######## block 1 ########
block_1/logic_types.png
Scale bar: 10 um.
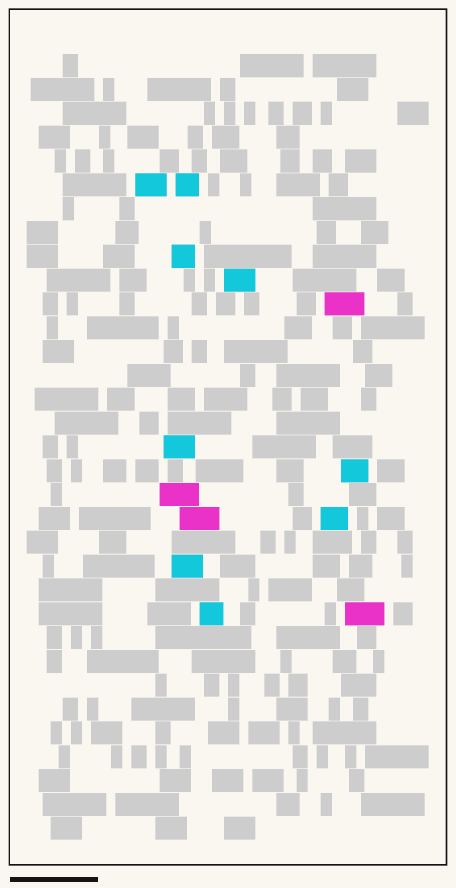
block_1/flops_by_reg.png
Scale bar: 10 um. Other sequential cells in the stronger grey, the rest of the logic in the fainter grey.
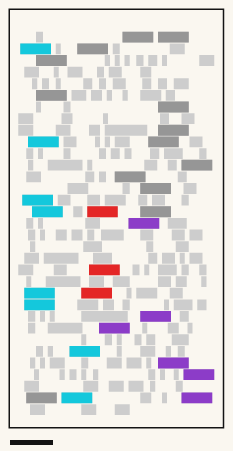
block_1/congestion.png
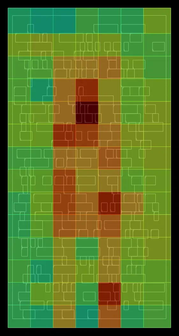
--- config.mk ---
export PLATFORM = sky130hd
export DESIGN_NAME = uart_tx_serializer
export DESIGN_NICKNAME = d
export VERILOG_FILES = /design/src/rtl/uart_tx_serializer.sv
export SDC_FILE = /design/constraint.sdc
export NUM_CORES = 1
export LEC_CHECK = 0
export ABC_AREA = 0
export CAP_MARGIN = 15
export CELL_PAD_IN_SITES_DETAIL_PLACEMENT = 1
export CELL_PAD_IN_SITES_GLOBAL_PLACEMENT = 2
export CORE_ASPECT_RATIO = 2
export CORE_UTILIZATION = 35
export DETAILED_ROUTE_END_ITERATION = 8
export GPL_TIMING_DRIVEN = 1
export PLACE_DENSITY_LB_ADDON = 0.08
export SLEW_MARGIN = 5
export SYNTH_ARGS = -nofsm -noshare
export SYNTH_HDL_FRONTEND = slang
export SYNTH_SLANG_ARGS = --single-unit
--- constraint.sdc ---
create_clock -name clk -period 4.5 [get_ports clk]
set_clock_uncertainty 0.15 [all_clocks]
set_input_delay 0.45 -clock clk [delete_from_list [all_inputs] [get_ports clk]]
set_output_delay 0.45 -clock clk [all_outputs]
set_load 0.01 [all_outputs]
--- src/rtl/uart_tx_serializer.sv ---
// -----------------------------------------------------------------------------
// uart_tx_serializer
//
// UART transmit serializer. Accepts a parallel word with a one-cycle
// Data_Valid strobe while idle and sends it on TX_OUT in this order:
//   start bit (0), data LSB first, optional parity, stop bit (1).
// Each bit is held for Prescale clk cycles. A Prescale of 0 is treated as 1.
// The same Prescale value gives a baud rate that matches the UART_RX receiver.
//
// Optional build macro:
//   UART_TX_TWO_STOP_EN - when defined, the frame ends with two stop bits
//                         (the STOP state lasts 2*P cycles).
//
// Ports:
//   clk         in   system clock; all logic on posedge
//   reset       in   synchronous active-high reset
//   P_DATA      in   [DATA_width-1:0] word to transmit
//   Data_Valid  in   one-cycle request; accepted only while busy=0
//   PAR_EN      in   1 = parity bit included in the frame
//   PAR_TYP     in   0 = even parity, 1 = odd parity
//   Prescale    in   [Prescale_width-1:0] clk cycles per bit
//   TX_OUT      out  serial line, idle high, registered
//   busy        out  high while a frame is in progress, registered
// -----------------------------------------------------------------------------
module uart_tx_serializer #(
  parameter int DATA_width     = 8,
  parameter int Prescale_width = 6
) (
  input  logic                      clk,
  input  logic                      reset,
  input  logic [DATA_width-1:0]     P_DATA,
  input  logic                      Data_Valid,
  input  logic                      PAR_EN,
  input  logic                      PAR_TYP,
  input  logic [Prescale_width-1:0] Prescale,
  output logic                      TX_OUT,
  output logic                      busy
);

  localparam int IDX_W = (DATA_width > 1) ? $clog2(DATA_width) : 1;

  typedef enum logic [2:0] {
    IDLE,
    START,
    DATA,
    PARITY,
    STOP
  } state_t;

  state_t                    state_q, state_d;
  logic [Prescale_width-1:0] cnt_q, cnt_d;
  logic [Prescale_width-1:0] presc_q, presc_d;
  logic [IDX_W-1:0]          idx_q, idx_d;
  logic [DATA_width-1:0]     data_q, data_d;
  logic                      par_en_q, par_en_d;
  logic                      par_typ_q, par_typ_d;
  logic                      tx_q, tx_d;
  logic                      busy_q, busy_d;
`ifdef UART_TX_TWO_STOP_EN
  logic                      stop2_q, stop2_d;  // second stop bit in progress
`endif

  logic             bit_last;
  logic [IDX_W-1:0] idx_next;

  // presc_q is never 0 while a frame runs, so P-1 does not underflow.
  assign bit_last = (cnt_q == presc_q - Prescale_width'(1));
  assign idx_next = idx_q + IDX_W'(1);

  // The line value is computed one cycle early so that TX_OUT is registered
  // and changes on the same edge as the state does.
  always_comb begin
    state_d   = state_q;
    cnt_d     = cnt_q;
    presc_d   = presc_q;
    idx_d     = idx_q;
    data_d    = data_q;
    par_en_d  = par_en_q;
    par_typ_d = par_typ_q;
    tx_d      = tx_q;
    busy_d    = busy_q;
`ifdef UART_TX_TWO_STOP_EN
    stop2_d   = stop2_q;
`endif

    if (state_q != IDLE) begin
      cnt_d = bit_last ? '0 : cnt_q + Prescale_width'(1);
    end

    case (state_q)
      IDLE: begin
        cnt_d = '0;
        tx_d  = 1'b1;
        if (Data_Valid) begin
          data_d    = P_DATA;
          par_en_d  = PAR_EN;
          par_typ_d = PAR_TYP;
          presc_d   = (Prescale == '0) ? Prescale_width'(1) : Prescale;
          idx_d     = '0;
          state_d   = START;
          tx_d      = 1'b0;
          busy_d    = 1'b1;
`ifdef UART_TX_TWO_STOP_EN
          stop2_d   = 1'b0;
`endif
        end
      end

      START: begin
        if (bit_last) begin
          state_d = DATA;
          idx_d   = '0;
          tx_d    = data_q[0];
        end
      end

      DATA: begin
        if (bit_last) begin
          if (idx_q == IDX_W'(DATA_width - 1)) begin
            if (par_en_q) begin
              state_d = PARITY;
              tx_d    = (^data_q) ^ par_typ_q;
            end else begin
              state_d = STOP;
              tx_d    = 1'b1;
            end
          end else begin
            idx_d = idx_next;
            tx_d  = data_q[idx_next];
          end
        end
      end

      PARITY: begin
        if (bit_last) begin
          state_d = STOP;
          tx_d    = 1'b1;
        end
      end

      STOP: begin
        if (bit_last) begin
`ifdef UART_TX_TWO_STOP_EN
          if (!stop2_q) begin
            stop2_d = 1'b1;
          end else begin
            stop2_d = 1'b0;
            state_d = IDLE;
            busy_d  = 1'b0;
          end
`else
          state_d = IDLE;
          busy_d  = 1'b0;
`endif
          tx_d = 1'b1;
        end
      end

      default: begin
        state_d = IDLE;
        tx_d    = 1'b1;
        busy_d  = 1'b0;
      end
    endcase
  end

  always_ff @(posedge clk) begin
    if (reset) begin
      state_q   <= IDLE;
      cnt_q     <= '0;
      presc_q   <= '0;
      idx_q     <= '0;
      data_q    <= '0;
      par_en_q  <= 1'b0;
      par_typ_q <= 1'b0;
      tx_q      <= 1'b1;
      busy_q    <= 1'b0;
`ifdef UART_TX_TWO_STOP_EN
      stop2_q   <= 1'b0;
`endif
    end else begin
      state_q   <= state_d;
      cnt_q     <= cnt_d;
      presc_q   <= presc_d;
      idx_q     <= idx_d;
      data_q    <= data_d;
      par_en_q  <= par_en_d;
      par_typ_q <= par_typ_d;
      tx_q      <= tx_d;
      busy_q    <= busy_d;
`ifdef UART_TX_TWO_STOP_EN
      stop2_q   <= stop2_d;
`endif
    end
  end

  assign TX_OUT = tx_q;
  assign busy   = busy_q;

endmodule

==> flow_summary.rst <==
Synthesis and place-and-route
=============================

.. list-table::
   :header-rows: 1

   * - Metric
     - Value
   * - Top cells by count
     - sky130_fd_sc_hd__nand2_1, sky130_fd_sc_hd__dfxtp_1, sky130_fd_sc_hd__a21oi_1, sky130_fd_sc_hd__xnor2_1
   * - Sequential-to-total area share from yosys stat
     - 0.376
   * - Status
     - completed
   * - DRC Markers
     - 0
   * - WHS Endpoint
     - par_typ_q
   * - Source-to-sink clock delay at the later pin of the worst-skew pair
     - between 0.2 and 0.3 ns
   * - Wire length of the first global-routing pass
     - between 7000 and 8000 um
   * - Peak fanout along the critical path
     - 18
   * - Ys Warns
     - 0
   * - Post-synth EDFFs
     - 0
   * - Global route total overflow
     - 0
   * - Reg area
     - ~600 sq um
   * - Worst Hold Slack
     - between 0.3 and 0.4 ns
   * - Biggest cell delay along the critical path
     - 0.72 ns
   * - Floorplan utilization
     - 0.368
   * - Switching share of total power
     - 0.265
   * - Detail Route met3 WL
     - 69 um
   * - Static Leakage
     - approximately 0.7 nW
   * - Share of post-route cells with drive strength above 1
     - 0.0846
   * - Layout overhead on the synthesized area
     - 21.8%
   * - Final GP Congestion
     - 0.764
   * - Power consumed by combinational cells
     - 0.113 mW
   * - IO Count
     - 21
About block_1/logic_types.png:
colour	family	cells
cyan	AND-OR and OR-AND gates	9
magenta	adder and majority cells	4
most frequently placed logic cell in the final layout: sky130_fd_sc_hd__nand2_1
number of standard cells in the final layout excluding fillers: 255
multi-input gate share of total cell area: 0.484

About block_1/flops_by_reg.png:
colour	signal	placed flops
purple	`presc_q`	6
cyan	`data_q`	8
red	`idx_q`	3
sequential-cell power consumption: 0.292 mW
fraction of standard cell area that is sequential: 0.309
core utilization of the finished layout: 0.448

About block_1/congestion.png:
GRT Max-Usage Layer: met2
post-DR wirelength/cell: 17.6 um
Total GRT Usage: 0.209
GR Util met1: 0.202

==> cell families (layout without fill, tap and decap cells) <==
| logic type | Yosys count | in the layout | synth area share |
|---|---|---|---|
| xor gates and xnor gates | 16 | 16 | 0.105 |
| DFF | 30 | 30 | 0.376 |
| and+or+nand+nor | 71 | 71 | 0.225 |
| muxes | 4 | 4 | 0.0408 |
| AOI/OAI and AO/OA | 42 | 42 | 0.187 |
| adders and majority gates | 4 | 4 | 0.0314 |
| buffers and inverters | 14 | 34 | 0.0345 |
==> worst max path at each step <==
| stage | startpoint | to | slack, ns | cells after the start |
|---|---|---|---|---|
| after floorplan | presc_q[0] | state_q[2] | 2.43 | 7 |
| after global placement | state_q[0] | presc_q[0] | 2.03 | 5 |
| after detailed placement | reset | idx_q[0] | 1.86 | 5 |
| after CTS | state_q[0] | presc_q[0] | 1.99 | 5 |
| after global routing | state_q[0] | presc_q[0] | 1.79 | 5 |
| final | state_q[0] | idx_q[1] | 2.01 | 4 |
==> worst register-to-register path: cells and delay by family, from the launching register on <==
family	cells	cell delay [ns]
AOI/OAI and AO/OA	2	0.41
DFF	1	0.40
and+or+nand+nor	2	1.42

######## block 2 ########
block_2/flops_by_reg.png
Scale bar: 20 um. Other sequential cells in the stronger grey, the rest of the logic in the fainter grey.
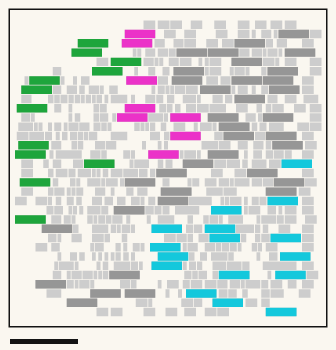
block_2/placement_by_type.png
Scale bar: 20 um.
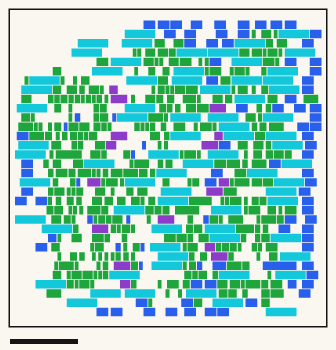
block_2/sizes.png
Scale bar: 20 um.
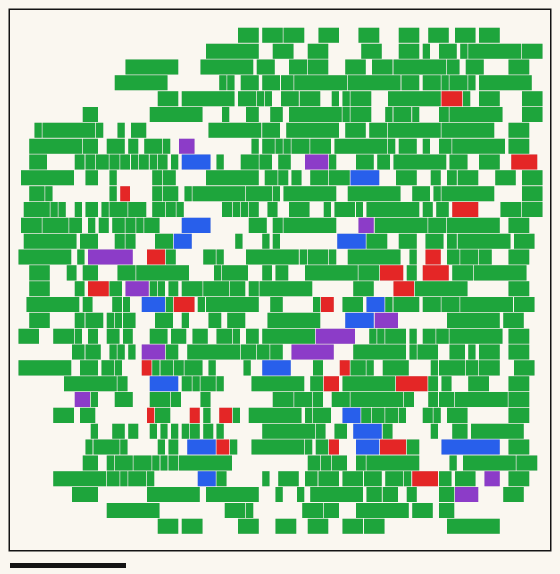
<file path="config.mk">
export PLATFORM = sky130hd
export DESIGN_NAME = memtest_sequencer_flat
export DESIGN_NICKNAME = d
export VERILOG_FILES = /design/src/rtl/memtest_sequencer_if.sv /design/src/rtl/memtest_sequencer.sv /design/src/flat_wrapper.sv
export SDC_FILE = /design/constraint.sdc
export NUM_CORES = 1
export LEC_CHECK = 0
export CORE_UTILIZATION = 50
export DETAILED_ROUTE_END_ITERATION = 6
export GPL_TIMING_DRIVEN = 0
export HOLD_SLACK_MARGIN = 0.15
export PLACE_DENSITY = 0.77
export SLEW_MARGIN = 20
export SYNTH_ARGS = -nofsm -noshare
export SYNTH_HDL_FRONTEND = slang
export SYNTH_SLANG_ARGS = --single-unit
</file>
<file path="constraint.sdc">
create_clock -name clk -period 4.3 [get_ports clk]
set_input_delay 0.43 -clock clk [delete_from_list [all_inputs] [get_ports clk]]
set_output_delay 0.43 -clock clk [all_outputs]
set_load 0.02 [all_outputs]
</file>
<file path="src/rtl/memtest_sequencer_if.sv">
// Snooped AXI B and R channel signals observed by the memory self-test sequencer.
// The sequencer only listens; the master modport belongs to whatever drives these wires.
interface memtest_sequencer_if;
    logic        axi_bvalid_in;
    logic        axi_bready_in;
    logic [1:0]  axi_bresp_in;
    logic        axi_rvalid_in;
    logic        axi_rready_in;
    logic [15:0] axi_rdata_in;
    logic        axi_rlast_in;

    modport master (
        output axi_bvalid_in, axi_bready_in, axi_bresp_in,
        output axi_rvalid_in, axi_rready_in, axi_rdata_in, axi_rlast_in
    );

    modport slave (
        input axi_bvalid_in, axi_bready_in, axi_bresp_in,
        input axi_rvalid_in, axi_rready_in, axi_rdata_in, axi_rlast_in
    );
endinterface

</file>
<file path="src/rtl/memtest_sequencer.sv">
// Memory self-test sequencer: triggers a write burst then a read burst, snoops B/R
// handshakes and checks the read data against an incrementing pattern.
//
// state     | meaning
// ----------+-----------------------------------------------------------
// S_IDLE    | waiting for start; pass/fail of the last run held
// S_WR_TRIG | one-cycle write_start_triger pulse
// S_WR_WAIT | waiting for the B handshake, timeout armed
// S_RD_TRIG | one-cycle read_start_triger pulse
// S_RD_WAIT | checking read beats, timeout armed
// S_DONE    | burst complete; resolve pass or data failure
// S_GAP     | idle spacing between looped runs
// S_FAIL    | protocol failure or timeout; raise fail
module memtest_sequencer #(
    parameter int          BURST_LEN   = 256,
    parameter logic [15:0] PAT_SEED    = 16'h0000,
    parameter int          TIMEOUT_CYC = 4096,
    parameter int          LOOP_GAP    = 16
) (
    input  logic                clk,
    input  logic                reset_n,
    input  logic                start,
    input  logic                loop_en,
    output logic                write_start_triger,
    output logic                read_start_triger,
    memtest_sequencer_if.slave  axi,
    output logic                busy,
    output logic                pass,
    output logic                fail,
    output logic [15:0]         err_count,
    output logic [7:0]          first_err_beat,
    output logic [2:0]          fail_code,
    output logic [15:0]         pass_count
);

    localparam int             TW         = $clog2(TIMEOUT_CYC);
    localparam logic [TW-1:0]  TIMER_LOAD = TW'(TIMEOUT_CYC - 1);
    localparam int             GW         = (LOOP_GAP > 2) ? $clog2(LOOP_GAP) : 1;
    localparam logic [GW-1:0]  GAP_LOAD   = GW'((LOOP_GAP > 0) ? (LOOP_GAP - 1) : 0);
    localparam logic [7:0]     LAST_BEAT  = 8'(BURST_LEN - 1);

    localparam logic [2:0] CODE_DATA    = 3'd1;
    localparam logic [2:0] CODE_BRESP   = 3'd2;
    localparam logic [2:0] CODE_EARLY   = 3'd3;
    localparam logic [2:0] CODE_MISSING = 3'd4;
    localparam logic [2:0] CODE_TIMEOUT = 3'd5;

    typedef enum logic [2:0] {
        S_IDLE, S_WR_TRIG, S_WR_WAIT, S_RD_TRIG, S_RD_WAIT, S_DONE, S_GAP, S_FAIL
    } state_t;

    state_t         state, state_nxt;
    logic [TW-1:0]  timer;
    logic [GW-1:0]  gap_cnt;
    logic [7:0]     beat_idx;
    logic           b_hs, r_hs, beat_bad, at_last_beat;
    logic           run_start, code_we;
    logic [2:0]     code_nxt;

    assign b_hs         = axi.axi_bvalid_in & axi.axi_bready_in;
    assign r_hs         = axi.axi_rvalid_in & axi.axi_rready_in;
    assign at_last_beat = (beat_idx == LAST_BEAT);
    assign beat_bad     = (axi.axi_rdata_in != (PAT_SEED + 16'(beat_idx)));

    assign write_start_triger = (state == S_WR_TRIG);
    assign read_start_triger  = (state == S_RD_TRIG);
    assign busy               = (state != S_IDLE);

    always_ff @(posedge clk or negedge reset_n) begin
        if (!reset_n) state <= S_IDLE;
        else          state <= state_nxt;
    end

    always_comb begin
        state_nxt = state;
        run_start = 1'b0;
        code_we   = 1'b0;
        code_nxt  = 3'd0;
        case (state)
            S_IDLE: begin
                if (start) begin
                    state_nxt = S_WR_TRIG;
                    run_start = 1'b1;
                end
            end
            S_WR_TRIG: state_nxt = S_WR_WAIT;
            S_WR_WAIT: begin
                if (b_hs) begin
                    if (axi.axi_bresp_in != 2'b00) begin
                        state_nxt = S_FAIL;
                        code_we   = 1'b1;
                        code_nxt  = CODE_BRESP;
                    end else begin
                        state_nxt = S_RD_TRIG;
                    end
                end else if (timer == '0) begin
                    state_nxt = S_FAIL;
                    code_we   = 1'b1;
                    code_nxt  = CODE_TIMEOUT;
                end
            end
            S_RD_TRIG: state_nxt = S_RD_WAIT;
            S_RD_WAIT: begin
                // Length violations take priority over a data mismatch on the same beat.
                if (r_hs) begin
                    if (axi.axi_rlast_in && !at_last_beat) begin
                        state_nxt = S_FAIL;
                        code_we   = 1'b1;
                        code_nxt  = CODE_EARLY;
                    end else if (!axi.axi_rlast_in && at_last_beat) begin
                        state_nxt = S_FAIL;
                        code_we   = 1'b1;
                        code_nxt  = CODE_MISSING;
                    end else if (axi.axi_rlast_in) begin
                        state_nxt = S_DONE;
                    end
                end else if (timer == '0) begin
                    state_nxt = S_FAIL;
                    code_we   = 1'b1;
                    code_nxt  = CODE_TIMEOUT;
                end
            end
            S_DONE: begin
                if (loop_en && (err_count == 16'd0)) state_nxt = S_GAP;
                else                                 state_nxt = S_IDLE;
            end
            S_GAP: begin
                if (!loop_en) begin
                    state_nxt = S_IDLE;
                end else if (gap_cnt == '0) begin
                    state_nxt = S_WR_TRIG;
                    run_start = 1'b1;
                end
            end
            S_FAIL:  state_nxt = S_IDLE;
            default: state_nxt = S_IDLE;
        endcase
    end

    // Timeout down-counter, reloaded on each handshake in the wait states.
    always_ff @(posedge clk or negedge reset_n) begin
        if (!reset_n) begin
            timer <= '0;
        end else begin
            case (state)
                S_WR_TRIG, S_RD_TRIG: timer <= TIMER_LOAD;
                S_WR_WAIT: timer <= b_hs ? TIMER_LOAD : ((timer != '0) ? timer - 1'b1 : timer);
                S_RD_WAIT: timer <= r_hs ? TIMER_LOAD : ((timer != '0) ? timer - 1'b1 : timer);
                default:   timer <= timer;
            endcase
        end
    end

    always_ff @(posedge clk or negedge reset_n) begin
        if (!reset_n) begin
            gap_cnt  <= '0;
            beat_idx <= '0;
        end else begin
            if (state == S_DONE)                      gap_cnt <= GAP_LOAD;
            else if (state == S_GAP && gap_cnt != '0) gap_cnt <= gap_cnt - 1'b1;

            if (state == S_RD_TRIG)                 beat_idx <= '0;
            else if (state == S_RD_WAIT && r_hs)    beat_idx <= beat_idx + 8'd1;
        end
    end

    always_ff @(posedge clk or negedge reset_n) begin
        if (!reset_n) begin
            pass           <= 1'b0;
            fail           <= 1'b0;
            err_count      <= '0;
            first_err_beat <= '0;
            fail_code      <= '0;
            pass_count     <= '0;
        end else begin
            if (run_start) begin
                pass           <= 1'b0;
                fail           <= 1'b0;
                err_count      <= '0;
                first_err_beat <= '0;
                fail_code      <= '0;
            end
            if (state == S_RD_WAIT && r_hs && beat_bad) begin
                if (err_count == 16'd0)     first_err_beat <= beat_idx;
                if (err_count != 16'hFFFF)  err_count      <= err_count + 16'd1;
            end
            if (code_we) fail_code <= code_nxt;
            if (state == S_FAIL) fail <= 1'b1;
            if (state == S_DONE) begin
                if (err_count == 16'd0) begin
                    pass       <= 1'b1;
                    pass_count <= pass_count + 16'd1;
                end else begin
                    fail      <= 1'b1;
                    fail_code <= CODE_DATA;
                end
            end
        end
    end

endmodule

</file>
<file path="src/flat_wrapper.sv">
// flat-port wrapper written by rule: the top's interface ports become plain ports
module memtest_sequencer_flat 
#(
    parameter int          BURST_LEN   = 256,
    parameter logic [15:0] PAT_SEED    = 16'h0000,
    parameter int          TIMEOUT_CYC = 4096,
    parameter int          LOOP_GAP    = 16
)
  (clk, reset_n, start, loop_en, write_start_triger, read_start_triger, busy, pass, fail, err_count, first_err_beat, fail_code, pass_count, axi_axi_bvalid_in, axi_axi_bready_in, axi_axi_bresp_in, axi_axi_rvalid_in, axi_axi_rready_in, axi_axi_rdata_in, axi_axi_rlast_in);
  memtest_sequencer_if axi_i ();
  input  logic clk;
  input  logic reset_n;
  input  logic start;
  input  logic loop_en;
  output logic write_start_triger;
  output logic read_start_triger;
  output logic busy;
  output logic pass;
  output logic fail;
  output logic [15:0] err_count;
  output logic [7:0] first_err_beat;
  output logic [2:0] fail_code;
  output logic [15:0] pass_count;
  input wire logic [$bits(axi_i.axi_bvalid_in)-1:0] axi_axi_bvalid_in;
  input wire logic [$bits(axi_i.axi_bready_in)-1:0] axi_axi_bready_in;
  input wire logic [$bits(axi_i.axi_bresp_in)-1:0] axi_axi_bresp_in;
  input wire logic [$bits(axi_i.axi_rvalid_in)-1:0] axi_axi_rvalid_in;
  input wire logic [$bits(axi_i.axi_rready_in)-1:0] axi_axi_rready_in;
  input wire logic [$bits(axi_i.axi_rdata_in)-1:0] axi_axi_rdata_in;
  input wire logic [$bits(axi_i.axi_rlast_in)-1:0] axi_axi_rlast_in;
  assign axi_i.axi_bvalid_in = axi_axi_bvalid_in;
  assign axi_i.axi_bready_in = axi_axi_bready_in;
  assign axi_i.axi_bresp_in = axi_axi_bresp_in;
  assign axi_i.axi_rvalid_in = axi_axi_rvalid_in;
  assign axi_i.axi_rready_in = axi_axi_rready_in;
  assign axi_i.axi_rdata_in = axi_axi_rdata_in;
  assign axi_i.axi_rlast_in = axi_axi_rlast_in;
  memtest_sequencer #(.BURST_LEN(BURST_LEN), .PAT_SEED(PAT_SEED), .TIMEOUT_CYC(TIMEOUT_CYC), .LOOP_GAP(LOOP_GAP)) u_core (.clk(clk), .reset_n(reset_n), .start(start), .loop_en(loop_en), .write_start_triger(write_start_triger), .read_start_triger(read_start_triger), .axi(axi_i), .busy(busy), .pass(pass), .fail(fail), .err_count(err_count), .first_err_beat(first_err_beat), .fail_code(fail_code), .pass_count(pass_count));
endmodule
</file>
==> flow_summary.rst <==
Synthesis and place-and-route
=============================

.. list-table::
   :header-rows: 1

   * - Metric
     - Value
   * - Reg-to-Reg Start
     - u_core.beat_idx[2]
   * - Status
     - completed
   * - Arrival time worst endpoint
     - approximately 2.6 ns
   * - Area fraction in compound gates
     - 0.129
   * - Flops out of synthesis
     - 72
   * - Post-layout minimum cycle time
     - 3.01 ns
   * - IO buf count
     - around 74
   * - Wire length of the first global-routing pass
     - approximately 17000 um
   * - Layout net count
     - ~560
   * - Worst-path cell chain
     - clkbuf_1, clkbuf_1, nor3b_1, clkdlybuf4s50_1
   * - Tally of nets with antenna violations remaining after routing
     - 0
   * - Worst Reg-to-Reg Cells
     - 9
   * - HPWL Detailed
     - 7400 um
   * - Count of buffers added by post-CTS timing repair for setup
     - 0
   * - Mean instance size in the synthesized netlist
     - about 9.5 sq um
   * - Setup slack, reg-to-reg
     - ~1.8 ns
   * - Count of antenna diodes in the layout
     - 0
   * - Clock tree buffer count of the final layout
     - 9
   * - Number of failing hold endpoints at the final stage
     - 0
   * - Global route total overflow
     - 0
Notes on block_2/flops_by_reg.png above:
colour	signal	placed flops
cyan	`u_core.err_count`	16
green	`u_core.timer`	12
magenta	`u_core.beat_idx`	8
not coloured	36
sequential-cell power consumption: 0.964 mW
core utilization of the finished layout: 0.663
fraction of standard cell area that is sequential: 0.346

Notes on block_2/placement_by_type.png above:
colour	class	cells
blue	other buffers and delay cells	91
purple	clock drivers and dummy loads	16
cyan	flops	72
green	combinational and other logic	345
fin area: 5210 sq um
FP Rows: 32
Core Region: 7850 sq um

Notes on block_2/sizes.png above:
colour	size	cells	share
red	_2 cells	23	4.4%
green	_0 and _1 cells	473	90%
blue	_6 and larger	16	3.1%
purple	_3 and _4 cells	12	2.3%
layout overhead on the synthesized area: 26.4%
total of plain and repair buffers excluding clock buffers: 91
final critical-path setup slack: 1.29 ns

synth_stat cells, drive strengths merged, types with 3 or more instances:
cell type | count | share of area
or4 | 3 | 0.0064
o211ai | 6 | 0.011
o41ai | 3 | 0.0064
ha | 10 | 0.030
nor3 | 9 | 0.013
clkbuf | 8 | 0.0073
xor2 | 11 | 0.023
or3 | 6 | 0.0091
nand3 | 17 | 0.021
mux2i | 16 | 0.039
nor2b | 3 | 0.0046
a21oi | 20 | 0.024
o21ai | 17 | 0.021
xnor2 | 23 | 0.049
nor3b | 3 | 0.0082
nand4 | 17 | 0.030
and2 | 3 | 0.0049
or3b | 3 | 0.0070
o31ai | 10 | 0.018
nor2 | 30 | 0.032
a22oi | 5 | 0.0091
o311ai | 4 | 0.0085
nor4 | 14 | 0.028
and3 | 7 | 0.012
nand2 | 56 | 0.051
buf | 7 | 0.011
a31oi | 4 | 0.0061
inv | 22 | 0.020
dfrtp | 72 | 0.44
per-layer routing:
layer | vias to the layer above | GRT usage | wire length (um)
li1 | 1745 | - | -
met1 | 1778 | 0.335 | 4620
met2 | 118 | 0.401 | 4910
met3 | 9 | 0.0419 | 474
met4 | 0 | 0.0885 | 107
met5 | - | 0 | 0

######## block 3 ########
[config.mk]
export PLATFORM = sky130hd
export DESIGN_NAME = q2_sequencer
export DESIGN_NICKNAME = d
export VERILOG_FILES = /design/src/rtl/q2_sequencer.sv
export SDC_FILE = /design/constraint.sdc
export NUM_CORES = 1
export LEC_CHECK = 0
export CORE_MARGIN = 3
export CORE_UTILIZATION = 35
export DETAILED_ROUTE_END_ITERATION = 6
export PLACE_DENSITY = 0.63
export SYNTH_ARGS = -nofsm -noshare
export SYNTH_HDL_FRONTEND = slang
export SYNTH_SLANG_ARGS = --single-unit
[constraint.sdc]
create_clock -name clk -period 1.6 [get_ports clk]
set_input_delay 0.4 -clock clk [delete_from_list [all_inputs] [get_ports clk]]
set_output_delay 0.4 -clock clk [all_outputs]
set_load 0.02 [all_outputs]
[src/rtl/q2_sequencer.sv]
// ---------------------------------------------------------------------------
// q2_sequencer
//
// Cycle-state sequencer for the Q2 CPU. Walks each instruction through
// FETCH / DEREF / LOAD / EXEC and an optional multi-step serial ALU state.
// Every state lasts two clocks (phase 0 settle, phase 1 write). The block
// also owns front-panel run/halt/single-step control and turns the DEPOSIT
// switch into a clean one-clock strobe.
//
// Ports:
//   clk, nrst           system clock, asynchronous active-low reset
//   run_sw              panel RUN level (asynchronous)
//   step_sw, dep_sw     panel STEP / DEPOSIT switches, rising edge acts
//   deref, o2           decoded indirect bit and opcode bit 2 (0 = load class)
//   s2in, halt_req      ALU multi-cycle request / halt, sampled at end of EXEC
//   s0/ns0, s1/ns1      state bits and complements
//   s2, s3              ALU shift state active / final ALU shift step
//   ws                  write strobe, phase 1 of every active state
//   running             sequencer executing
//   dep_strobe          one-clock deposit pulse
// ---------------------------------------------------------------------------
module q2_sequencer #(
    parameter int ALU_STEPS   = 8,
    parameter int SYNC_STAGES = 2
) (
    input  logic clk,
    input  logic nrst,
    input  logic run_sw,
    input  logic step_sw,
    input  logic dep_sw,
    input  logic deref,
    input  logic o2,
    input  logic s2in,
    input  logic halt_req,
    output logic s0,
    output logic ns0,
    output logic s1,
    output logic ns1,
    output logic s2,
    output logic s3,
    output logic ws,
    output logic running,
    output logic dep_strobe
);

    // Encoding is {s2,s1,s0}, so the state bits fall straight out of the register.
    typedef enum logic [2:0] {
        ST_FETCH = 3'b000,
        ST_DEREF = 3'b001,
        ST_LOAD  = 3'b010,
        ST_EXEC  = 3'b011,
        ST_ALU   = 3'b100
    } state_t;

    localparam logic [3:0] StepsInit = 4'(ALU_STEPS - 1);

    state_t                 state_q, state_d;
    logic                   phase_q, phase_d;
    logic                   running_q, running_d;
    logic                   single_q, single_d;
    logic [3:0]             cnt_q, cnt_d;
    logic                   depStrobe_q, depStrobe_d;
    logic [SYNC_STAGES-1:0] runSync_q, stepSync_q, depSync_q;
    logic                   stepPrev_q, depPrev_q;

    logic runLvl, stepLvl, depLvl;
    logic stepEdge, depEdge;
    logic endInstr;

    assign runLvl   = runSync_q[SYNC_STAGES-1];
    assign stepLvl  = stepSync_q[SYNC_STAGES-1];
    assign depLvl   = depSync_q[SYNC_STAGES-1];
    assign stepEdge = stepLvl & ~stepPrev_q;
    assign depEdge  = depLvl & ~depPrev_q;

    // Panel synchronizers and edge-detect history. The history flops update
    // every cycle, so an edge seen while running is consumed, not queued.
    always_ff @(posedge clk or negedge nrst) begin
        if (!nrst) begin
            runSync_q  <= '0;
            stepSync_q <= '0;
            depSync_q  <= '0;
            stepPrev_q <= 1'b0;
            depPrev_q  <= 1'b0;
        end else begin
            runSync_q  <= {runSync_q[SYNC_STAGES-2:0], run_sw};
            stepSync_q <= {stepSync_q[SYNC_STAGES-2:0], step_sw};
            depSync_q  <= {depSync_q[SYNC_STAGES-2:0], dep_sw};
            stepPrev_q <= stepLvl;
            depPrev_q  <= depLvl;
        end
    end

    // Sequencer state register.
    always_ff @(posedge clk or negedge nrst) begin
        if (!nrst) begin
            state_q     <= ST_FETCH;
            phase_q     <= 1'b0;
            running_q   <= 1'b0;
            single_q    <= 1'b0;
            cnt_q       <= 4'd0;
            depStrobe_q <= 1'b0;
        end else begin
            state_q     <= state_d;
            phase_q     <= phase_d;
            running_q   <= running_d;
            single_q    <= single_d;
            cnt_q       <= cnt_d;
            depStrobe_q <= depStrobe_d;
        end
    end

    // Next-state logic. While halted the sequencer sits frozen in FETCH
    // phase 0 and only panel events act. While running, phase 0 always
    // moves to phase 1 and the state transition happens at the end of
    // phase 1. Run/step stop is only considered at instruction boundaries
    // (EXEC or the last ALU step going back to FETCH); halt_req forces a
    // stop there and also suppresses the ALU state.
    always_comb begin
        state_d     = state_q;
        phase_d     = phase_q;
        running_d   = running_q;
        single_d    = single_q;
        cnt_d       = cnt_q;
        depStrobe_d = 1'b0;
        endInstr    = 1'b0;

        if (!running_q) begin
            state_d = ST_FETCH;
            phase_d = 1'b0;
            if (stepEdge) begin
                running_d = 1'b1;
                single_d  = 1'b1;
            end else if (runLvl) begin
                running_d = 1'b1;
            end
            if (depEdge && !stepEdge) begin
                depStrobe_d = 1'b1;
            end
        end else if (!phase_q) begin
            phase_d = 1'b1;
        end else begin
            phase_d = 1'b0;
            unique case (state_q)
                ST_FETCH: begin
                    if (deref)    state_d = ST_DEREF;
                    else if (!o2) state_d = ST_LOAD;
                    else          state_d = ST_EXEC;
                end
                ST_DEREF: state_d = o2 ? ST_EXEC : ST_LOAD;
                ST_LOAD:  state_d = ST_EXEC;
                ST_EXEC: begin
                    if (halt_req) begin
                        state_d   = ST_FETCH;
                        running_d = 1'b0;
                        single_d  = 1'b0;
                    end else if (s2in) begin
                        state_d = ST_ALU;
                        cnt_d   = StepsInit;
                    end else begin
                        state_d  = ST_FETCH;
                        endInstr = 1'b1;
                    end
                end
                ST_ALU: begin
                    if (cnt_q == 4'd0) begin
                        state_d  = ST_FETCH;
                        endInstr = 1'b1;
                    end else begin
                        cnt_d = cnt_q - 4'd1;
                    end
                end
                default: state_d = ST_FETCH;
            endcase
            if (endInstr && (!runLvl || single_q)) begin
                running_d = 1'b0;
                single_d  = 1'b0;
            end
        end
    end

    // Outputs come straight from registers, so reset clears them at once
    // and ws cannot glitch when nrst falls.
    always_comb begin
        s0         = state_q[0];
        s1         = state_q[1];
        ns0        = ~state_q[0];
        ns1        = ~state_q[1];
        s2         = (state_q == ST_ALU);
        s3         = (state_q == ST_ALU) && (cnt_q == 4'd0);
        ws         = running_q & phase_q;
        running    = running_q;
        dep_strobe = depStrobe_q;
    end

endmodule

block_3/congestion.png
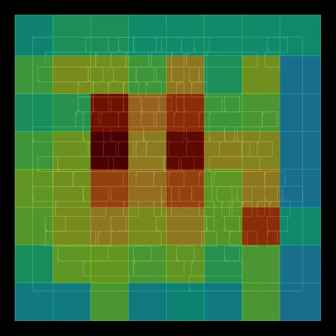
fraction of met2 tracks used by global routing: 0.228
core utilization of the finished layout: 0.582
GR Util met1: 0.194

==> flow_summary.rst <==
Synthesis and place-and-route
=============================

.. list-table::
   :header-rows: 1

   * - Metric
     - Value
   * - Mean instance size in the synthesized netlist
     - between 10 and 15 sq um
   * - Highest metal layer with signal wires
     - met4
   * - Final critical-path share of the clock period
     - 1.21
   * - Biggest cell delay along the critical path
     - 0.41 ns
   * - Final critical-path setup slack
     - -0.341 ns
   * - Vias per cell
     - 5.16
   * - # Max-Cap Violations
     - 0
   * - Fraction of synthesized cell area taken by the top area cell type
     - 0.549
   * - Via count
     - 774
   * - Cells in synth_stat.txt
     - slightly below 80
   * - Final setup vio count
     - 6
   * - Tally of nets with antenna violations remaining after routing
     - 0
   * - Simple logic cell fraction of the synthesized area
     - 0.186
   * - Slew at the pin with the worst max-slew slack
     - roughly 0.28 ns
   * - Global-route track usage on met3
     - 0.0278
   * - Total Power Consumption
     - between 2 and 2.5 mW
   * - Total GRT Usage
     - 0.150
   * - TNS Setup
     - -0.843 ns
   * - Status
     - complete, but fails checks
   * - Failing checks
     - negative setup slack
   * - Post-DP Area
     - about 1200 sq um
   * - Switching power of the nets
     - ~0.9 mW
   * - Count of tool warnings
     - 30
   * - TritonCTS clock tree
     - built
block_3/sizes.png
Scale bar: 20 um.
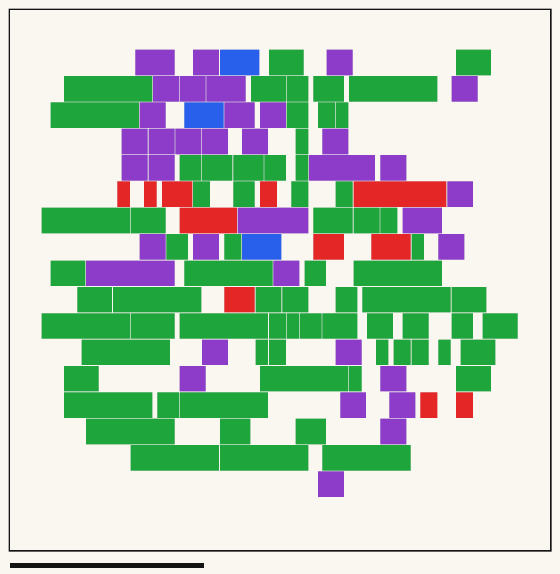
colour	size	cells	share
red	_2 cells	11	9.0%
blue	_6 and larger	3	2.5%
purple	_3 and _4 cells	36	30%
green	_0 and _1 cells	72	59%

-- final timing paths --
check	from	endpoint
max	cnt_q[0]	s3
max in group asynchronous	nrst	state_q[1]
min in group asynchronous	nrst	cnt_q[3]
min	runSync_q[0]	runSync_q[1]
max reg2reg	cnt_q[1]	cnt_q[3]
min reg2reg	runSync_q[0]	runSync_q[1]
-- cell type report --
type	instances	area [sq um]
Multi-Input combinational cell	50	405
Tap cell	28	35.0
Sequential cell	19	477
Fill cell	191	952
Clock buffer	3	22.5
Clock inverter	1	7.51
Inverter	7	31.3
Timing Repair Buffer	42	345
-- power groups by stage --
stage	combinational, mW	sequential, mW	clock [mW]
after floorplan	0.572	0.738	0
after global placement	1.17	0.658	0
after detailed placement	1.21	0.664	0
after CTS	1.20	0.656	0.276
after global routing	1.42	0.673	0.292
final	1.30	0.656	0.266
-- cells by family after synthesis --
| kind of cell | Yosys count |
|---|---|
| AND-OR/OR-AND | 22 |
| AND/OR/NAND/NOR | 26 |
| buffers and inverters | 10 |
| adder cells (fa/ha/maj) | 2 |
| flip-flops | 19 |

######## block 4 ########
block_4/flops_by_reg.png
Scale bar: 20 um. Other sequential cells in the stronger grey, the rest of the logic in the fainter grey.
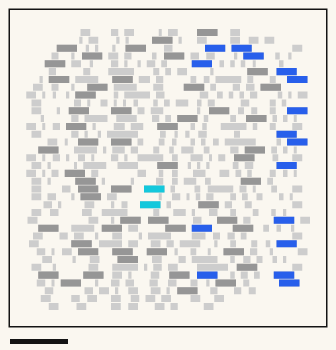
block_4/logic_types.png
Scale bar: 20 um.
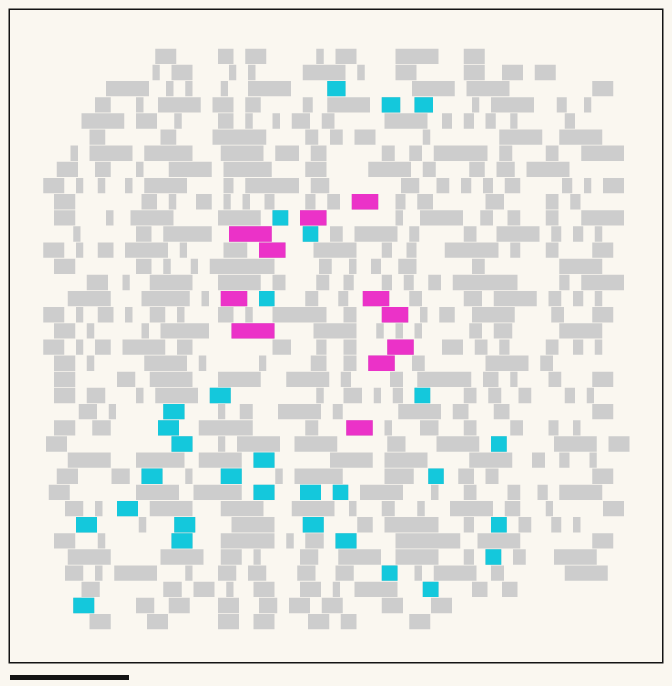
**src/rtl/seq_adder_if.sv**
```systemverilog
// Request/result bundle for seq_adder: operands and controls in, status and results out.
interface seq_adder_if #(
    parameter int unsigned WIDTH = 16
) ();
    logic             start;
    logic [WIDTH-1:0] a;
    logic [WIDTH-1:0] b;
    logic             cin;
    logic             sub;
    logic             busy;
    logic             done;
    logic [WIDTH-1:0] sum;
    logic             cout;
    logic             ovf;

    modport master (
        output start, a, b, cin, sub,
        input  busy, done, sum, cout, ovf
    );

    modport slave (
        input  start, a, b, cin, sub,
        output busy, done, sum, cout, ovf
    );
endinterface

```
**src/rtl/seq_adder.sv**
```systemverilog
// Digit-serial two's-complement adder/subtractor, DIGIT bits per clock, start/busy/done handshake.
// Define SEQ_ADDER_SAT_EN to clamp the result to the signed range on overflow.
module seq_adder #(
    parameter int unsigned WIDTH = 16,
    parameter int unsigned DIGIT = 4
) (
    input  logic      clk,
    input  logic      rst_n,
    seq_adder_if.slave bus
);
    localparam int unsigned N    = WIDTH / DIGIT;
    localparam int unsigned CntW = (N > 1) ? $clog2(N) : 1;

    typedef enum logic [0:0] {StIdle, StRun} state_t;

    state_t            state;
    logic [WIDTH-1:0]  a_q;
    logic [WIDTH-1:0]  b_q;
    logic [WIDTH-1:0]  acc_q;
    logic              carry_q;
    logic [CntW-1:0]   cnt_q;

    logic [DIGIT-1:0]  slice_a;
    logic [DIGIT-1:0]  slice_b;
    logic [DIGIT-1:0]  slice_sum;
    logic              slice_cout;
    logic              msb_cin;
    logic              ovf_next;
    logic              last_slice;
    logic [WIDTH-1:0]  acc_next;
    logic [WIDTH-1:0]  final_sum;

    always_comb begin
        slice_a  = a_q[cnt_q*DIGIT +: DIGIT];
        slice_b  = b_q[cnt_q*DIGIT +: DIGIT];
        {slice_cout, slice_sum} = {1'b0, slice_a} + {1'b0, slice_b} + {{DIGIT{1'b0}}, carry_q};
        // Carry into the slice MSB recovered from its sum bit; only used on the top slice.
        msb_cin  = slice_sum[DIGIT-1] ^ slice_a[DIGIT-1] ^ slice_b[DIGIT-1];
        ovf_next = msb_cin ^ slice_cout;
        acc_next = acc_q;
        acc_next[cnt_q*DIGIT +: DIGIT] = slice_sum;
        last_slice = (cnt_q == CntW'(N - 1));
    end

`ifdef SEQ_ADDER_SAT_EN
    always_comb begin
        final_sum = acc_next;
        if (ovf_next) begin
            final_sum = a_q[WIDTH-1] ? {1'b1, {(WIDTH-1){1'b0}}} : {1'b0, {(WIDTH-1){1'b1}}};
        end
    end
`else
    assign final_sum = acc_next;
`endif

    always_ff @(posedge clk) begin
        if (!rst_n) begin
            state    <= StIdle;
            a_q      <= '0;
            b_q      <= '0;
            acc_q    <= '0;
            carry_q  <= 1'b0;
            cnt_q    <= '0;
            bus.busy <= 1'b0;
            bus.done <= 1'b0;
            bus.sum  <= '0;
            bus.cout <= 1'b0;
            bus.ovf  <= 1'b0;
        end else begin
            bus.done <= 1'b0;
            case (state)
                StIdle: begin
                    if (bus.start) begin
                        a_q      <= bus.a;
                        // Subtraction as a + ~b + ~cin, so the borrow-in inverts the carry.
                        b_q      <= bus.sub ? ~bus.b : bus.b;
                        carry_q  <= bus.cin ^ bus.sub;
                        cnt_q    <= '0;
                        acc_q    <= '0;
                        bus.busy <= 1'b1;
                        state    <= StRun;
                    end
                end
                StRun: begin
                    acc_q   <= acc_next;
                    carry_q <= slice_cout;
                    if (last_slice) begin
                        state    <= StIdle;
                        bus.busy <= 1'b0;
                        bus.done <= 1'b1;
                        bus.sum  <= final_sum;
                        bus.cout <= slice_cout;
                        bus.ovf  <= ovf_next;
                    end else begin
                        cnt_q <= cnt_q + 1'b1;
                    end
                end
                default: state <= StIdle;
            endcase
        end
    end
endmodule

```
**src/flat_wrapper.sv**
```systemverilog
// flat-port wrapper written by rule: the top's interface ports become plain ports
module seq_adder_flat 
#(
    parameter int unsigned WIDTH = 16,
    parameter int unsigned DIGIT = 4
)
  (clk, rst_n, bus_start, bus_a, bus_b, bus_cin, bus_sub, bus_busy, bus_done, bus_sum, bus_cout, bus_ovf);
  seq_adder_if #(.WIDTH(WIDTH)) bus_i ();
  input  logic clk;
  input  logic rst_n;
  input wire logic [$bits(bus_i.start)-1:0] bus_start;
  input wire logic [$bits(bus_i.a)-1:0] bus_a;
  input wire logic [$bits(bus_i.b)-1:0] bus_b;
  input wire logic [$bits(bus_i.cin)-1:0] bus_cin;
  input wire logic [$bits(bus_i.sub)-1:0] bus_sub;
  output wire logic [$bits(bus_i.busy)-1:0] bus_busy;
  output wire logic [$bits(bus_i.done)-1:0] bus_done;
  output wire logic [$bits(bus_i.sum)-1:0] bus_sum;
  output wire logic [$bits(bus_i.cout)-1:0] bus_cout;
  output wire logic [$bits(bus_i.ovf)-1:0] bus_ovf;
  assign bus_i.start = bus_start;
  assign bus_i.a = bus_a;
  assign bus_i.b = bus_b;
  assign bus_i.cin = bus_cin;
  assign bus_i.sub = bus_sub;
  assign bus_busy = bus_i.busy;
  assign bus_done = bus_i.done;
  assign bus_sum = bus_i.sum;
  assign bus_cout = bus_i.cout;
  assign bus_ovf = bus_i.ovf;
  seq_adder #(.WIDTH(WIDTH), .DIGIT(DIGIT)) u_core (.clk(clk), .rst_n(rst_n), .bus(bus_i));
endmodule
```
**config.mk**
```make
export PLATFORM = sky130hd
export DESIGN_NAME = seq_adder_flat
export DESIGN_NICKNAME = d
export VERILOG_FILES = /design/src/rtl/seq_adder_if.sv /design/src/rtl/seq_adder.sv /design/src/flat_wrapper.sv
export SDC_FILE = /design/constraint.sdc
export NUM_CORES = 1
export LEC_CHECK = 0
export ABC_CLOCK_PERIOD_IN_PS = 8400
export CAP_MARGIN = 20
export CELL_PAD_IN_SITES_DETAIL_PLACEMENT = 2
export CELL_PAD_IN_SITES_GLOBAL_PLACEMENT = 2
export CORE_MARGIN = 5
export CORE_UTILIZATION = 35
export CTS_BUF_LIST = sky130_fd_sc_hd__clkbuf_16
export CTS_CLUSTER_SIZE = 30
export DETAILED_ROUTE_END_ITERATION = 10
export GPL_TIMING_DRIVEN = 1
export PLACE_DENSITY_LB_ADDON = 0.15
export SLEW_MARGIN = 10
export SYNTH_ARGS = -nofsm -noshare
export SYNTH_HDL_FRONTEND = slang
export SYNTH_SLANG_ARGS = --single-unit
```
**constraint.sdc**
```tcl
create_clock -name clk -period 8.4 [get_ports clk]
set_input_delay 1.68 -clock clk [delete_from_list [all_inputs] [get_ports clk]]
set_output_delay 1.68 -clock clk [all_outputs]
set_load 0.05 [all_outputs]
```
==> flow_summary.rst <==
Synthesis and place-and-route
=============================

.. list-table::
   :header-rows: 1

   * - Metric
     - Value
   * - Status
     - completed
   * - Hold buffers post-CTS
     - 0
   * - Number of logic stages on the critical path including buffering
     - 7
   * - Total GRT Usage
     - 0.168
   * - Number of gates resized after CTS
     - 0
   * - Highest metal layer with signal wires
     - met4
   * - Clock sink count
     - 72
   * - Instance count of the mapped netlist
     - about 380
   * - Total internal power
     - roughly 0.7 mW
   * - Reg-to-Reg Start
     - u_core.cnt_q[0]
   * - Global route total overflow
     - 0
   * - Post-DP Area
     - between 4000 and 5000 sq um
   * - Required time worst endpoint
     - ~8.7 ns
   * - Maximum clock rate
     - between 200 and 300 MHz
   * - Post-layout minimum cycle time
     - about 3.8 ns
   * - Static Leakage
     - 1.74 nW
   * - Biggest cell delay along the critical path
     - 0.49 ns
   * - Die Footprint
     - roughly 12000 sq um
   * - Total power density per cell area
     - between 200 and 250 nW/um^2
   * - Worst rel slew slack
     - 0.349
   * - Crit path max-delay cell type
     - sky130_fd_sc_hd__nand3_1
   * - Combinational share of power
     - 0.127
   * - Layout overhead on the synthesized area
     - 28.3%
   * - Count of antenna diodes in the layout
     - 0
   * - Count of tool warnings
     - 31
   * - Arrival time worst endpoint
     - 4.07 ns
   * - Width of the die
     - roughly 110 um
   * - Clock H-tree levels
     - 3
   * - HPWL Detailed
     - ~6300 um
   * - Total Power Consumption
     - roughly 0.92 mW
Notes on block_4/flops_by_reg.png above:
colour	signal	placed flops
blue	`u_core.bus.sum`	16
cyan	`u_core.cnt_q`	2

Notes on block_4/logic_types.png above:
colour	family	cells
cyan	AND-OR and OR-AND gates	30
magenta	adder and majority cells	11

-- synthesized netlist by cell type, drive strengths merged, types with 3 or more instances --
cell	count	area share
dfxtp	72	0.41
nand2	66	0.071
nor2b	37	0.066
clkbuf	22	0.024
o21ai	18	0.026
xnor2	18	0.045
a21boi	17	0.037
o211a	16	0.046
a21oi	15	0.022
inv	10	0.011
o21a	10	0.022
ha	9	0.032
mux4	8	0.052
nor3b	7	0.015
a31oi	6	0.011
buf	6	0.0097
a32oi	5	0.013
a22o	3	0.0075
a22oi	3	0.0065
and2	3	0.0061
and3b	3	0.0075
nand3	3	0.0043
nor3	3	0.0043
-- cell type report --
cell class | count | area (sq um)
timing repair buffer | 59 | 596
sequential | 72 | 1440
tap | 133 | 166
clock buffer | 9 | 225
inverter | 10 | 37.5
clock inverter | 7 | 110
fill | 1080 | 5250
multi-input combinational | 270 | 1900
-- per-layer routing --
metal  vias up  track usage
met2        47        0.304
met5         -            0
met1      1399        0.196
li1       1403            -
met3        14       0.0258
met4         0       0.0668

######## block 5 ########
block_5/congestion.png
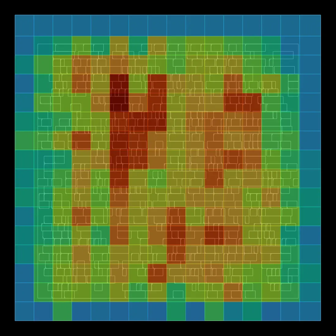
block_5/logic_types.png
Scale bar: 20 um.
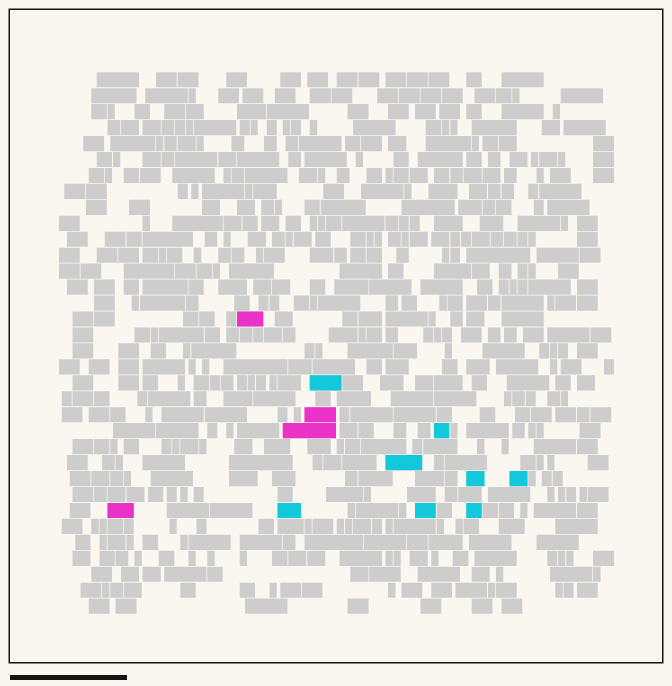
[config.mk]
export PLATFORM = sky130hd
export DESIGN_NAME = fp_div_round_pack
export DESIGN_NICKNAME = d
export VERILOG_FILES = /design/src/rtl/fp_div_pkg.sv /design/src/rtl/fp_rne_round.sv /design/src/rtl/fp_div_round_pack.sv
export SDC_FILE = /design/constraint.sdc
export NUM_CORES = 1
export LEC_CHECK = 0
export ABC_CLOCK_PERIOD_IN_PS = 2600
export CORE_MARGIN = 8
export CORE_UTILIZATION = 45
export DETAILED_ROUTE_END_ITERATION = 8
export MAX_ROUTING_LAYER = met4
export PLACE_DENSITY_LB_ADDON = 0.1
export SETUP_SLACK_MARGIN = 0.4
export SLEW_MARGIN = 5
export SYNTH_ARGS = -nofsm -noshare
export SYNTH_HDL_FRONTEND = slang
export SYNTH_HIERARCHICAL = 1
export SYNTH_SLANG_ARGS = --single-unit
[constraint.sdc]
create_clock -name clk -period 2.6 [get_ports clk]
set_input_delay 0.39 -clock clk [delete_from_list [all_inputs] [get_ports clk]]
set_output_delay 0.39 -clock clk [all_outputs]
set_load 0.05 [all_outputs]
[src/rtl/fp_div_pkg.sv]
// Shared types and constants for the FP32 divider back end.
package fp_div_pkg;

  typedef enum logic [1:0] {
    NORMAL = 2'd0,
    ZERO   = 2'd1,
    INF    = 2'd2,
    NAN    = 2'd3
  } fp_class_e;

  localparam int unsigned SIG_W   = 24;
  localparam int unsigned FRAC_W  = 23;
  localparam int unsigned QUOT_W  = 27;
  localparam int unsigned FLAGS_W = 4;

  localparam int EXP_BIAS = 127;
  localparam int EXP_MAX  = 255;

  localparam logic [31:0] QNAN = 32'h7FC0_0000;

  localparam int unsigned FLAG_INVALID   = 3;
  localparam int unsigned FLAG_OVERFLOW  = 2;
  localparam int unsigned FLAG_UNDERFLOW = 1;
  localparam int unsigned FLAG_INEXACT   = 0;

  // Normalised significand plus rounding bits carried from stage 1 to stage 2.
  typedef struct packed {
    logic              sign;
    fp_class_e         cls;
    logic [SIG_W-1:0]  sig;
    logic              g;
    logic              r;
    logic              s;
  } s1_payload_t;

endpackage

[src/rtl/fp_rne_round.sv]
// Round-to-nearest-even of a 24-bit significand with guard/round/sticky bits.
module fp_rne_round
  import fp_div_pkg::*;
(
  input  logic [SIG_W-1:0]  sig,
  input  logic              g,
  input  logic              r,
  input  logic              s,
  output logic [FRAC_W-1:0] frac_c,
  output logic              carry_c,
  output logic              inexact_c
);

  logic inc;
  logic frac_co;

  // Increment only the fraction; a carry out of it overflows the significand
  // exactly when the hidden bit is already set.
  always_comb begin
    inc                = g & (r | s | sig[0]);
    {frac_co, frac_c}  = {1'b0, sig[FRAC_W-1:0]} + (FRAC_W+1)'(inc);
    carry_c            = frac_co & sig[SIG_W-1];
    inexact_c          = g | r | s;
  end

endmodule

[src/rtl/fp_div_round_pack.sv]
// FP32 divider back end: normalise, round-to-nearest-even and pack, two pipeline stages.
module fp_div_round_pack
  import fp_div_pkg::*;
#(
  parameter int EXP_W = 10,
  parameter int FTZ   = 1
) (
  input  logic                     clk,
  input  logic                     rst,
  input  logic                     in_valid,
  output logic                     in_ready,
  input  logic                     in_sign,
  input  logic signed [EXP_W-1:0]  in_exp,
  input  logic [QUOT_W-1:0]        in_quot,
  input  logic                     in_sticky,
  input  logic [1:0]               in_class,
  output logic                     out_valid,
  input  logic                     out_ready,
  output logic [31:0]              out_result,
  output logic [FLAGS_W-1:0]       out_flags
);

  // Two guard bits absorb the -1 normalise and +1 rounding adjustments.
  localparam int unsigned XW = EXP_W + 2;
  localparam logic signed [XW-1:0] EXP_TOP  = XW'(EXP_MAX);
  localparam logic signed [XW-1:0] EXP_ZERO = XW'(0);

  if (FTZ != 1) begin : g_ftz_check
    $error("fp_div_round_pack: only FTZ=1 is supported");
  end

  logic                    s1_valid;
  s1_payload_t             s1_q;
  s1_payload_t             s1_d;
  logic signed [XW-1:0]    s1_exp;
  logic signed [XW-1:0]    exp_norm;
  logic [QUOT_W-1:0]       norm;
  logic                    s1_load;
  logic                    s2_load;

  logic [FRAC_W-1:0]       frac_rnd;
  logic                    carry;
  logic                    inexact;
  logic signed [XW-1:0]    exp_rnd;
  logic [31:0]             res_d;
  logic [FLAGS_W-1:0]      flags_d;

  assign s2_load  = !out_valid || out_ready;
  assign s1_load  = !s1_valid || s2_load;
  assign in_ready = s1_load;

  // Stage 1: bring the quotient into [1,2) and split off the rounding bits.
  always_comb begin
    norm     = in_quot;
    exp_norm = XW'(in_exp);
    if (!in_quot[QUOT_W-1]) begin
      norm     = {in_quot[QUOT_W-2:0], 1'b0};
      exp_norm = XW'(in_exp) - XW'(1);
    end
    s1_d.sign = in_sign;
    s1_d.cls  = fp_class_e'(in_class);
    s1_d.sig  = norm[QUOT_W-1:3];
    s1_d.g    = norm[2];
    s1_d.r    = norm[1];
    s1_d.s    = norm[0] | in_sticky;
  end

  always_ff @(posedge clk) begin
    if (rst) begin
      s1_valid <= 1'b0;
      s1_q     <= '0;
      s1_exp   <= '0;
    end else if (s1_load) begin
      s1_valid <= in_valid;
      if (in_valid) begin
        s1_q   <= s1_d;
        s1_exp <= exp_norm;
      end
    end
  end

  fp_rne_round u_round (
    .sig       (s1_q.sig),
    .g         (s1_q.g),
    .r         (s1_q.r),
    .s         (s1_q.s),
    .frac_c    (frac_rnd),
    .carry_c   (carry),
    .inexact_c (inexact)
  );

  // Stage 2: range check after rounding, then class overrides win.
  always_comb begin
    res_d   = '0;
    flags_d = '0;
    exp_rnd = s1_exp + (carry ? XW'(1) : XW'(0));
    case (s1_q.cls)
      NAN: begin
        res_d                 = QNAN;
        flags_d[FLAG_INVALID] = 1'b1;
      end
      ZERO: res_d = {s1_q.sign, 31'h0};
      INF:  res_d = {s1_q.sign, 8'hFF, 23'h0};
      default: begin
        if (exp_rnd >= EXP_TOP) begin
          res_d                  = {s1_q.sign, 8'hFF, 23'h0};
          flags_d[FLAG_OVERFLOW] = 1'b1;
          flags_d[FLAG_INEXACT]  = 1'b1;
        end else if (exp_rnd <= EXP_ZERO) begin
          res_d                   = {s1_q.sign, 31'h0};
          flags_d[FLAG_UNDERFLOW] = 1'b1;
          flags_d[FLAG_INEXACT]   = 1'b1;
        end else begin
          res_d                 = {s1_q.sign, exp_rnd[7:0], frac_rnd};
          flags_d[FLAG_INEXACT] = inexact;
        end
      end
    endcase
  end

  always_ff @(posedge clk) begin
    if (rst) begin
      out_valid  <= 1'b0;
      out_result <= '0;
      out_flags  <= '0;
    end else if (s2_load) begin
      out_valid <= s1_valid;
      if (s1_valid) begin
        out_result <= res_d;
        out_flags  <= flags_d;
      end
    end
  end

endmodule

==> flow_summary.rst <==
Synthesis and place-and-route
=============================

.. list-table::
   :header-rows: 1

   * - Metric
     - Value
   * - # Max-Cap Violations
     - 0
   * - Floorplan utilization
     - 0.465
   * - Total power density per cell area
     - approximately 530 nW/um^2
   * - Top cells by count
     - sky130_fd_sc_hd__dfxtp_1, sky130_fd_sc_hd__nor2_1, sky130_fd_sc_hd__nand2_1, sky130_fd_sc_hd__a211oi_1, sky130_fd_sc_hd__nand4_1
   * - Biggest area consumer among synthesized cells
     - sky130_fd_sc_hd__dfxtp_1
   * - WHS Endpoint
     - out_result[13]
   * - Count of antenna diodes in the layout
     - 0
   * - Via count
     - around 3900
   * - Async set-or-reset flop fraction in the synthesized netlist
     - 0
   * - Static Leakage
     - 2.16 nW
   * - Multi-input combinational gate total
     - roughly 370
   * - Crit path max-delay cell type
     - sky130_fd_sc_hd__dfxtp_2
   * - Clock tree buffer count of the final layout
     - 11
   * - CP Launch Point
     - s1_q[21]
   * - HPWL Detailed
     - around 8000 um
   * - Hold buffers post-CTS
     - 0
   * - FP Rows
     - 34
   * - Filler Cell Count
     - ~730
   * - Status
     - completed
   * - Combinational Area
     - roughly 2600 sq um
   * - Initial antenna violation count
     - 0
   * - Final setup vio count
     - 0
   * - Most instantiated library cell after synthesis
     - sky130_fd_sc_hd__dfxtp_1
   * - Global route total overflow
     - 0
   * - Met1 routed wirelength after detailed routing
     - ~5400 um
About block_5/congestion.png:
core utilization of the finished layout: 0.664
fraction of met2 tracks used by global routing: 0.294
GR Util met1: 0.237

About block_5/logic_types.png:
colour	family	cells
magenta	adder and majority cells	4
cyan	AND-OR and OR-AND gates	8
multi-input gate share of total cell area: 0.439
number of standard cells in the final layout excluding fillers: 706

==> power by group <==
group / internal [mW] / leakage (nW) / total [mW] / switching [mW]
Clock: 0.665 / 0.120 / 1.12 / 0.453
Sequential: 1.28 / 0.654 / 1.35 / 0.0686
Combinational: 0.286 / 1.39 / 0.630 / 0.344
==> registers in the layout, indices dropped and copies added, names as in the netlist <==
register,cells
out_valid,1
out_result,32
out_flags,4
s1_valid,1
s1_exp,11
s1_q,30
==> cell families (layout without fill, tap and decap cells) <==
| family | count (synthesis) | after routing | share of synthesized area |
|---|---|---|---|
| simple gates | 202 | 202 | 0.244 |
| compound gates | 98 | 98 | 0.163 |
| flops | 79 | 79 | 0.388 |
| buf+inv | 46 | 153 | 0.0509 |
| xor+xnor | 36 | 36 | 0.0773 |
| mux | 26 | 26 | 0.0638 |
| fa+ha+maj | 4 | 4 | 0.0123 |
==> stage by stage <==
step,instance area [sq um],TNS [ns]
2_1_floorplan,4160,0
4_1_cts,5570,0
6_report,5820,0
5_1_grt,5820,-0.00393
3_5_place_dp,5170,0
3_3_place_gp,5170,0

######## block 6 ########
block_6/flops_by_reg.png
Scale bar: 20 um. Other sequential cells in the stronger grey, the rest of the logic in the fainter grey.
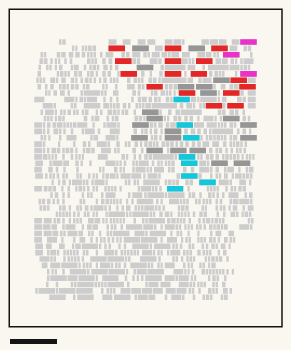
block_6/placement_by_type.png
Scale bar: 20 um.
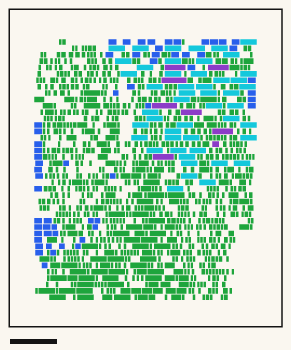
**src/rtl/alu_mc.sv**
```systemverilog
// Multi-cycle ALU with a registered result and an iterative restoring divider.
//
// Parameters:
//   DATA_WIDTH  operand width of A and B
//   FUN_WIDTH   opcode width; opcodes with any bit above bit 3 set act as NOP
// Ports:
//   CLK         clock, all state updates on the rising edge
//   RST         synchronous active-high reset
//   A, B        unsigned operands
//   ALU_FUN     operation code
//   ALU_EN      request, accepted on an edge where ALU_EN=1 and BUSY=0
//   ALU_OUT     registered result, 2*DATA_WIDTH bits
//   OUT_VALID   one-cycle pulse marking a new ALU_OUT
//   BUSY        high while an iterative divide is running
//   ZERO_FLAG   new ALU_OUT is zero
//   CARRY_FLAG  carry out of ADD / borrow of SUB, else 0
//   DIV_ERR     divide by zero
module alu_mc #(
  parameter int unsigned DATA_WIDTH = 8,
  parameter int unsigned FUN_WIDTH  = 4
) (
  input  logic                    CLK,
  input  logic                    RST,
  input  logic [DATA_WIDTH-1:0]   A,
  input  logic [DATA_WIDTH-1:0]   B,
  input  logic [FUN_WIDTH-1:0]    ALU_FUN,
  input  logic                    ALU_EN,
  output logic [2*DATA_WIDTH-1:0] ALU_OUT,
  output logic                    OUT_VALID,
  output logic                    BUSY,
  output logic                    ZERO_FLAG,
  output logic                    CARRY_FLAG,
  output logic                    DIV_ERR
);

  localparam int unsigned OUT_WIDTH = 2 * DATA_WIDTH;
  localparam int unsigned CntW      = (DATA_WIDTH > 1) ? $clog2(DATA_WIDTH) : 1;

  localparam logic [3:0] OpAdd = 4'h0;
  localparam logic [3:0] OpSub = 4'h1;
  localparam logic [3:0] OpMul = 4'h2;
  localparam logic [3:0] OpDiv = 4'h3;

  typedef enum logic [0:0] {StIdle, StDiv} state_e;

  state_e                  state_q, state_d;
  logic [CntW-1:0]         cnt_q, cnt_d;
  logic [DATA_WIDTH-1:0]   rem_q, rem_d;
  logic [DATA_WIDTH-1:0]   quo_q, quo_d;
  logic [DATA_WIDTH-1:0]   dvs_q, dvs_d;
  logic [OUT_WIDTH-1:0]    alu_out_q, alu_out_d;
  logic                    out_valid_q, out_valid_d;
  logic                    zero_q, zero_d;
  logic                    carry_q, carry_d;
  logic                    div_err_q, div_err_d;

  // Single-cycle datapath
  logic [3:0]            op;
  logic                  op_legal;
  logic [DATA_WIDTH:0]   sum;
  logic [DATA_WIDTH-1:0] logic_r;
  logic [OUT_WIDTH-1:0]  a_ext, b_ext, res;
  logic                  carry_res;

  assign op       = ALU_FUN[3:0];
  assign op_legal = (ALU_FUN >> 4) == '0;
  assign a_ext    = {{DATA_WIDTH{1'b0}}, A};
  assign b_ext    = {{DATA_WIDTH{1'b0}}, B};
  assign sum      = {1'b0, A} + {1'b0, B};

  always_comb begin
    res       = '0;
    carry_res = 1'b0;
    logic_r   = '0;
    if (op_legal) begin
      case (op)
        4'h0: begin
          res       = {{(DATA_WIDTH - 1){1'b0}}, sum};
          carry_res = sum[DATA_WIDTH];
        end
        4'h1: begin
          res       = a_ext - b_ext;
          carry_res = (A < B);
        end
        4'h2: res = a_ext * b_ext;
        // Only reached with B=0; non-zero divisors go through the iterative path.
        4'h3: res = '1;
        4'h4: begin logic_r = A & B;    res = {{DATA_WIDTH{1'b0}}, logic_r}; end
        4'h5: begin logic_r = A | B;    res = {{DATA_WIDTH{1'b0}}, logic_r}; end
        4'h6: begin logic_r = ~(A & B); res = {{DATA_WIDTH{1'b0}}, logic_r}; end
        4'h7: begin logic_r = ~(A | B); res = {{DATA_WIDTH{1'b0}}, logic_r}; end
        4'h9: res = (A == B) ? OUT_WIDTH'(1) : '0;
        4'hA: res = (A > B)  ? OUT_WIDTH'(2) : '0;
        4'hB: res = (A < B)  ? OUT_WIDTH'(3) : '0;
        4'hC: res = a_ext >> 1;
        4'hD: res = a_ext << 1;
        4'hE: res = b_ext >> 1;
        4'hF: res = b_ext << 1;
        default: res = '0;
      endcase
    end
  end

  // Restoring divide step: shift the next dividend bit into the partial remainder and subtract
  // the divisor if it fits. Bit DATA_WIDTH of the trial difference is the borrow.
  logic [DATA_WIDTH:0]   shifted, trial;
  logic                  q_bit;
  logic [DATA_WIDTH-1:0] rem_step, quo_step;

  always_comb begin
    shifted  = {rem_q, quo_q[DATA_WIDTH-1]};
    trial    = shifted - {1'b0, dvs_q};
    q_bit    = ~trial[DATA_WIDTH];
    rem_step = q_bit ? trial[DATA_WIDTH-1:0] : shifted[DATA_WIDTH-1:0];
    quo_step = (quo_q << 1) | DATA_WIDTH'(q_bit);
  end

  always_comb begin
    state_d     = state_q;
    cnt_d       = cnt_q;
    rem_d       = rem_q;
    quo_d       = quo_q;
    dvs_d       = dvs_q;
    alu_out_d   = alu_out_q;
    out_valid_d = 1'b0;
    zero_d      = zero_q;
    carry_d     = carry_q;
    div_err_d   = div_err_q;
    case (state_q)
      StIdle: begin
        if (ALU_EN) begin
          if (op_legal && (op == OpDiv) && (B != '0)) begin
            state_d = StDiv;
            cnt_d   = '0;
            rem_d   = '0;
            quo_d   = A;
            dvs_d   = B;
          end else begin
            alu_out_d   = res;
            out_valid_d = 1'b1;
            zero_d      = (res == '0);
            carry_d     = carry_res & ((op == OpAdd) || (op == OpSub)) & op_legal;
            div_err_d   = op_legal && (op == OpDiv);
          end
        end
      end
      StDiv: begin
        rem_d = rem_step;
        quo_d = quo_step;
        cnt_d = cnt_q + 1'b1;
        if (cnt_q == CntW'(DATA_WIDTH - 1)) begin
          state_d     = StIdle;
          alu_out_d   = {rem_step, quo_step};
          out_valid_d = 1'b1;
          zero_d      = (rem_step == '0) && (quo_step == '0);
          carry_d     = 1'b0;
          div_err_d   = 1'b0;
        end
      end
      default: state_d = StIdle;
    endcase
  end

  always_ff @(posedge CLK) begin
    if (RST) begin
      state_q     <= StIdle;
      cnt_q       <= '0;
      rem_q       <= '0;
      quo_q       <= '0;
      dvs_q       <= '0;
      alu_out_q   <= '0;
      out_valid_q <= 1'b0;
      zero_q      <= 1'b0;
      carry_q     <= 1'b0;
      div_err_q   <= 1'b0;
    end else begin
      state_q     <= state_d;
      cnt_q       <= cnt_d;
      rem_q       <= rem_d;
      quo_q       <= quo_d;
      dvs_q       <= dvs_d;
      alu_out_q   <= alu_out_d;
      out_valid_q <= out_valid_d;
      zero_q      <= zero_d;
      carry_q     <= carry_d;
      div_err_q   <= div_err_d;
    end
  end

  assign ALU_OUT    = alu_out_q;
  assign OUT_VALID  = out_valid_q;
  assign BUSY       = (state_q == StDiv);
  assign ZERO_FLAG  = zero_q;
  assign CARRY_FLAG = carry_q;
  assign DIV_ERR    = div_err_q;

  // Keeps OpMul referenced for readers scanning the opcode map.
  logic unused_op;
  assign unused_op = (OpMul == 4'h2) & (OpSub == 4'h1);

endmodule

```
**config.mk**
```make
export PLATFORM = sky130hd
export DESIGN_NAME = alu_mc
export DESIGN_NICKNAME = d
export VERILOG_FILES = /design/src/rtl/alu_mc.sv
export SDC_FILE = /design/constraint.sdc
export NUM_CORES = 1
export LEC_CHECK = 0
export ABC_AREA = 1
export CAP_MARGIN = 20
export CORE_ASPECT_RATIO = 1.2
export CORE_MARGIN = 10
export CORE_UTILIZATION = 60
export CTS_BUF_LIST = sky130_fd_sc_hd__clkbuf_16
export DETAILED_ROUTE_END_ITERATION = 12
export GPL_ROUTABILITY_DRIVEN = 1
export GPL_TIMING_DRIVEN = 1
export PLACE_DENSITY = 0.81
export SLEW_MARGIN = 20
export SYNTH_ARGS = -nofsm -noshare
export SYNTH_HDL_FRONTEND = slang
export SYNTH_SLANG_ARGS = --single-unit
export TNS_END_PERCENT = 20
```
**constraint.sdc**
```tcl
create_clock -name CLK -period 6.75 [get_ports CLK]
set_input_delay 1.35 -clock CLK [delete_from_list [all_inputs] [get_ports CLK]]
set_output_delay 1.35 -clock CLK [all_outputs]
set_load 0.05 [all_outputs]
```
==> flow_summary.rst <==
Synthesis and place-and-route
=============================

.. list-table::
   :header-rows: 1

   * - Metric
     - Value
   * - Seq pwr share
     - 0.210
   * - Buffering overhead
     - 0.0742
   * - Count of tool warnings
     - 42
   * - Arrival time worst endpoint
     - 6.16 ns
   * - Clock root buffer
     - sky130_fd_sc_hd__clkbuf_16
   * - TritonCTS clock tree
     - built
   * - WHS Endpoint
     - CARRY_FLAG
   * - Total Power Consumption
     - ~1.4 mW
   * - Top cells by count
     - sky130_fd_sc_hd__nand2_1, sky130_fd_sc_hd__inv_1, sky130_fd_sc_hd__nor2_1, sky130_fd_sc_hd__nand3_1, sky130_fd_sc_hd__ha_1
   * - Sequential-to-total area share from yosys stat
     - 0.146
   * - Fraction of synthesized cell area taken by the top area cell type
     - 0.186
   * - Aggregate routed wire length
     - roughly 20000 um
   * - Combinational share of power
     - 0.565
   * - Post-synthesis instance area
     - between 6000 and 7000 sq um
   * - Multi-input combinational gate total
     - roughly 800
   * - Cells in synth_stat.txt
     - between 1000 and 1500
   * - Worst Hold Slack
     - 0.460 ns
   * - Cell total after placement
     - around 1200
   * - Status
     - completed
   * - Endpoint of the worst register-to-register path
     - ZERO_FLAG
   * - Worst rel slew slack
     - 0.370
   * - Category of the worst setup path capture point
     - flop
   * - Global route total overflow
     - 0
## Picture notes: block_6/flops_by_reg.png
colour	signal	placed flops
red	`ALU_OUT`	16
magenta	`cnt_q`	3
cyan	`dvs_q`	8
fraction of standard cell area that is sequential: 0.131
sequential-cell power consumption: 0.304 mW
Reg area: 961 sq um
core utilization of the finished layout: 0.689

## Picture notes: block_6/placement_by_type.png
colour	class	cells
cyan	flops	48
green	combinational and other logic	1005
blue	other buffers and delay cells	58
purple	clock drivers and dummy loads	8
fin area: 7310 sq um
FP Rows: 41

-- worst max-delay path, cell delays in order --
cell                              delay, ns
sky130_fd_sc_hd__clkdlybuf4s50_1       0.73
sky130_fd_sc_hd__ha_1                  0.39
sky130_fd_sc_hd__fa_1                  0.49
sky130_fd_sc_hd__fa_1                  0.51
sky130_fd_sc_hd__fa_1                  0.50
sky130_fd_sc_hd__inv_1                 0.05
sky130_fd_sc_hd__fa_1                  0.47
sky130_fd_sc_hd__inv_1                 0.04
sky130_fd_sc_hd__ha_1                  0.35
sky130_fd_sc_hd__nand2_1               0.12
sky130_fd_sc_hd__nor2_1                0.15
sky130_fd_sc_hd__nand3_1               0.13
sky130_fd_sc_hd__nand3_1               0.10
sky130_fd_sc_hd__nand2_1               0.05
sky130_fd_sc_hd__nand3_1               0.08
sky130_fd_sc_hd__nand2_1               0.08
sky130_fd_sc_hd__nor2_1                0.10
sky130_fd_sc_hd__nand2_1               0.07
sky130_fd_sc_hd__nor2_1                0.11
sky130_fd_sc_hd__nand3_1               0.09
sky130_fd_sc_hd__nand3_1               0.08
sky130_fd_sc_hd__nand2_1               0.06
sky130_fd_sc_hd__inv_1                 0.05

######## block 7 ########
block_7/layer_met1.png
Scale bar: 10 um. Supply wires on this layer in grey.
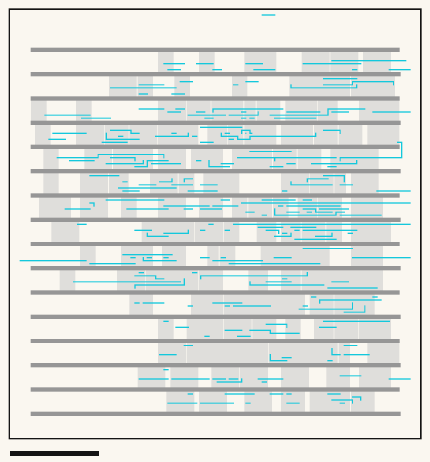
block_7/placement_by_type.png
Scale bar: 10 um.
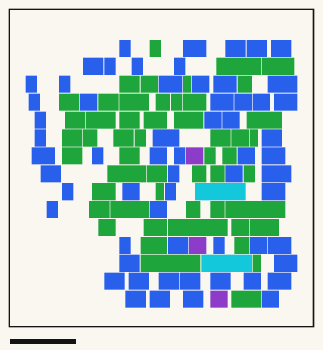
block_7/logic_types.png
Scale bar: 10 um.
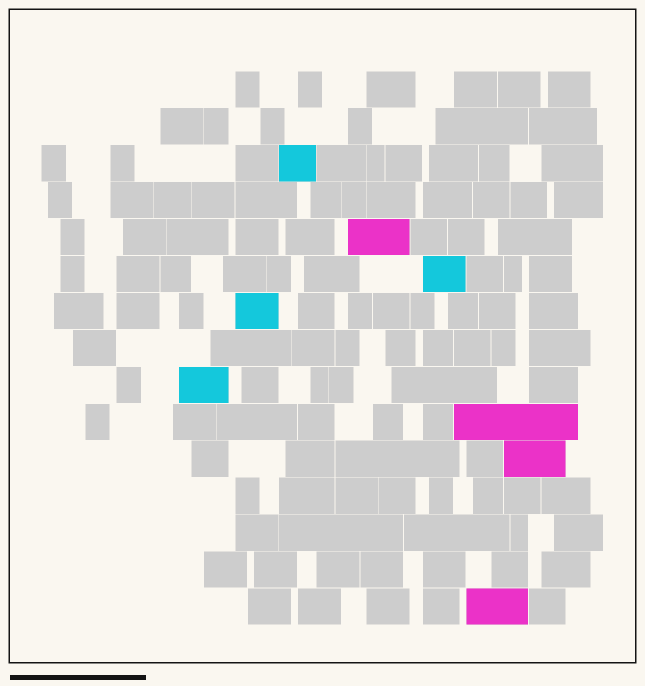
`src/rtl/pipe_ctrl_if.sv`:
```
// Hazard/run-control bundle between the pipeline datapath and pipe_ctrl.
// The master side drives the pipeline-register fields and the run-control pulses.
// The slave side (pipe_ctrl) returns the stall/bubble controls and the run state.
// The counter fields exist only when PIPE_PERF_CNT_EN is defined.
interface pipe_ctrl_if;
  logic [3:0] D_icode;
  logic [3:0] E_icode;
  logic [3:0] M_icode;
  logic [3:0] d_srcA;
  logic [3:0] d_srcB;
  logic [3:0] E_dstM;
  logic       e_Cnd;
  logic [2:0] m_stat;
  logic [2:0] W_stat;
  logic       start;
  logic       step;
  logic       pause;

  logic       F_stall;
  logic       D_stall;
  logic       E_stall;
  logic       M_stall;
  logic       W_stall;
  logic       D_bubble;
  logic       E_bubble;
  logic       M_bubble;
  logic [1:0] cpu_state;
  logic       halted;
`ifdef PIPE_PERF_CNT_EN
  logic [31:0] cyc_cnt;
  logic [31:0] stall_cnt;
  logic [31:0] mispred_cnt;
`endif

  modport master (
    output D_icode, E_icode, M_icode, d_srcA, d_srcB, E_dstM, e_Cnd, m_stat, W_stat,
    output start, step, pause,
    input  F_stall, D_stall, E_stall, M_stall, W_stall, D_bubble, E_bubble, M_bubble,
    input  cpu_state, halted
`ifdef PIPE_PERF_CNT_EN
    , input cyc_cnt, stall_cnt, mispred_cnt
`endif
  );

  modport slave (
    input  D_icode, E_icode, M_icode, d_srcA, d_srcB, E_dstM, e_Cnd, m_stat, W_stat,
    input  start, step, pause,
    output F_stall, D_stall, E_stall, M_stall, W_stall, D_bubble, E_bubble, M_bubble,
    output cpu_state, halted
`ifdef PIPE_PERF_CNT_EN
    , output cyc_cnt, stall_cnt, mispred_cnt
`endif
  );
endinterface

```
`src/rtl/pipe_ctrl.sv`:
```
// Pipeline hazard control and run-control FSM for a Y86-style 5-stage pipeline.
// Stall and bubble outputs are purely combinational from the state and the hazard inputs.
// Optional performance counters are enabled by defining PIPE_PERF_CNT_EN.
module pipe_ctrl (
  input  logic        clk,
  input  logic        rst_n,
  pipe_ctrl_if.slave  bus
);

  localparam logic [3:0] IMrmovq = 4'h5;
  localparam logic [3:0] IJxx    = 4'h7;
  localparam logic [3:0] IRet    = 4'h9;
  localparam logic [3:0] IPopq   = 4'hB;
  localparam logic [3:0] RNone   = 4'hF;
  localparam logic [2:0] SHlt    = 3'd2;
  localparam logic [2:0] SAdr    = 3'd3;
  localparam logic [2:0] SIns    = 3'd4;

  typedef enum logic [1:0] {
    StIdle = 2'b00,
    StRun  = 2'b01,
    StStep = 2'b10,
    StHalt = 2'b11
  } state_e;

  state_e state_q, state_d;

  logic load_use, ret_hz, mispred, exc_m, exc_w, active;

  // Hazard detection terms
  always_comb begin
    load_use = ((bus.E_icode == IMrmovq) || (bus.E_icode == IPopq)) &&
               (bus.E_dstM != RNone) &&
               ((bus.E_dstM == bus.d_srcA) || (bus.E_dstM == bus.d_srcB));
    ret_hz   = (bus.D_icode == IRet) || (bus.E_icode == IRet) || (bus.M_icode == IRet);
    mispred  = (bus.E_icode == IJxx) && !bus.e_Cnd;
    exc_m    = (bus.m_stat == SHlt) || (bus.m_stat == SAdr) || (bus.m_stat == SIns);
    exc_w    = (bus.W_stat == SHlt) || (bus.W_stat == SAdr) || (bus.W_stat == SIns);
    active   = (state_q == StRun) || (state_q == StStep);
  end

  // State register with synchronous reset
  always_ff @(posedge clk) begin
    if (!rst_n) begin
      state_q <= StIdle;
    end else begin
      state_q <= state_d;
    end
  end

  // Next-state logic; HALT is sticky until reset
  always_comb begin
    state_d = state_q;
    unique case (state_q)
      StIdle: begin
        if (bus.start) begin
          state_d = StRun;
        end else if (bus.step) begin
          state_d = StStep;
        end
      end
      StRun: begin
        if (exc_w) begin
          state_d = StHalt;
        end else if (bus.pause) begin
          state_d = StIdle;
        end
      end
      StStep: begin
        state_d = exc_w ? StHalt : StIdle;
      end
      StHalt: begin
        state_d = StHalt;
      end
      default: state_d = StIdle;
    endcase
  end

  // Stall/bubble outputs: frozen pipeline unless running or stepping
  always_comb begin
    bus.F_stall  = 1'b1;
    bus.D_stall  = 1'b1;
    bus.E_stall  = 1'b1;
    bus.M_stall  = 1'b1;
    bus.W_stall  = 1'b1;
    bus.D_bubble = 1'b0;
    bus.E_bubble = 1'b0;
    bus.M_bubble = 1'b0;
    if (active) begin
      bus.F_stall  = load_use | ret_hz;
      bus.D_stall  = load_use;
      bus.E_stall  = 1'b0;
      bus.M_stall  = 1'b0;
      bus.W_stall  = exc_w;
      bus.D_bubble = mispred | (ret_hz & ~load_use);
      bus.E_bubble = mispred | load_use;
      bus.M_bubble = exc_m | exc_w;
    end
    bus.cpu_state = state_q;
    bus.halted    = (state_q == StHalt);
  end

`ifdef PIPE_PERF_CNT_EN
  logic [31:0] cyc_cnt_q, stall_cnt_q, mispred_cnt_q;

  // Performance counters, advancing only while the pipeline is live
  always_ff @(posedge clk) begin
    if (!rst_n) begin
      cyc_cnt_q     <= '0;
      stall_cnt_q   <= '0;
      mispred_cnt_q <= '0;
    end else if (active) begin
      cyc_cnt_q <= cyc_cnt_q + 32'd1;
      if (load_use | ret_hz) begin
        stall_cnt_q <= stall_cnt_q + 32'd1;
      end
      if (mispred) begin
        mispred_cnt_q <= mispred_cnt_q + 32'd1;
      end
    end
  end

  // Counter outputs
  always_comb begin
    bus.cyc_cnt     = cyc_cnt_q;
    bus.stall_cnt   = stall_cnt_q;
    bus.mispred_cnt = mispred_cnt_q;
  end
`endif

endmodule

```
`src/flat_wrapper.sv`:
```
// flat-port wrapper written by rule: the top's interface ports become plain ports
module pipe_ctrl_flat 
  (clk, rst_n, bus_D_icode, bus_E_icode, bus_M_icode, bus_d_srcA, bus_d_srcB, bus_E_dstM, bus_e_Cnd, bus_m_stat, bus_W_stat, bus_start, bus_step, bus_pause, bus_F_stall, bus_D_stall, bus_E_stall, bus_M_stall, bus_W_stall, bus_D_bubble, bus_E_bubble, bus_M_bubble, bus_cpu_state, bus_halted);
  pipe_ctrl_if bus_i ();
  input  logic clk;
  input  logic rst_n;
  input wire logic [$bits(bus_i.D_icode)-1:0] bus_D_icode;
  input wire logic [$bits(bus_i.E_icode)-1:0] bus_E_icode;
  input wire logic [$bits(bus_i.M_icode)-1:0] bus_M_icode;
  input wire logic [$bits(bus_i.d_srcA)-1:0] bus_d_srcA;
  input wire logic [$bits(bus_i.d_srcB)-1:0] bus_d_srcB;
  input wire logic [$bits(bus_i.E_dstM)-1:0] bus_E_dstM;
  input wire logic [$bits(bus_i.e_Cnd)-1:0] bus_e_Cnd;
  input wire logic [$bits(bus_i.m_stat)-1:0] bus_m_stat;
  input wire logic [$bits(bus_i.W_stat)-1:0] bus_W_stat;
  input wire logic [$bits(bus_i.start)-1:0] bus_start;
  input wire logic [$bits(bus_i.step)-1:0] bus_step;
  input wire logic [$bits(bus_i.pause)-1:0] bus_pause;
  output wire logic [$bits(bus_i.F_stall)-1:0] bus_F_stall;
  output wire logic [$bits(bus_i.D_stall)-1:0] bus_D_stall;
  output wire logic [$bits(bus_i.E_stall)-1:0] bus_E_stall;
  output wire logic [$bits(bus_i.M_stall)-1:0] bus_M_stall;
  output wire logic [$bits(bus_i.W_stall)-1:0] bus_W_stall;
  output wire logic [$bits(bus_i.D_bubble)-1:0] bus_D_bubble;
  output wire logic [$bits(bus_i.E_bubble)-1:0] bus_E_bubble;
  output wire logic [$bits(bus_i.M_bubble)-1:0] bus_M_bubble;
  output wire logic [$bits(bus_i.cpu_state)-1:0] bus_cpu_state;
  output wire logic [$bits(bus_i.halted)-1:0] bus_halted;
  assign bus_i.D_icode = bus_D_icode;
  assign bus_i.E_icode = bus_E_icode;
  assign bus_i.M_icode = bus_M_icode;
  assign bus_i.d_srcA = bus_d_srcA;
  assign bus_i.d_srcB = bus_d_srcB;
  assign bus_i.E_dstM = bus_E_dstM;
  assign bus_i.e_Cnd = bus_e_Cnd;
  assign bus_i.m_stat = bus_m_stat;
  assign bus_i.W_stat = bus_W_stat;
  assign bus_i.start = bus_start;
  assign bus_i.step = bus_step;
  assign bus_i.pause = bus_pause;
  assign bus_F_stall = bus_i.F_stall;
  assign bus_D_stall = bus_i.D_stall;
  assign bus_E_stall = bus_i.E_stall;
  assign bus_M_stall = bus_i.M_stall;
  assign bus_W_stall = bus_i.W_stall;
  assign bus_D_bubble = bus_i.D_bubble;
  assign bus_E_bubble = bus_i.E_bubble;
  assign bus_M_bubble = bus_i.M_bubble;
  assign bus_cpu_state = bus_i.cpu_state;
  assign bus_halted = bus_i.halted;
  pipe_ctrl u_core (.clk(clk), .rst_n(rst_n), .bus(bus_i));
endmodule
```
`config.mk`:
```
export PLATFORM = sky130hd
export DESIGN_NAME = pipe_ctrl_flat
export DESIGN_NICKNAME = d
export VERILOG_FILES = /design/src/rtl/pipe_ctrl_if.sv /design/src/rtl/pipe_ctrl.sv /design/src/flat_wrapper.sv
export SDC_FILE = /design/constraint.sdc
export NUM_CORES = 1
export LEC_CHECK = 0
export CORE_AREA = 2 2 44 46
export DETAILED_ROUTE_END_ITERATION = 7
export DIE_AREA = 0 0 46 48
export PLACE_DENSITY = 0.75
export SLEW_MARGIN = 30
export SYNTH_ARGS = -nofsm -noshare
export SYNTH_HDL_FRONTEND = slang
export SYNTH_SLANG_ARGS = --single-unit
```
`constraint.sdc`:
```
create_clock -name clk -period 1.6 [get_ports clk]
set_input_delay 0.24 -clock clk [delete_from_list [all_inputs] [get_ports clk]]
set_output_delay 0.24 -clock clk [all_outputs]
set_load 0.005 [all_outputs]
```
==> flow_summary.rst <==
Synthesis and place-and-route
=============================

.. list-table::
   :header-rows: 1

   * - Metric
     - Value
   * - Unrepaired setup endpoints after global routing
     - yes
   * - Instance count of the mapped netlist
     - about 55
   * - Final critical-path setup slack
     - -0.00398 ns
   * - Startpoint Class
     - flop
   * - Cell group occupying the most layout area
     - multi-input combinational cells
   * - XORs/XNORs by Area
     - 0.153
   * - Clock H-tree levels
     - 1
   * - Number of cells on the worst hold path
     - 3
   * - Status
     - complete, but fails checks
   * - CP Launch Point
     - u_core.bus.cpu_state[0]
   * - Failing checks
     - negative setup slack
   * - Post-synthesis instance area
     - 459 sq um
   * - Filler Cell Count
     - ~150
   * - Final GP Congestion
     - 0.771
   * - Final setup vio count
     - 1
   * - Worst min-delay path class
     - reg2reg
   * - Source-to-sink clock delay at the later pin of the worst-skew pair
     - between 0.2 and 0.25 ns
   * - Combinational Area
     - ~480 sq um
   * - Number of global-route vias before repair
     - roughly 650
## Picture notes: block_7/layer_met1.png
share of all routed wire	35%
nets with wire on the layer	132
main direction	horizontal
longest straight run	19.8 um
via count: 670
aggregate routed wire length: 1770 um
GR Util met1: 0.148

## Picture notes: block_7/placement_by_type.png
colour	class	cells
blue	other buffers and delay cells	61
cyan	flops	2
purple	clock drivers	3
green	combinational and other logic	52
core utilization of the finished layout: 0.630
Core Region: 1690 sq um
FP Rows: 15
fin area: 1060 sq um
fraction of standard cell area that is sequential: 0.0400

## Picture notes: block_7/logic_types.png
colour	family	cells
cyan	AND-OR and OR-AND gates	4
magenta	adder and majority cells	4
multi-input gate share of total cell area: 0.455
most frequently placed logic cell in the final layout: sky130_fd_sc_hd__dlygate4sd2_1

[worst register-to-register path, delay by kind of cell, from the launching register on]
family,cells,cell delay (ns)
AND-OR/OR-AND,3,0.41
flip-flops,1,0.31
adder cells (fa/ha/maj),1,0.17
buffers and inverters,2,0.19
AND/OR/NAND/NOR,1,0.27
[Yosys cell counts, drive strengths merged, types with 2 or more instances]
cell type / number / area, sq um
o21ai: 3 / 15.0
nor3b: 3 / 27.5
o22ai: 2 / 12.5
ha: 4 / 50.1
nor4bb: 4 / 40.0
nor3: 2 / 15.0
nor2b: 3 / 18.8
nor4: 2 / 25.0
xor2: 8 / 70.1
dfxtp: 2 / 40.0
nor2: 2 / 7.51
nand2: 2 / 7.51
inv: 3 / 11.3
[where the power goes]
group | total, mW | internal [mW] | switching, mW
sequential | 0.0961 | 0.0785 | 0.0176
clock | 0.110 | 0.0826 | 0.0273
combinational | 0.871 | 0.514 | 0.357
[what timing repair did]
action	in CTS	in global routing
pin swaps	17	13
setup buffers	4	1
setup endpoints to repair	8	9
resized	72	28
[metal layers]
layer	GRT usage	vias up	wire length [um]
li1	-	331	-
met1	0.148	311	625
met2	0.344	28	1000
met3	0.0453	0	143
met4	0.0800	0	0
met5	0	-	0

######## block 8 ########
### src/rtl/pc_sequencer.sv
// Program-counter owner: fetches over req/ack (min 1 cycle req->EXEC), holds instr until exec_done, then picks the next PC.
// Backpressure: imem_req is held until imem_ack or a MAX_WAIT timeout; EXEC stalls indefinitely until exec_done.
module pc_sequencer #(
    parameter logic [31:0] RESET_PC   = 32'h0000_0000,
    parameter logic [31:0] EXC_VECTOR = 32'h0000_0080,
    parameter int          MAX_WAIT   = 16
) (
    input  logic        clk,
    input  logic        rst,
    output logic        imem_req,
    output logic [31:0] imem_addr,
    input  logic        imem_ack,
    input  logic [31:0] imem_rdata,
    output logic [31:0] instr,
    output logic        instr_valid,
    input  logic        exec_done,
    input  logic        branch_taken,
    input  logic [31:0] branch_target,
    input  logic        jump,
    input  logic [31:0] jump_target,
    input  logic        halt,
    output logic [31:0] pc,
    output logic [31:0] pc_plus4,
    output logic [31:0] epc,
    output logic [1:0]  exc_cause,
    output logic        halted
);

    typedef enum logic [1:0] {S_FETCH, S_EXEC, S_EXC, S_HALT} state_t;

    // wait_cnt holds the number of unacked request cycles already seen
    localparam logic [7:0] WAIT_LAST = 8'(MAX_WAIT - 1);

    state_t      state;
    logic [7:0]  wait_cnt;
    logic [31:0] next_pc;

    assign pc_plus4  = pc + 32'd4;
    assign imem_addr = pc;

    always_comb begin
        next_pc = pc_plus4;
        if (jump)
            next_pc = jump_target;
        else if (branch_taken)
            next_pc = branch_target;
    end

    always_ff @(posedge clk or posedge rst) begin
        if (rst) begin
            state       <= S_FETCH;
            pc          <= RESET_PC;
            instr       <= 32'd0;
            instr_valid <= 1'b0;
            imem_req    <= 1'b0;
            epc         <= 32'd0;
            exc_cause   <= 2'd0;
            halted      <= 1'b0;
            wait_cnt    <= 8'd0;
        end else begin
            case (state)
                S_FETCH: begin
                    if (!imem_req) begin
                        imem_req <= 1'b1;
                    end else if (imem_ack) begin
                        // ack beats a timeout landing in the same cycle
                        instr       <= imem_rdata;
                        wait_cnt    <= 8'd0;
                        imem_req    <= 1'b0;
                        instr_valid <= 1'b1;
                        state       <= S_EXEC;
                    end else if (wait_cnt == WAIT_LAST) begin
                        epc       <= pc;
                        exc_cause <= 2'd1;
                        wait_cnt  <= 8'd0;
                        imem_req  <= 1'b0;
                        state     <= S_EXC;
                    end else begin
                        wait_cnt <= wait_cnt + 8'd1;
                    end
                end
                S_EXEC: begin
                    if (exec_done) begin
                        instr_valid <= 1'b0;
                        if (halt) begin
                            halted <= 1'b1;
                            state  <= S_HALT;
                        end else if (next_pc[1:0] != 2'b00) begin
                            epc       <= pc;
                            exc_cause <= 2'd2;
                            state     <= S_EXC;
                        end else begin
                            pc       <= next_pc;
                            imem_req <= 1'b1;
                            state    <= S_FETCH;
                        end
                    end
                end
                S_EXC: begin
                    pc       <= EXC_VECTOR;
                    imem_req <= 1'b1;
                    state    <= S_FETCH;
                end
                S_HALT: begin
                    imem_req    <= 1'b0;
                    instr_valid <= 1'b0;
                    halted      <= 1'b1;
                end
            endcase
        end
    end

endmodule

### config.mk
export PLATFORM = sky130hd
export DESIGN_NAME = pc_sequencer
export DESIGN_NICKNAME = d
export VERILOG_FILES = /design/src/rtl/pc_sequencer.sv
export SDC_FILE = /design/constraint.sdc
export NUM_CORES = 1
export LEC_CHECK = 0
export CAP_MARGIN = 15
export CORE_MARGIN = 4
export CORE_UTILIZATION = 40
export CTS_CLUSTER_SIZE = 28
export DETAILED_ROUTE_END_ITERATION = 6
export HOLD_SLACK_MARGIN = 0.08
export PLACE_DENSITY = 0.76
export SETUP_SLACK_MARGIN = 0.15
export SLEW_MARGIN = 30
export SYNTH_ARGS = -nofsm -noshare
export SYNTH_HDL_FRONTEND = slang
export SYNTH_SLANG_ARGS = --single-unit
### constraint.sdc
create_clock -name clk -period 7.75 [get_ports clk]
set_input_delay 1.55 -clock clk [delete_from_list [all_inputs] [get_ports clk]]
set_output_delay 1.55 -clock clk [all_outputs]
set_load 0.005 [all_outputs]
==> flow_summary.rst <==
Synthesis and place-and-route
=============================

.. list-table::
   :header-rows: 1

   * - Metric
     - Value
   * - Layout overhead on the synthesized area
     - 45.7%
   * - Instance count of the mapped netlist
     - between 500 and 600
   * - Buffering overhead
     - 0.299
   * - CP Launch Point
     - imem_addr[2]
   * - Core utilization of the finished layout
     - 0.596
   * - Max clock buf depth
     - 2
   * - Worst min-delay path class
     - reg2reg
   * - HPWL Detailed
     - 15800 um
   * - Hold buffers post-CTS
     - 0
   * - Vias per cell
     - 5.62
   * - Launch point of the worst hold path
     - halted
   * - Dominant register cell in the synthesized netlist
     - sky130_fd_sc_hd__dfrtp_1
   * - DRC Markers
     - 0
   * - Status
     - completed
   * - Number of cells on the worst hold path
     - 1
   * - Worst Reg-to-Reg Cells
     - 7
-- layer usage --
layer,share of wire,track usage,vias up
met1,0.39,0.290,2776
met4,0.028,0.0860,0
met3,0.065,0.0430,36
met2,0.52,0.404,251
li1,-,-,2515
met5,0,0,-
-- layout by cell type (no fill, tap or decap), drive strengths merged, types with 3 or more instances in the layout --
cell / n
o2bb2ai: 5
o31ai: 4
o22ai: 9
nand4: 10
a211o: 3
buf: 4
mux2: 67
nand2b: 6
clkdlybuf4s50: 267
xor2: 10
nor4: 8
dfrtp: 111
a22oi: 9
a21oi: 21
xnor2: 20
inv: 20
o21ai: 45
a22o: 9
o31a: 5
clkbuf: 11
and3: 7
a21o: 7
and2: 6
o211ai: 3
nor2: 32
nor3: 11
mux2i: 5
nand2: 32
nand3: 16
a221oi: 4
ha: 6
or3: 3
-- sequential cells by signal (all words and copies together) (netlist names) --
| signal | cells |
|---|---|
| instr_valid | 1 |
| exc_cause | 2 |
| wait_cnt | 8 |
| state | 2 |
| epc | 32 |
| instr | 32 |
| halted | 1 |
| imem_addr | 32 |
| imem_req | 1 |
block_8/sizes.png
Scale bar: 50 um.
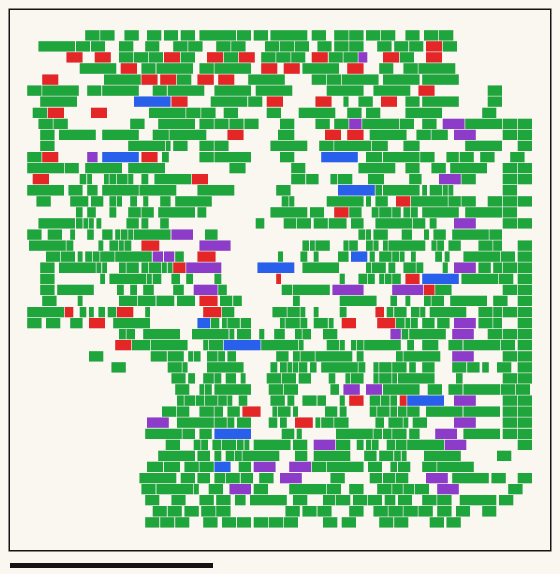
colour	size	cells	share
purple	_3 and _4 cells	34	4.2%
blue	_6 and larger	12	1.5%
red	_2 cells	53	6.6%
green	_0 and _1 cells	704	88%
total of plain and repair buffers excluding clock buffers: 271
final critical-path setup slack: 3.30 ns
fin area: 9060 sq um


######## block 9 ########
block_9/sizes.png
Scale bar: 20 um.
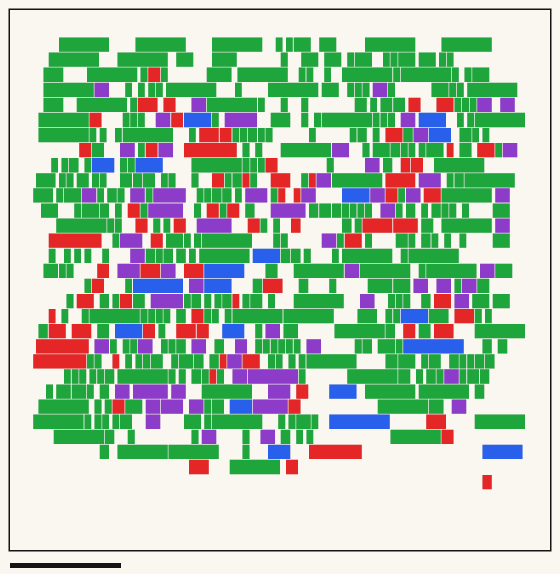
block_9/placement_by_type.png
Scale bar: 20 um.
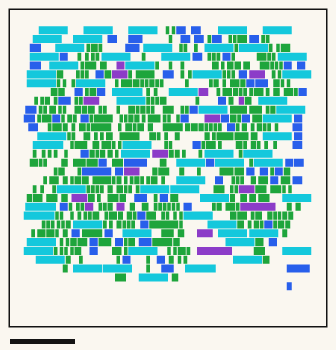
block_9/flops_by_reg.png
Scale bar: 20 um. Other sequential cells in the stronger grey, the rest of the logic in the fainter grey.
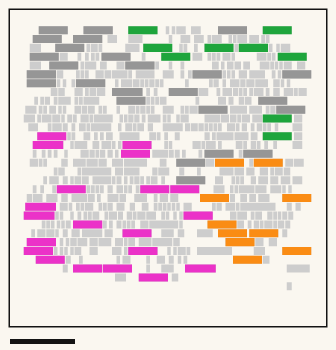
**config.mk**
```make
export PLATFORM = sky130hd
export DESIGN_NAME = ultrasonic_ranger_mc
export DESIGN_NICKNAME = d
export VERILOG_FILES = /design/src/rtl/ultrasonic_ranger_mc.sv
export SDC_FILE = /design/constraint.sdc
export NUM_CORES = 1
export LEC_CHECK = 0
export ABC_AREA = 1
export CORE_MARGIN = 4
export CORE_UTILIZATION = 46
export DETAILED_ROUTE_END_ITERATION = 16
export PLACE_DENSITY_LB_ADDON = 0.25
export SYNTH_ARGS = -nofsm -noshare
export SYNTH_HDL_FRONTEND = slang
export SYNTH_SLANG_ARGS = --single-unit
```
**constraint.sdc**
```tcl
create_clock -name hw_clk -period 1.71 [get_ports hw_clk]
set_input_delay 0.513 -clock hw_clk [delete_from_list [all_inputs] [get_ports hw_clk]]
set_output_delay 0.513 -clock hw_clk [all_outputs]
set_load 0.005 [all_outputs]
```
**src/rtl/ultrasonic_ranger_mc.sv**
```systemverilog
// ultrasonic_ranger_mc: round-robin multi-sensor HC-SR04 ranger reporting cm over valid/ready
//   hw_clk, rst_n            clock, async active-low reset
//   enable                   run the trigger/measure sequence
//   echo[NUM_CH]             raw asynchronous echo inputs
//   trig[NUM_CH]             one-hot trigger outputs
//   dist_valid/dist_ready    result handshake
//   dist_data/dist_ch/dist_timeout  distance in cm, channel, no-echo/over-range flag
module ultrasonic_ranger_mc #(
  parameter int CLK_HZ     = 12000000,
  parameter int NUM_CH     = 2,
  parameter int TRIG_US    = 10,
  parameter int TIMEOUT_US = 25000,
  parameter int GAP_US     = 60000,
  parameter int DIST_W     = 9,
  parameter int CH_W       = 3
) (
  input  logic              hw_clk,
  input  logic              rst_n,
  input  logic              enable,
  input  logic [NUM_CH-1:0] echo,
  output logic [NUM_CH-1:0] trig,
  output logic              dist_valid,
  input  logic              dist_ready,
  output logic [DIST_W-1:0] dist_data,
  output logic [CH_W-1:0]   dist_ch,
  output logic              dist_timeout
);
  localparam int MHZ        = CLK_HZ / 1000000;
  localparam int TRIG_CYC   = MHZ * TRIG_US;
  localparam int TO_CYC     = MHZ * TIMEOUT_US;
  localparam int GAP_CYC    = MHZ * GAP_US;
  localparam longint CPC_L  = longint'(CLK_HZ) * 58 / 1000000;
  localparam int CYC_PER_CM = int'(CPC_L);
  localparam int CNT_MAX    = (TO_CYC > GAP_CYC) ? ((TO_CYC > TRIG_CYC) ? TO_CYC : TRIG_CYC)
                                                 : ((GAP_CYC > TRIG_CYC) ? GAP_CYC : TRIG_CYC);
  localparam int CNT_W      = $clog2(CNT_MAX + 1);
  localparam int PSC_W      = $clog2(CYC_PER_CM + 1);
  localparam int CH_N       = 2 ** CH_W;
  typedef enum logic [2:0] {S_IDLE, S_TRIG, S_WAIT, S_MEAS, S_REP, S_GAP} state_t;
  state_t            r_state, w_nstate;
  logic [NUM_CH-1:0] r_s1, r_s2, r_prev, r_trig;
  logic [CNT_W-1:0]  r_cnt, w_ncnt;
  logic [PSC_W-1:0]  r_psc, w_npsc;
  logic [DIST_W-1:0] r_cm, w_ncm, r_data, w_ndata, w_cm_inc;
  logic [CH_W-1:0]   r_ch, w_nch;
  logic              r_valid, w_nvalid, r_to, w_nto;
  logic [CH_N-1:0]   w_s2p, w_prevp;
  logic              w_rise, w_fall, w_tick;
  // Pad the synchronised vectors to the full channel-index range so r_ch indexes them exactly
  assign w_s2p    = CH_N'(r_s2);
  assign w_prevp  = CH_N'(r_prev);
  assign w_rise   = w_s2p[r_ch] & ~w_prevp[r_ch];
  assign w_fall   = ~w_s2p[r_ch] & w_prevp[r_ch];
  assign w_tick   = r_psc == PSC_W'(CYC_PER_CM - 1);
  assign w_cm_inc = (w_tick && !(&r_cm)) ? r_cm + 1'b1 : r_cm;
  always_comb begin
    w_nstate = r_state;
    w_ncnt   = r_cnt + 1'b1;
    w_npsc   = r_psc;
    w_ncm    = r_cm;
    w_nch    = r_ch;
    w_nvalid = r_valid;
    w_ndata  = r_data;
    w_nto    = r_to;
    case (r_state)
      S_IDLE: begin
        w_ncnt   = '0;
        w_nstate = enable ? S_TRIG : S_IDLE;
      end
      S_TRIG: if (r_cnt == CNT_W'(TRIG_CYC - 1)) begin
        w_nstate = S_WAIT;
        w_ncnt   = '0;
      end
      // An echo already high on entry leaves r_prev set, so only a fresh edge counts
      S_WAIT: if (w_rise) begin
        w_nstate = S_MEAS;
        w_ncnt   = '0;
        w_npsc   = '0;
        w_ncm    = '0;
      end else if (r_cnt == CNT_W'(TO_CYC - 1)) begin
        w_nstate = S_REP;
        w_nvalid = 1'b1;
        w_ndata  = '0;
        w_nto    = 1'b1;
      end
      // The fall cycle is still counted so the result is floor(high_cycles / CYC_PER_CM)
      S_MEAS: begin
        w_npsc = w_tick ? '0 : r_psc + 1'b1;
        w_ncm  = w_cm_inc;
        if (w_fall) begin
          w_nstate = S_REP;
          w_nvalid = 1'b1;
          w_ndata  = w_cm_inc;
          w_nto    = 1'b0;
        end else if (r_cnt == CNT_W'(TO_CYC - 1)) begin
          w_nstate = S_REP;
          w_nvalid = 1'b1;
          w_ndata  = '1;
          w_nto    = 1'b1;
        end
      end
      S_REP: begin
        w_ncnt = '0;
        if (dist_ready) begin
          w_nstate = S_GAP;
          w_nvalid = 1'b0;
        end
      end
      S_GAP: if (r_cnt == CNT_W'(GAP_CYC - 1)) begin
        w_ncnt   = '0;
        w_nch    = (r_ch == CH_W'(NUM_CH - 1)) ? '0 : r_ch + 1'b1;
        w_nstate = enable ? S_TRIG : S_IDLE;
      end
      default: w_nstate = S_IDLE;
    endcase
  end
  always_ff @(posedge hw_clk or negedge rst_n) begin
    if (!rst_n) begin
      r_state <= S_IDLE;
      r_s1    <= '0;
      r_s2    <= '0;
      r_prev  <= '0;
      r_trig  <= '0;
      r_cnt   <= '0;
      r_psc   <= '0;
      r_cm    <= '0;
      r_ch    <= '0;
      r_valid <= 1'b0;
      r_data  <= '0;
      r_to    <= 1'b0;
    end else begin
      r_state <= w_nstate;
      r_s1    <= echo;
      r_s2    <= r_s1;
      r_prev  <= r_s2;
      r_trig  <= (w_nstate == S_TRIG) ? NUM_CH'(1) << w_nch : '0;
      r_cnt   <= w_ncnt;
      r_psc   <= w_npsc;
      r_cm    <= w_ncm;
      r_ch    <= w_nch;
      r_valid <= w_nvalid;
      r_data  <= w_ndata;
      r_to    <= w_nto;
    end
  end
  assign trig         = r_trig;
  assign dist_valid   = r_valid;
  assign dist_data    = r_data;
  assign dist_ch      = r_ch;
  assign dist_timeout = r_to;
endmodule

```
==> flow_summary.rst <==
Synthesis and place-and-route
=============================

.. list-table::
   :header-rows: 1

   * - Metric
     - Value
   * - Status
     - completed
   * - Proportion of synthesized area in mux cells
     - 0
   * - Initial antenna violation count
     - 0
   * - Worst-path cell chain
     - ha_4, nand3_4, inv_4, nand3_4, o21ai_4, nand3_4, buf_12, o211ai_1, inv_1
   * - Vias per cell
     - around 5.2
   * - Count of tool warnings
     - 27
   * - Combinational share of power
     - 0.022
   * - CP Buf/Inv Count
     - 3
   * - Top cell family by delay on the critical path
     - flip-flops
   * - Flops out of synthesis
     - about 64
   * - Worst rel slew slack
     - 0.751
   * - Worst Reg-to-Reg Cells
     - 9
   * - Share of final layout cell area taken by clock buffers and inverters
     - 0.0458
   * - Combinational Area
     - roughly 1900 sq um
   * - Net count of the mapped netlist
     - approximately 500
   * - XORs/XNORs by Area
     - 0.0310
## Picture notes: block_9/sizes.png
colour	size	cells	share
purple	_3 and _4 cells	65	11%
green	_0 and _1 cells	409	72%
red	_2 cells	73	13%
blue	_6 and larger	19	3.4%

## Picture notes: block_9/placement_by_type.png
colour	class	cells
purple	clock drivers and dummy loads	16
blue	other buffers and delay cells	74
cyan	flops	64
green	combinational and other logic	412

## Picture notes: block_9/flops_by_reg.png
colour	signal	placed flops
orange	`r_psc`	10
magenta	`r_cnt`	20
green	`dist_data`	9

==> worst max-delay path by stage <==
stage	from	end	slack (ns)	depth (start not counted)
after global routing	r_psc[5]	r_cm[1]	-0.13	8
after CTS	trig[0]	trig[0]	0.00006	1
after floorplan	r_cm[0]	dist_data[2]	0.03	10
after detailed placement	r_cm[0]	dist_data[6]	-0.06	11
after global placement	dist_ch[2]	dist_data[0]	-0.006	8
final	r_cnt[1]	r_cnt[9]	0.02	9
==> power groups by stage <==
stage	Combinational (mW)	Clock, mW	Sequential, mW
3_3_place_gp	0.0656	0	1.55
5_1_grt	0.0784	1.55	1.52
4_1_cts	0.0678	1.48	1.52
2_1_floorplan	0.0129	0	1.55
3_5_place_dp	0.0668	0	1.55
6_report	0.0665	1.45	1.52
==> repair_timing <==
| item | CTS | global route |
|---|---|---|
| resized | 22 | 66 |
| setup buffers | 6 | 8 |
| gates cloned | 0 | 1 |
| setup endpoints to repair | 24 | 51 |
| pin swaps | 4 | 20 |
==> state kept, by name (all words and copies together) (netlist names) <==
name / cells
dist_data: 9
r_state: 3
r_s2: 2
dist_valid: 1
r_cnt: 20
dist_timeout: 1
dist_ch: 3
r_cm: 9
r_s1: 2
r_psc: 10
r_prev: 2
trig: 2

######## block 10 ########
block_10/congestion.png
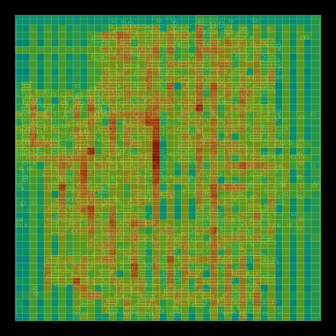
block_10/flops_by_reg.png
Scale bar: 100 um. Other sequential cells in the stronger grey, the rest of the logic in the fainter grey.
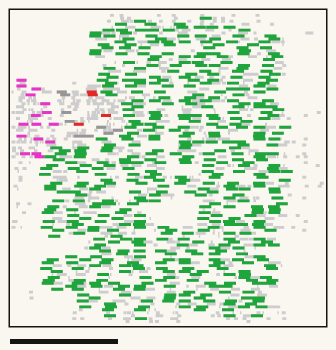
$ cat config.mk
export PLATFORM = sky130hd
export DESIGN_NAME = store_monitor
export DESIGN_NICKNAME = d
export VERILOG_FILES = /design/src/rtl/store_monitor_pkg.sv /design/src/rtl/sync_fifo.sv /design/src/rtl/store_monitor.sv
export SDC_FILE = /design/constraint.sdc
export NUM_CORES = 1
export LEC_CHECK = 0
export CAP_MARGIN = 20
export CORE_UTILIZATION = 25
export DETAILED_ROUTE_END_ITERATION = 10
export GPL_ROUTABILITY_DRIVEN = 0
export GPL_TIMING_DRIVEN = 0
export HOLD_SLACK_MARGIN = 0.12
export PLACE_DENSITY = 0.39
export SKIP_LAST_GASP = 1
export SYNTH_ARGS = -nofsm -noshare
export SYNTH_HDL_FRONTEND = slang
export SYNTH_SLANG_ARGS = --single-unit
$ cat constraint.sdc
create_clock -name clk -period 7.8 [get_ports clk]
set_input_delay 1.56 -clock clk [delete_from_list [all_inputs] [get_ports clk]]
set_output_delay 1.56 -clock clk [all_outputs]
set_load 0.02 [all_outputs]
$ cat src/rtl/store_monitor_pkg.sv
// Shared types and default signature constants for the store monitor.
// Verdict states plus the addresses/data that end a test program.
package store_monitor_pkg;

  typedef enum logic [1:0] {
    RUN  = 2'd0,
    PASS = 2'd1,
    FAIL = 2'd2
  } verdict_t;

  localparam logic [31:0] PASS_ADDR   = 32'd50;
  localparam logic [31:0] PASS_DATA   = 32'd0;
  localparam logic [31:0] IGNORE_ADDR = 32'd80;

endpackage

$ cat src/rtl/sync_fifo.sv
// Single-clock FIFO with occupancy counter and sticky overflow.
// Head reads as zero while empty so the output stays stable.
module sync_fifo #(
  parameter int DATA_W = 64,
  parameter int DEPTH  = 8
) (
  input  logic              clk,
  input  logic              rst_n,
  input  logic              push,
  input  logic              pop,
  input  logic [DATA_W-1:0] din,
  output logic [DATA_W-1:0] dout,
  output logic              full,
  output logic              empty,
  output logic              overflow
);

  localparam int AW = $clog2(DEPTH);
  localparam logic [AW:0] FULL_CNT = (AW+1)'(DEPTH);

  logic [DATA_W-1:0] mem [DEPTH];
  logic [AW-1:0]     wr_ptr;
  logic [AW-1:0]     rd_ptr;
  logic [AW:0]       count;
  logic              do_push;
  logic              do_pop;

  assign empty   = (count == '0);
  assign full    = (count == FULL_CNT);
  assign do_pop  = pop & ~empty;
  // A pop in the same cycle frees the slot a full push needs.
  assign do_push = push & (~full | do_pop);
  assign dout    = empty ? '0 : mem[rd_ptr];

  always_ff @(posedge clk) begin
    if (do_push) mem[wr_ptr] <= din;
  end

  always_ff @(posedge clk or negedge rst_n) begin
    if (!rst_n) begin
      wr_ptr   <= '0;
      rd_ptr   <= '0;
      count    <= '0;
      overflow <= 1'b0;
    end else begin
      if (do_push) wr_ptr <= wr_ptr + 1'b1;
      if (do_pop)  rd_ptr <= rd_ptr + 1'b1;
      unique case ({do_push, do_pop})
        2'b10:   count <= count + 1'b1;
        2'b01:   count <= count - 1'b1;
        default: count <= count;
      endcase
      if (push & full & ~do_pop) overflow <= 1'b1;
    end
  end

endmodule

$ cat src/rtl/store_monitor.sv
// Passive data-memory store observer: trace FIFO, store counter,
// and a sticky pass/fail verdict driven by a signature store.
module store_monitor
  import store_monitor_pkg::*;
#(
  parameter int          DEPTH       = 8,
  parameter logic [31:0] PASS_ADDR   = store_monitor_pkg::PASS_ADDR,
  parameter logic [31:0] PASS_DATA   = store_monitor_pkg::PASS_DATA,
  parameter logic [31:0] IGNORE_ADDR = store_monitor_pkg::IGNORE_ADDR
) (
  input  logic        clk,
  input  logic        reset,
  input  logic        memwrite,
  input  logic [31:0] dataadr,
  input  logic [31:0] writedata,
  output logic        out_valid,
  input  logic        out_ready,
  output logic [31:0] out_addr,
  output logic [31:0] out_data,
  output logic [15:0] store_count,
  output logic        overflow,
  output logic        pass,
  output logic        fail,
  output logic        done
);

  verdict_t state;
  verdict_t state_nxt;
  logic     push;
  logic     empty;
  logic     full;

  always_comb begin
    state_nxt = state;
    unique case (state)
      RUN: begin
        if (memwrite) begin
          if (dataadr == PASS_ADDR && writedata == PASS_DATA)
            state_nxt = PASS;
          else if (dataadr != IGNORE_ADDR)
            state_nxt = FAIL;
        end
      end
      default: state_nxt = state;
    endcase
  end

  always_ff @(posedge clk or negedge reset) begin
    if (!reset) state <= RUN;
    else        state <= state_nxt;
  end

  always_ff @(posedge clk or negedge reset) begin
    if (!reset)
      store_count <= '0;
    else if (memwrite && store_count != 16'hFFFF)
      store_count <= store_count + 16'd1;
  end

  // The verdict-causing store is still captured: push keys off current state.
  assign push      = memwrite & (state == RUN);
  assign out_valid = ~empty;
  assign pass      = (state == PASS);
  assign fail      = (state == FAIL);
  assign done      = pass | fail;

  sync_fifo #(
    .DATA_W (64),
    .DEPTH  (DEPTH)
  ) u_fifo (
    .clk      (clk),
    .rst_n    (reset),
    .push     (push),
    .pop      (out_valid & out_ready),
    .din      ({dataadr, writedata}),
    .dout     ({out_addr, out_data}),
    .full     (full),
    .empty    (empty),
    .overflow (overflow)
  );

  logic unused_full;
  assign unused_full = full;

endmodule

==> flow_summary.rst <==
Synthesis and place-and-route
=============================

.. list-table::
   :header-rows: 1

   * - Metric
     - Value
   * - Sequential-cell power consumption
     - 3.27 mW
   * - Slew at the pin with the worst max-slew slack
     - 1.06 ns
   * - Multi-input combinational gate total
     - 390
   * - Initial antenna violation count
     - 9
   * - P_clk
     - around 2.6 mW
   * - IO Count
     - approximately 150
   * - Switching share of total power
     - 0.313
   * - FP Rows
     - approximately 110
   * - Combinational Area
     - approximately 4800 sq um
   * - WHS Endpoint
     - u_fifo.overflow
   * - Largest Pwr Group
     - registers
   * - Well-Tap Cells
     - ~1100
   * - Count of tool warnings
     - 29
   * - DRC Markers
     - 0
   * - Maximum number of pins on one net before global-route repair
     - 30
   * - Status
     - completed
   * - Vias per cell
     - 4.39
   * - Post-synth EDFFs
     - about 500
   * - Total Power Consumption
     - between 8 and 9 mW
   * - Net count of the mapped netlist
     - between 1000 and 1500
   * - Most instantiated library cell after synthesis
     - sky130_fd_sc_hd__edfxtp_1
   * - TNS Setup
     - 0 ns
   * - Critical setup path kind
     - reg2out
   * - Most common logic cells in the final layout
     - sky130_fd_sc_hd__edfxtp_1, sky130_fd_sc_hd__clkdlybuf4s50_1, sky130_fd_sc_hd__mux4_2
## Picture notes: block_10/congestion.png
post-DR wirelength/cell: 23.5 um
global-route track usage on met3: 0.0280
GR Util met1: 0.176
Total GRT Usage: 0.130
fraction of met2 tracks used by global routing: 0.213

## Picture notes: block_10/flops_by_reg.png
colour	signal	placed flops
green	`u_fifo.mem`	512
red	`u_fifo.count`	4
magenta	`store_count`	16
not coloured	9

==> worst max-delay path, cell delays in order (launching register included) <==
cell and delay, ns:
sky130_fd_sc_hd__dfrtp_1 0.39, sky130_fd_sc_hd__clkbuf_1 0.67, sky130_fd_sc_hd__clkbuf_1 0.66, sky130_fd_sc_hd__mux4_2 0.33
sky130_fd_sc_hd__mux2i_1 0.06, sky130_fd_sc_hd__nor2_1 0.42, sky130_fd_sc_hd__clkdlybuf4s50_1 0.70
==> sequential cells by signal, summed over array words and instances (netlist names) <==
register and flops:
u_fifo.count 4, u_fifo.wr_ptr 3, state 2, u_fifo.rd_ptr 3
u_fifo.mem 512, store_count 16, u_fifo.overflow 1
==> per-layer routing <==
layer  share of wire  global-route usage  up-vias
met5          0.0010                   0        -
met2            0.48               0.213      221
met3           0.047              0.0280       75
met4           0.018              0.0297       10
li1                -                   -     4576
met1            0.46               0.176     5457
==> logic make-up after synthesis <==
logic type               share of synthesized area
AND/OR/NAND/NOR                             0.0335
flip-flops                                   0.766
multiplexers                                 0.170
buffers and inverters                       0.0102
adder cells (fa/ha/maj)                    0.00536
AND-OR/OR-AND                              0.00566
XOR/XNOR                                   0.00875

######## block 11 ########
block_11/flops_by_reg.png
Scale bar: 50 um. Other sequential cells in the stronger grey, the rest of the logic in the fainter grey.
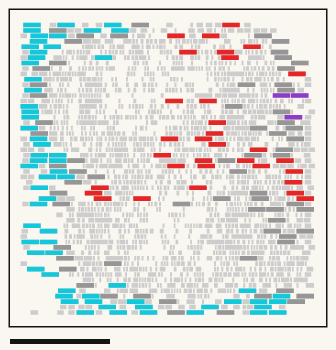
block_11/sizes.png
Scale bar: 50 um.
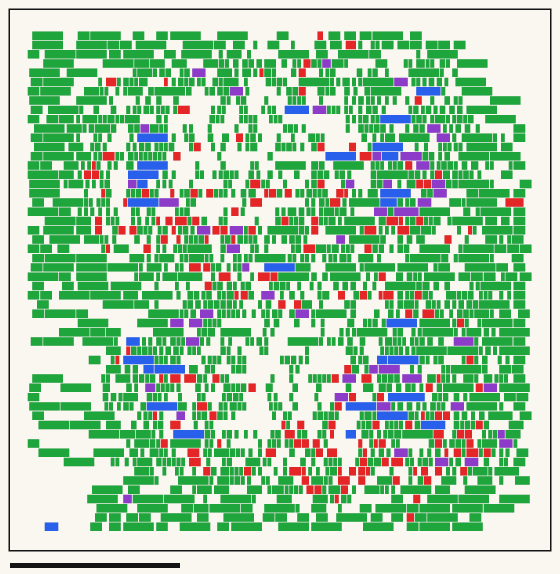
===== src/rtl/bfly_combine.sv =====
// Radix-2 butterfly combine stage: delays A to line up with the multiplier
// product P, then forms X = A + P and Y = A - P with optional halving or saturation.
module bfly_combine #(
    parameter int unsigned word_size = 16,
    parameter int unsigned DELAY     = 3
) (
    input  logic                     clk,
    input  logic                     reset,
    input  logic                     i_valid,
    input  logic [2*word_size-1:0]   A,
    input  logic                     p_valid,
    input  logic [2*word_size-1:0]   P,
    input  logic                     scale,
    input  logic                     clr_flags,
    output logic                     o_valid,
    output logic [2*word_size-1:0]   X,
    output logic [2*word_size-1:0]   Y,
    output logic                     ovf,
    output logic                     align_err
);

    localparam int unsigned W  = word_size;
    localparam int unsigned CW = 2 * word_size;
    localparam int unsigned SW = word_size + 1;

    logic [CW-1:0]    a_q [DELAY];
    logic [DELAY-1:0] v_q;

    logic [CW-1:0] ad;
    logic          vd;
    logic          fire;

    logic [SW-1:0] sum_xr, sum_xi, sum_yr, sum_yi;
    logic [W:0]    res_xr, res_xi, res_yr, res_yi;
    logic          sat_any;

    logic [CW-1:0] x_q, x_d;
    logic [CW-1:0] y_q, y_d;
    logic          o_valid_q, o_valid_d;
    logic          ovf_q, ovf_d;
    logic          aerr_q, aerr_d;

    // Sign-extend one component by a single bit so sums and differences are exact.
    function automatic logic [SW-1:0] sext(input logic [W-1:0] v);
        return {v[W-1], v};
    endfunction

    // Returns {clamp_active, result}: halve-with-round when scaling, else saturate.
    function automatic logic [W:0] lane(input logic [SW-1:0] s, input logic scl);
        logic [SW-1:0] rnd;
        logic [W-1:0]  val;
        logic          clamp;
        rnd   = s + SW'(1);
        val   = s[W-1:0];
        clamp = 1'b0;
        if (scl) begin
            val = rnd[SW-1:1];
        end else if (s[SW-1] != s[SW-2]) begin
            clamp = 1'b1;
            val   = s[SW-1] ? {1'b1, {(W-1){1'b0}}} : {1'b0, {(W-1){1'b1}}};
        end
        return {clamp, val};
    endfunction

    // Shift line runs every cycle so bubbles stay aligned with the multiplier.
    always_ff @(posedge clk or negedge reset) begin
        if (!reset) begin
            for (int i = 0; i < int'(DELAY); i++) begin
                a_q[i] <= '0;
            end
            v_q <= '0;
        end else begin
            a_q[0] <= A;
            v_q[0] <= i_valid;
            for (int i = 1; i < int'(DELAY); i++) begin
                a_q[i] <= a_q[i-1];
                v_q[i] <= v_q[i-1];
            end
        end
    end

    assign ad   = a_q[DELAY-1];
    assign vd   = v_q[DELAY-1];
    assign fire = vd & p_valid;

    always_comb begin
        sum_xr  = sext(ad[CW-1:W]) + sext(P[CW-1:W]);
        sum_xi  = sext(ad[W-1:0])  + sext(P[W-1:0]);
        sum_yr  = sext(ad[CW-1:W]) - sext(P[CW-1:W]);
        sum_yi  = sext(ad[W-1:0])  - sext(P[W-1:0]);
        res_xr  = lane(sum_xr, scale);
        res_xi  = lane(sum_xi, scale);
        res_yr  = lane(sum_yr, scale);
        res_yi  = lane(sum_yi, scale);
        sat_any = res_xr[W] | res_xi[W] | res_yr[W] | res_yi[W];
    end

    // Next-state for outputs and sticky flags; a set on the clear cycle wins.
    always_comb begin
        x_d       = x_q;
        y_d       = y_q;
        o_valid_d = fire;
        ovf_d     = (ovf_q & ~clr_flags) | (fire & ~scale & sat_any);
        aerr_d    = (aerr_q & ~clr_flags) | (vd ^ p_valid);
        if (fire) begin
            x_d = {res_xr[W-1:0], res_xi[W-1:0]};
            y_d = {res_yr[W-1:0], res_yi[W-1:0]};
        end
    end

    always_ff @(posedge clk or negedge reset) begin
        if (!reset) begin
            x_q       <= '0;
            y_q       <= '0;
            o_valid_q <= 1'b0;
            ovf_q     <= 1'b0;
            aerr_q    <= 1'b0;
        end else begin
            x_q       <= x_d;
            y_q       <= y_d;
            o_valid_q <= o_valid_d;
            ovf_q     <= ovf_d;
            aerr_q    <= aerr_d;
        end
    end

    assign X         = x_q;
    assign Y         = y_q;
    assign o_valid   = o_valid_q;
    assign ovf       = ovf_q;
    assign align_err = aerr_q;

endmodule


===== config.mk =====
export PLATFORM = sky130hd
export DESIGN_NAME = bfly_combine
export DESIGN_NICKNAME = d
export VERILOG_FILES = /design/src/rtl/bfly_combine.sv
export SDC_FILE = /design/constraint.sdc
export NUM_CORES = 1
export LEC_CHECK = 0
export ABC_AREA = 1
export CAP_MARGIN = 20
export CORE_MARGIN = 5
export CORE_UTILIZATION = 55
export DETAILED_ROUTE_END_ITERATION = 7
export PLACE_DENSITY = 0.9
export SLEW_MARGIN = 40
export SYNTH_ARGS = -nofsm -noshare
export SYNTH_HDL_FRONTEND = slang
export SYNTH_SLANG_ARGS = --single-unit

===== constraint.sdc =====
create_clock -name clk -period 6.2 [get_ports clk]
set_input_delay 1.24 -clock clk [delete_from_list [all_inputs] [get_ports clk]]
set_output_delay 1.24 -clock clk [all_outputs]
set_load 0.02 [all_outputs]

==> flow_summary.rst <==
Synthesis and place-and-route
=============================

.. list-table::
   :header-rows: 1

   * - Metric
     - Value
   * - Status
     - completed
   * - Arrival time worst endpoint
     - approximately 4.1 ns
   * - Inverters excl. clock
     - 231
   * - Y dimension of the die
     - roughly 160 um
   * - Number of standard cells in the final layout excluding fillers
     - between 2000 and 2500
   * - Post-route clock skew
     - about 0.011 ns
   * - Area of the synthesized netlist per yosys stat
     - about 12000 sq um
   * - Floorplan utilization
     - 0.558
   * - Tally of nets with antenna violations remaining after routing
     - 0
   * - Buffering overhead
     - 0.0988
   * - Instance count of the mapped netlist
     - 1704
   * - Worst min-delay path class
     - reg2reg
   * - Hold buffers post-CTS
     - 0
   * - Met2 WL post-DR
     - around 15000 um
   * - Highest metal layer with signal wires
     - met4
   * - Cell total after placement
     - between 2000 and 2500
   * - Ys Warns
     - 0
About block_11/flops_by_reg.png:
colour	signal	placed flops
purple	`v_q`	3
red	`Y`	32
cyan	`a_q`	64
not coloured	67
Reg area: 4150 sq um
core utilization of the finished layout: 0.651

About block_11/sizes.png:
colour	size	cells	share
green	_0 and _1 cells	1585	86%
purple	_3 and _4 cells	48	2.6%
blue	_6 and larger	29	1.6%
red	_2 cells	171	9.3%

[worst paths after layout]
kind                       startpoint      end  cells past startpoint
hold / removal                a_q[33]    ad[1]                      0
min in group asynchronous       reset  a_q[91]                      1
hold reg to reg               a_q[33]    ad[1]                      0
setup / recovery                P[27]    X[29]                     15
setup reg to reg               ad[16]    X[29]                     16
max in group asynchronous       reset    X[29]                      2
[report_power, final]
part,switching [mW],total (mW),internal (mW)
combinational,0.906,1.40,0.494
sequential,0.0852,1.29,1.21
clock,0.489,1.07,0.580
total,1.48,3.76,2.28
[registers in the layout, summed over array words and instances, names as in the netlist]
| register | count |
|---|---|
| a_q | 64 |
| X | 32 |
| Y | 32 |
| ad | 32 |
| v_q | 3 |
| align_err | 1 |
| o_valid | 1 |
| ovf | 1 |
[metal layers]
metal / up-vias / global-route usage
met2: 554 / 0.436
met1: 5462 / 0.428
met4: 0 / 0.0751
met3: 55 / 0.0535
met5: - / 0
li1: 5618 / -
[cell families (layout without fill, tap and decap cells)]
family | Yosys count | count (layout)
XOR/XNOR | 12 | 12
adder cells (fa/ha/maj) | 73 | 73
AND/OR/NAND/NOR | 989 | 989
buffers and inverters | 275 | 404
flip-flops | 166 | 166
AND-OR/OR-AND | 189 | 189


## Gallery

Where the registers sit.
image #1
Scale bar: 20 um. Other sequential cells in the stronger grey, the rest of the logic in the fainter grey.
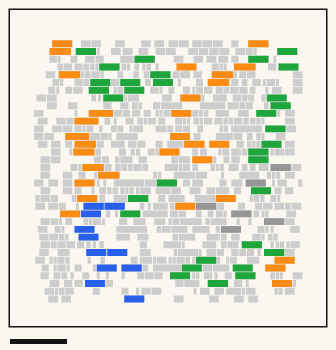
image #2
Scale bar: 20 um. Other sequential cells in the stronger grey, the rest of the logic in the fainter grey.
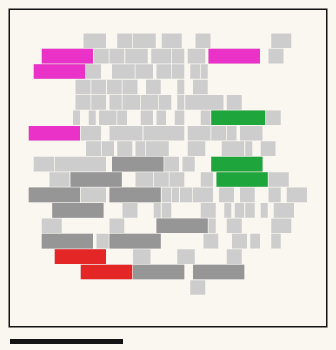
image #3
Scale bar: 50 um. Other sequential cells in the stronger grey, the rest of the logic in the fainter grey.
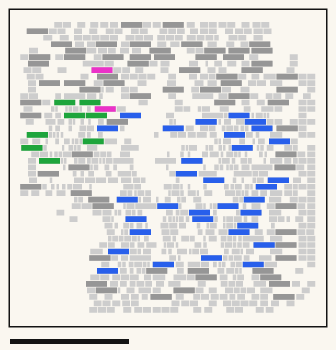
image #2 -> block 3
image #3 -> block 8
image #1 -> block 5


## Gallery

Gate-type map.
Plate I
Scale bar: 20 um.
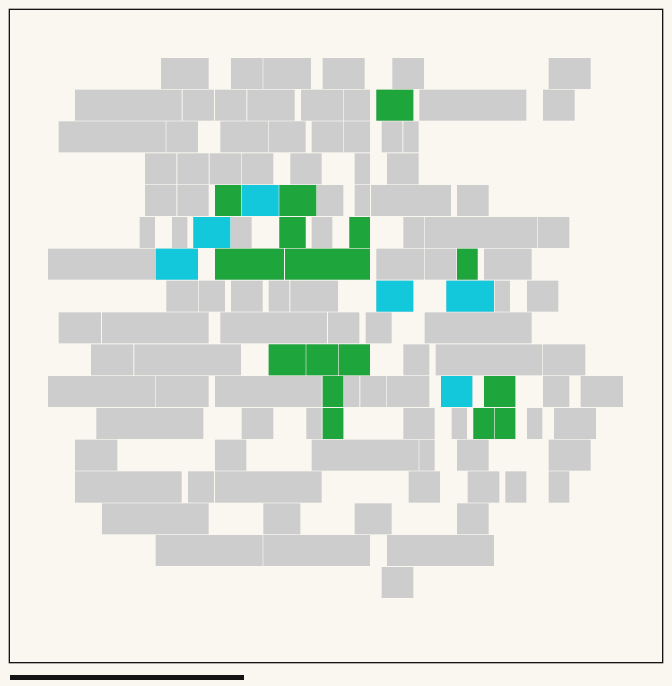
Plate II
Scale bar: 20 um.
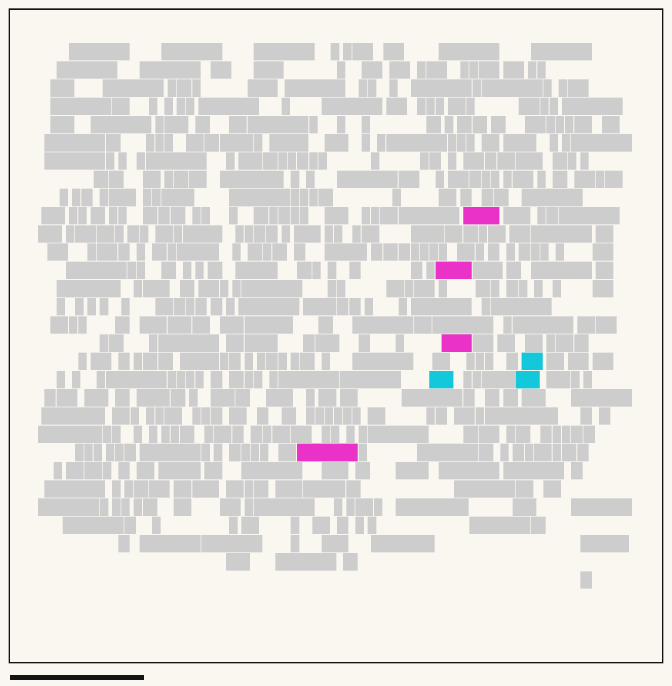
Plate III
Scale bar: 20 um.
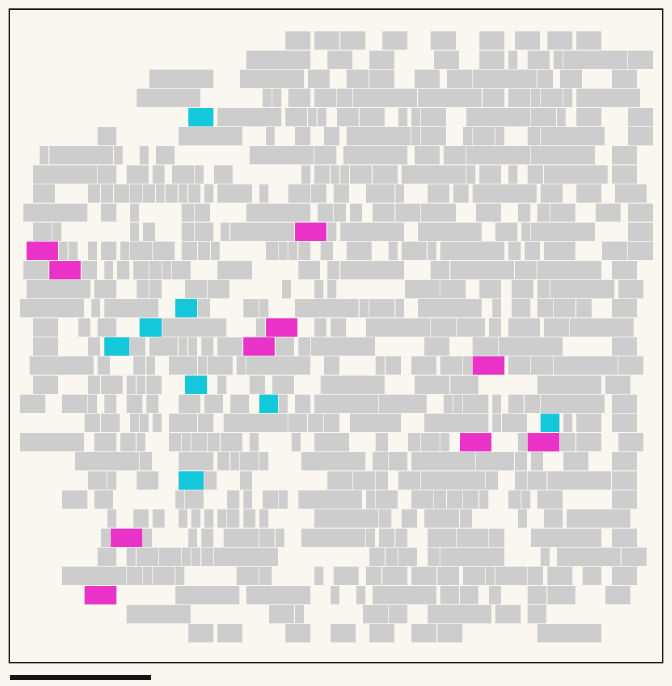
Plate IV
Scale bar: 20 um.
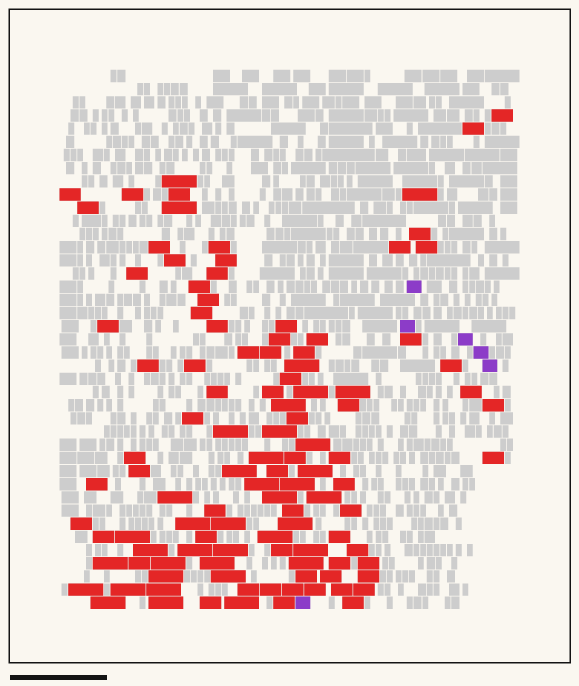
Plate V
Scale bar: 100 um.
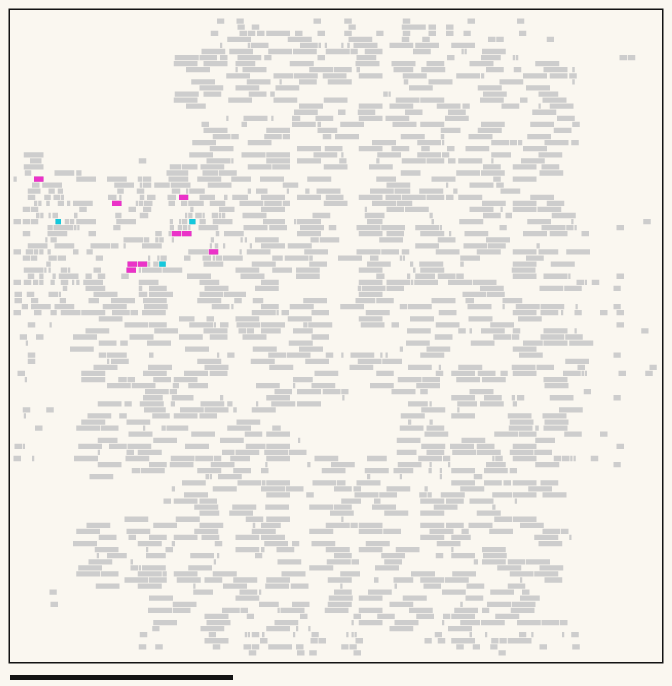
Plate VI
Scale bar: 50 um.
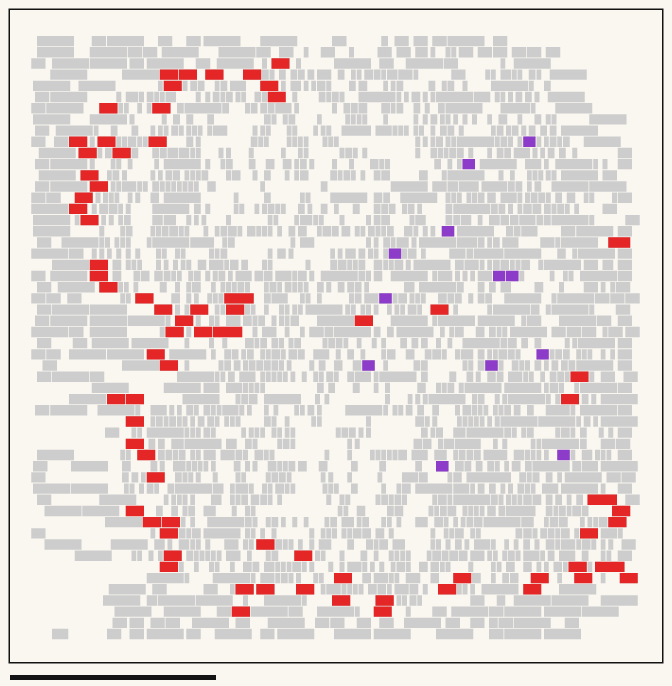
- block 3 = Plate I
- block 6 = Plate IV
- block 10 = Plate V
- block 2 = Plate III
- block 9 = Plate II
- block 11 = Plate VI

Power figures rest on the tool's default switching activity, not on a simulated workload.
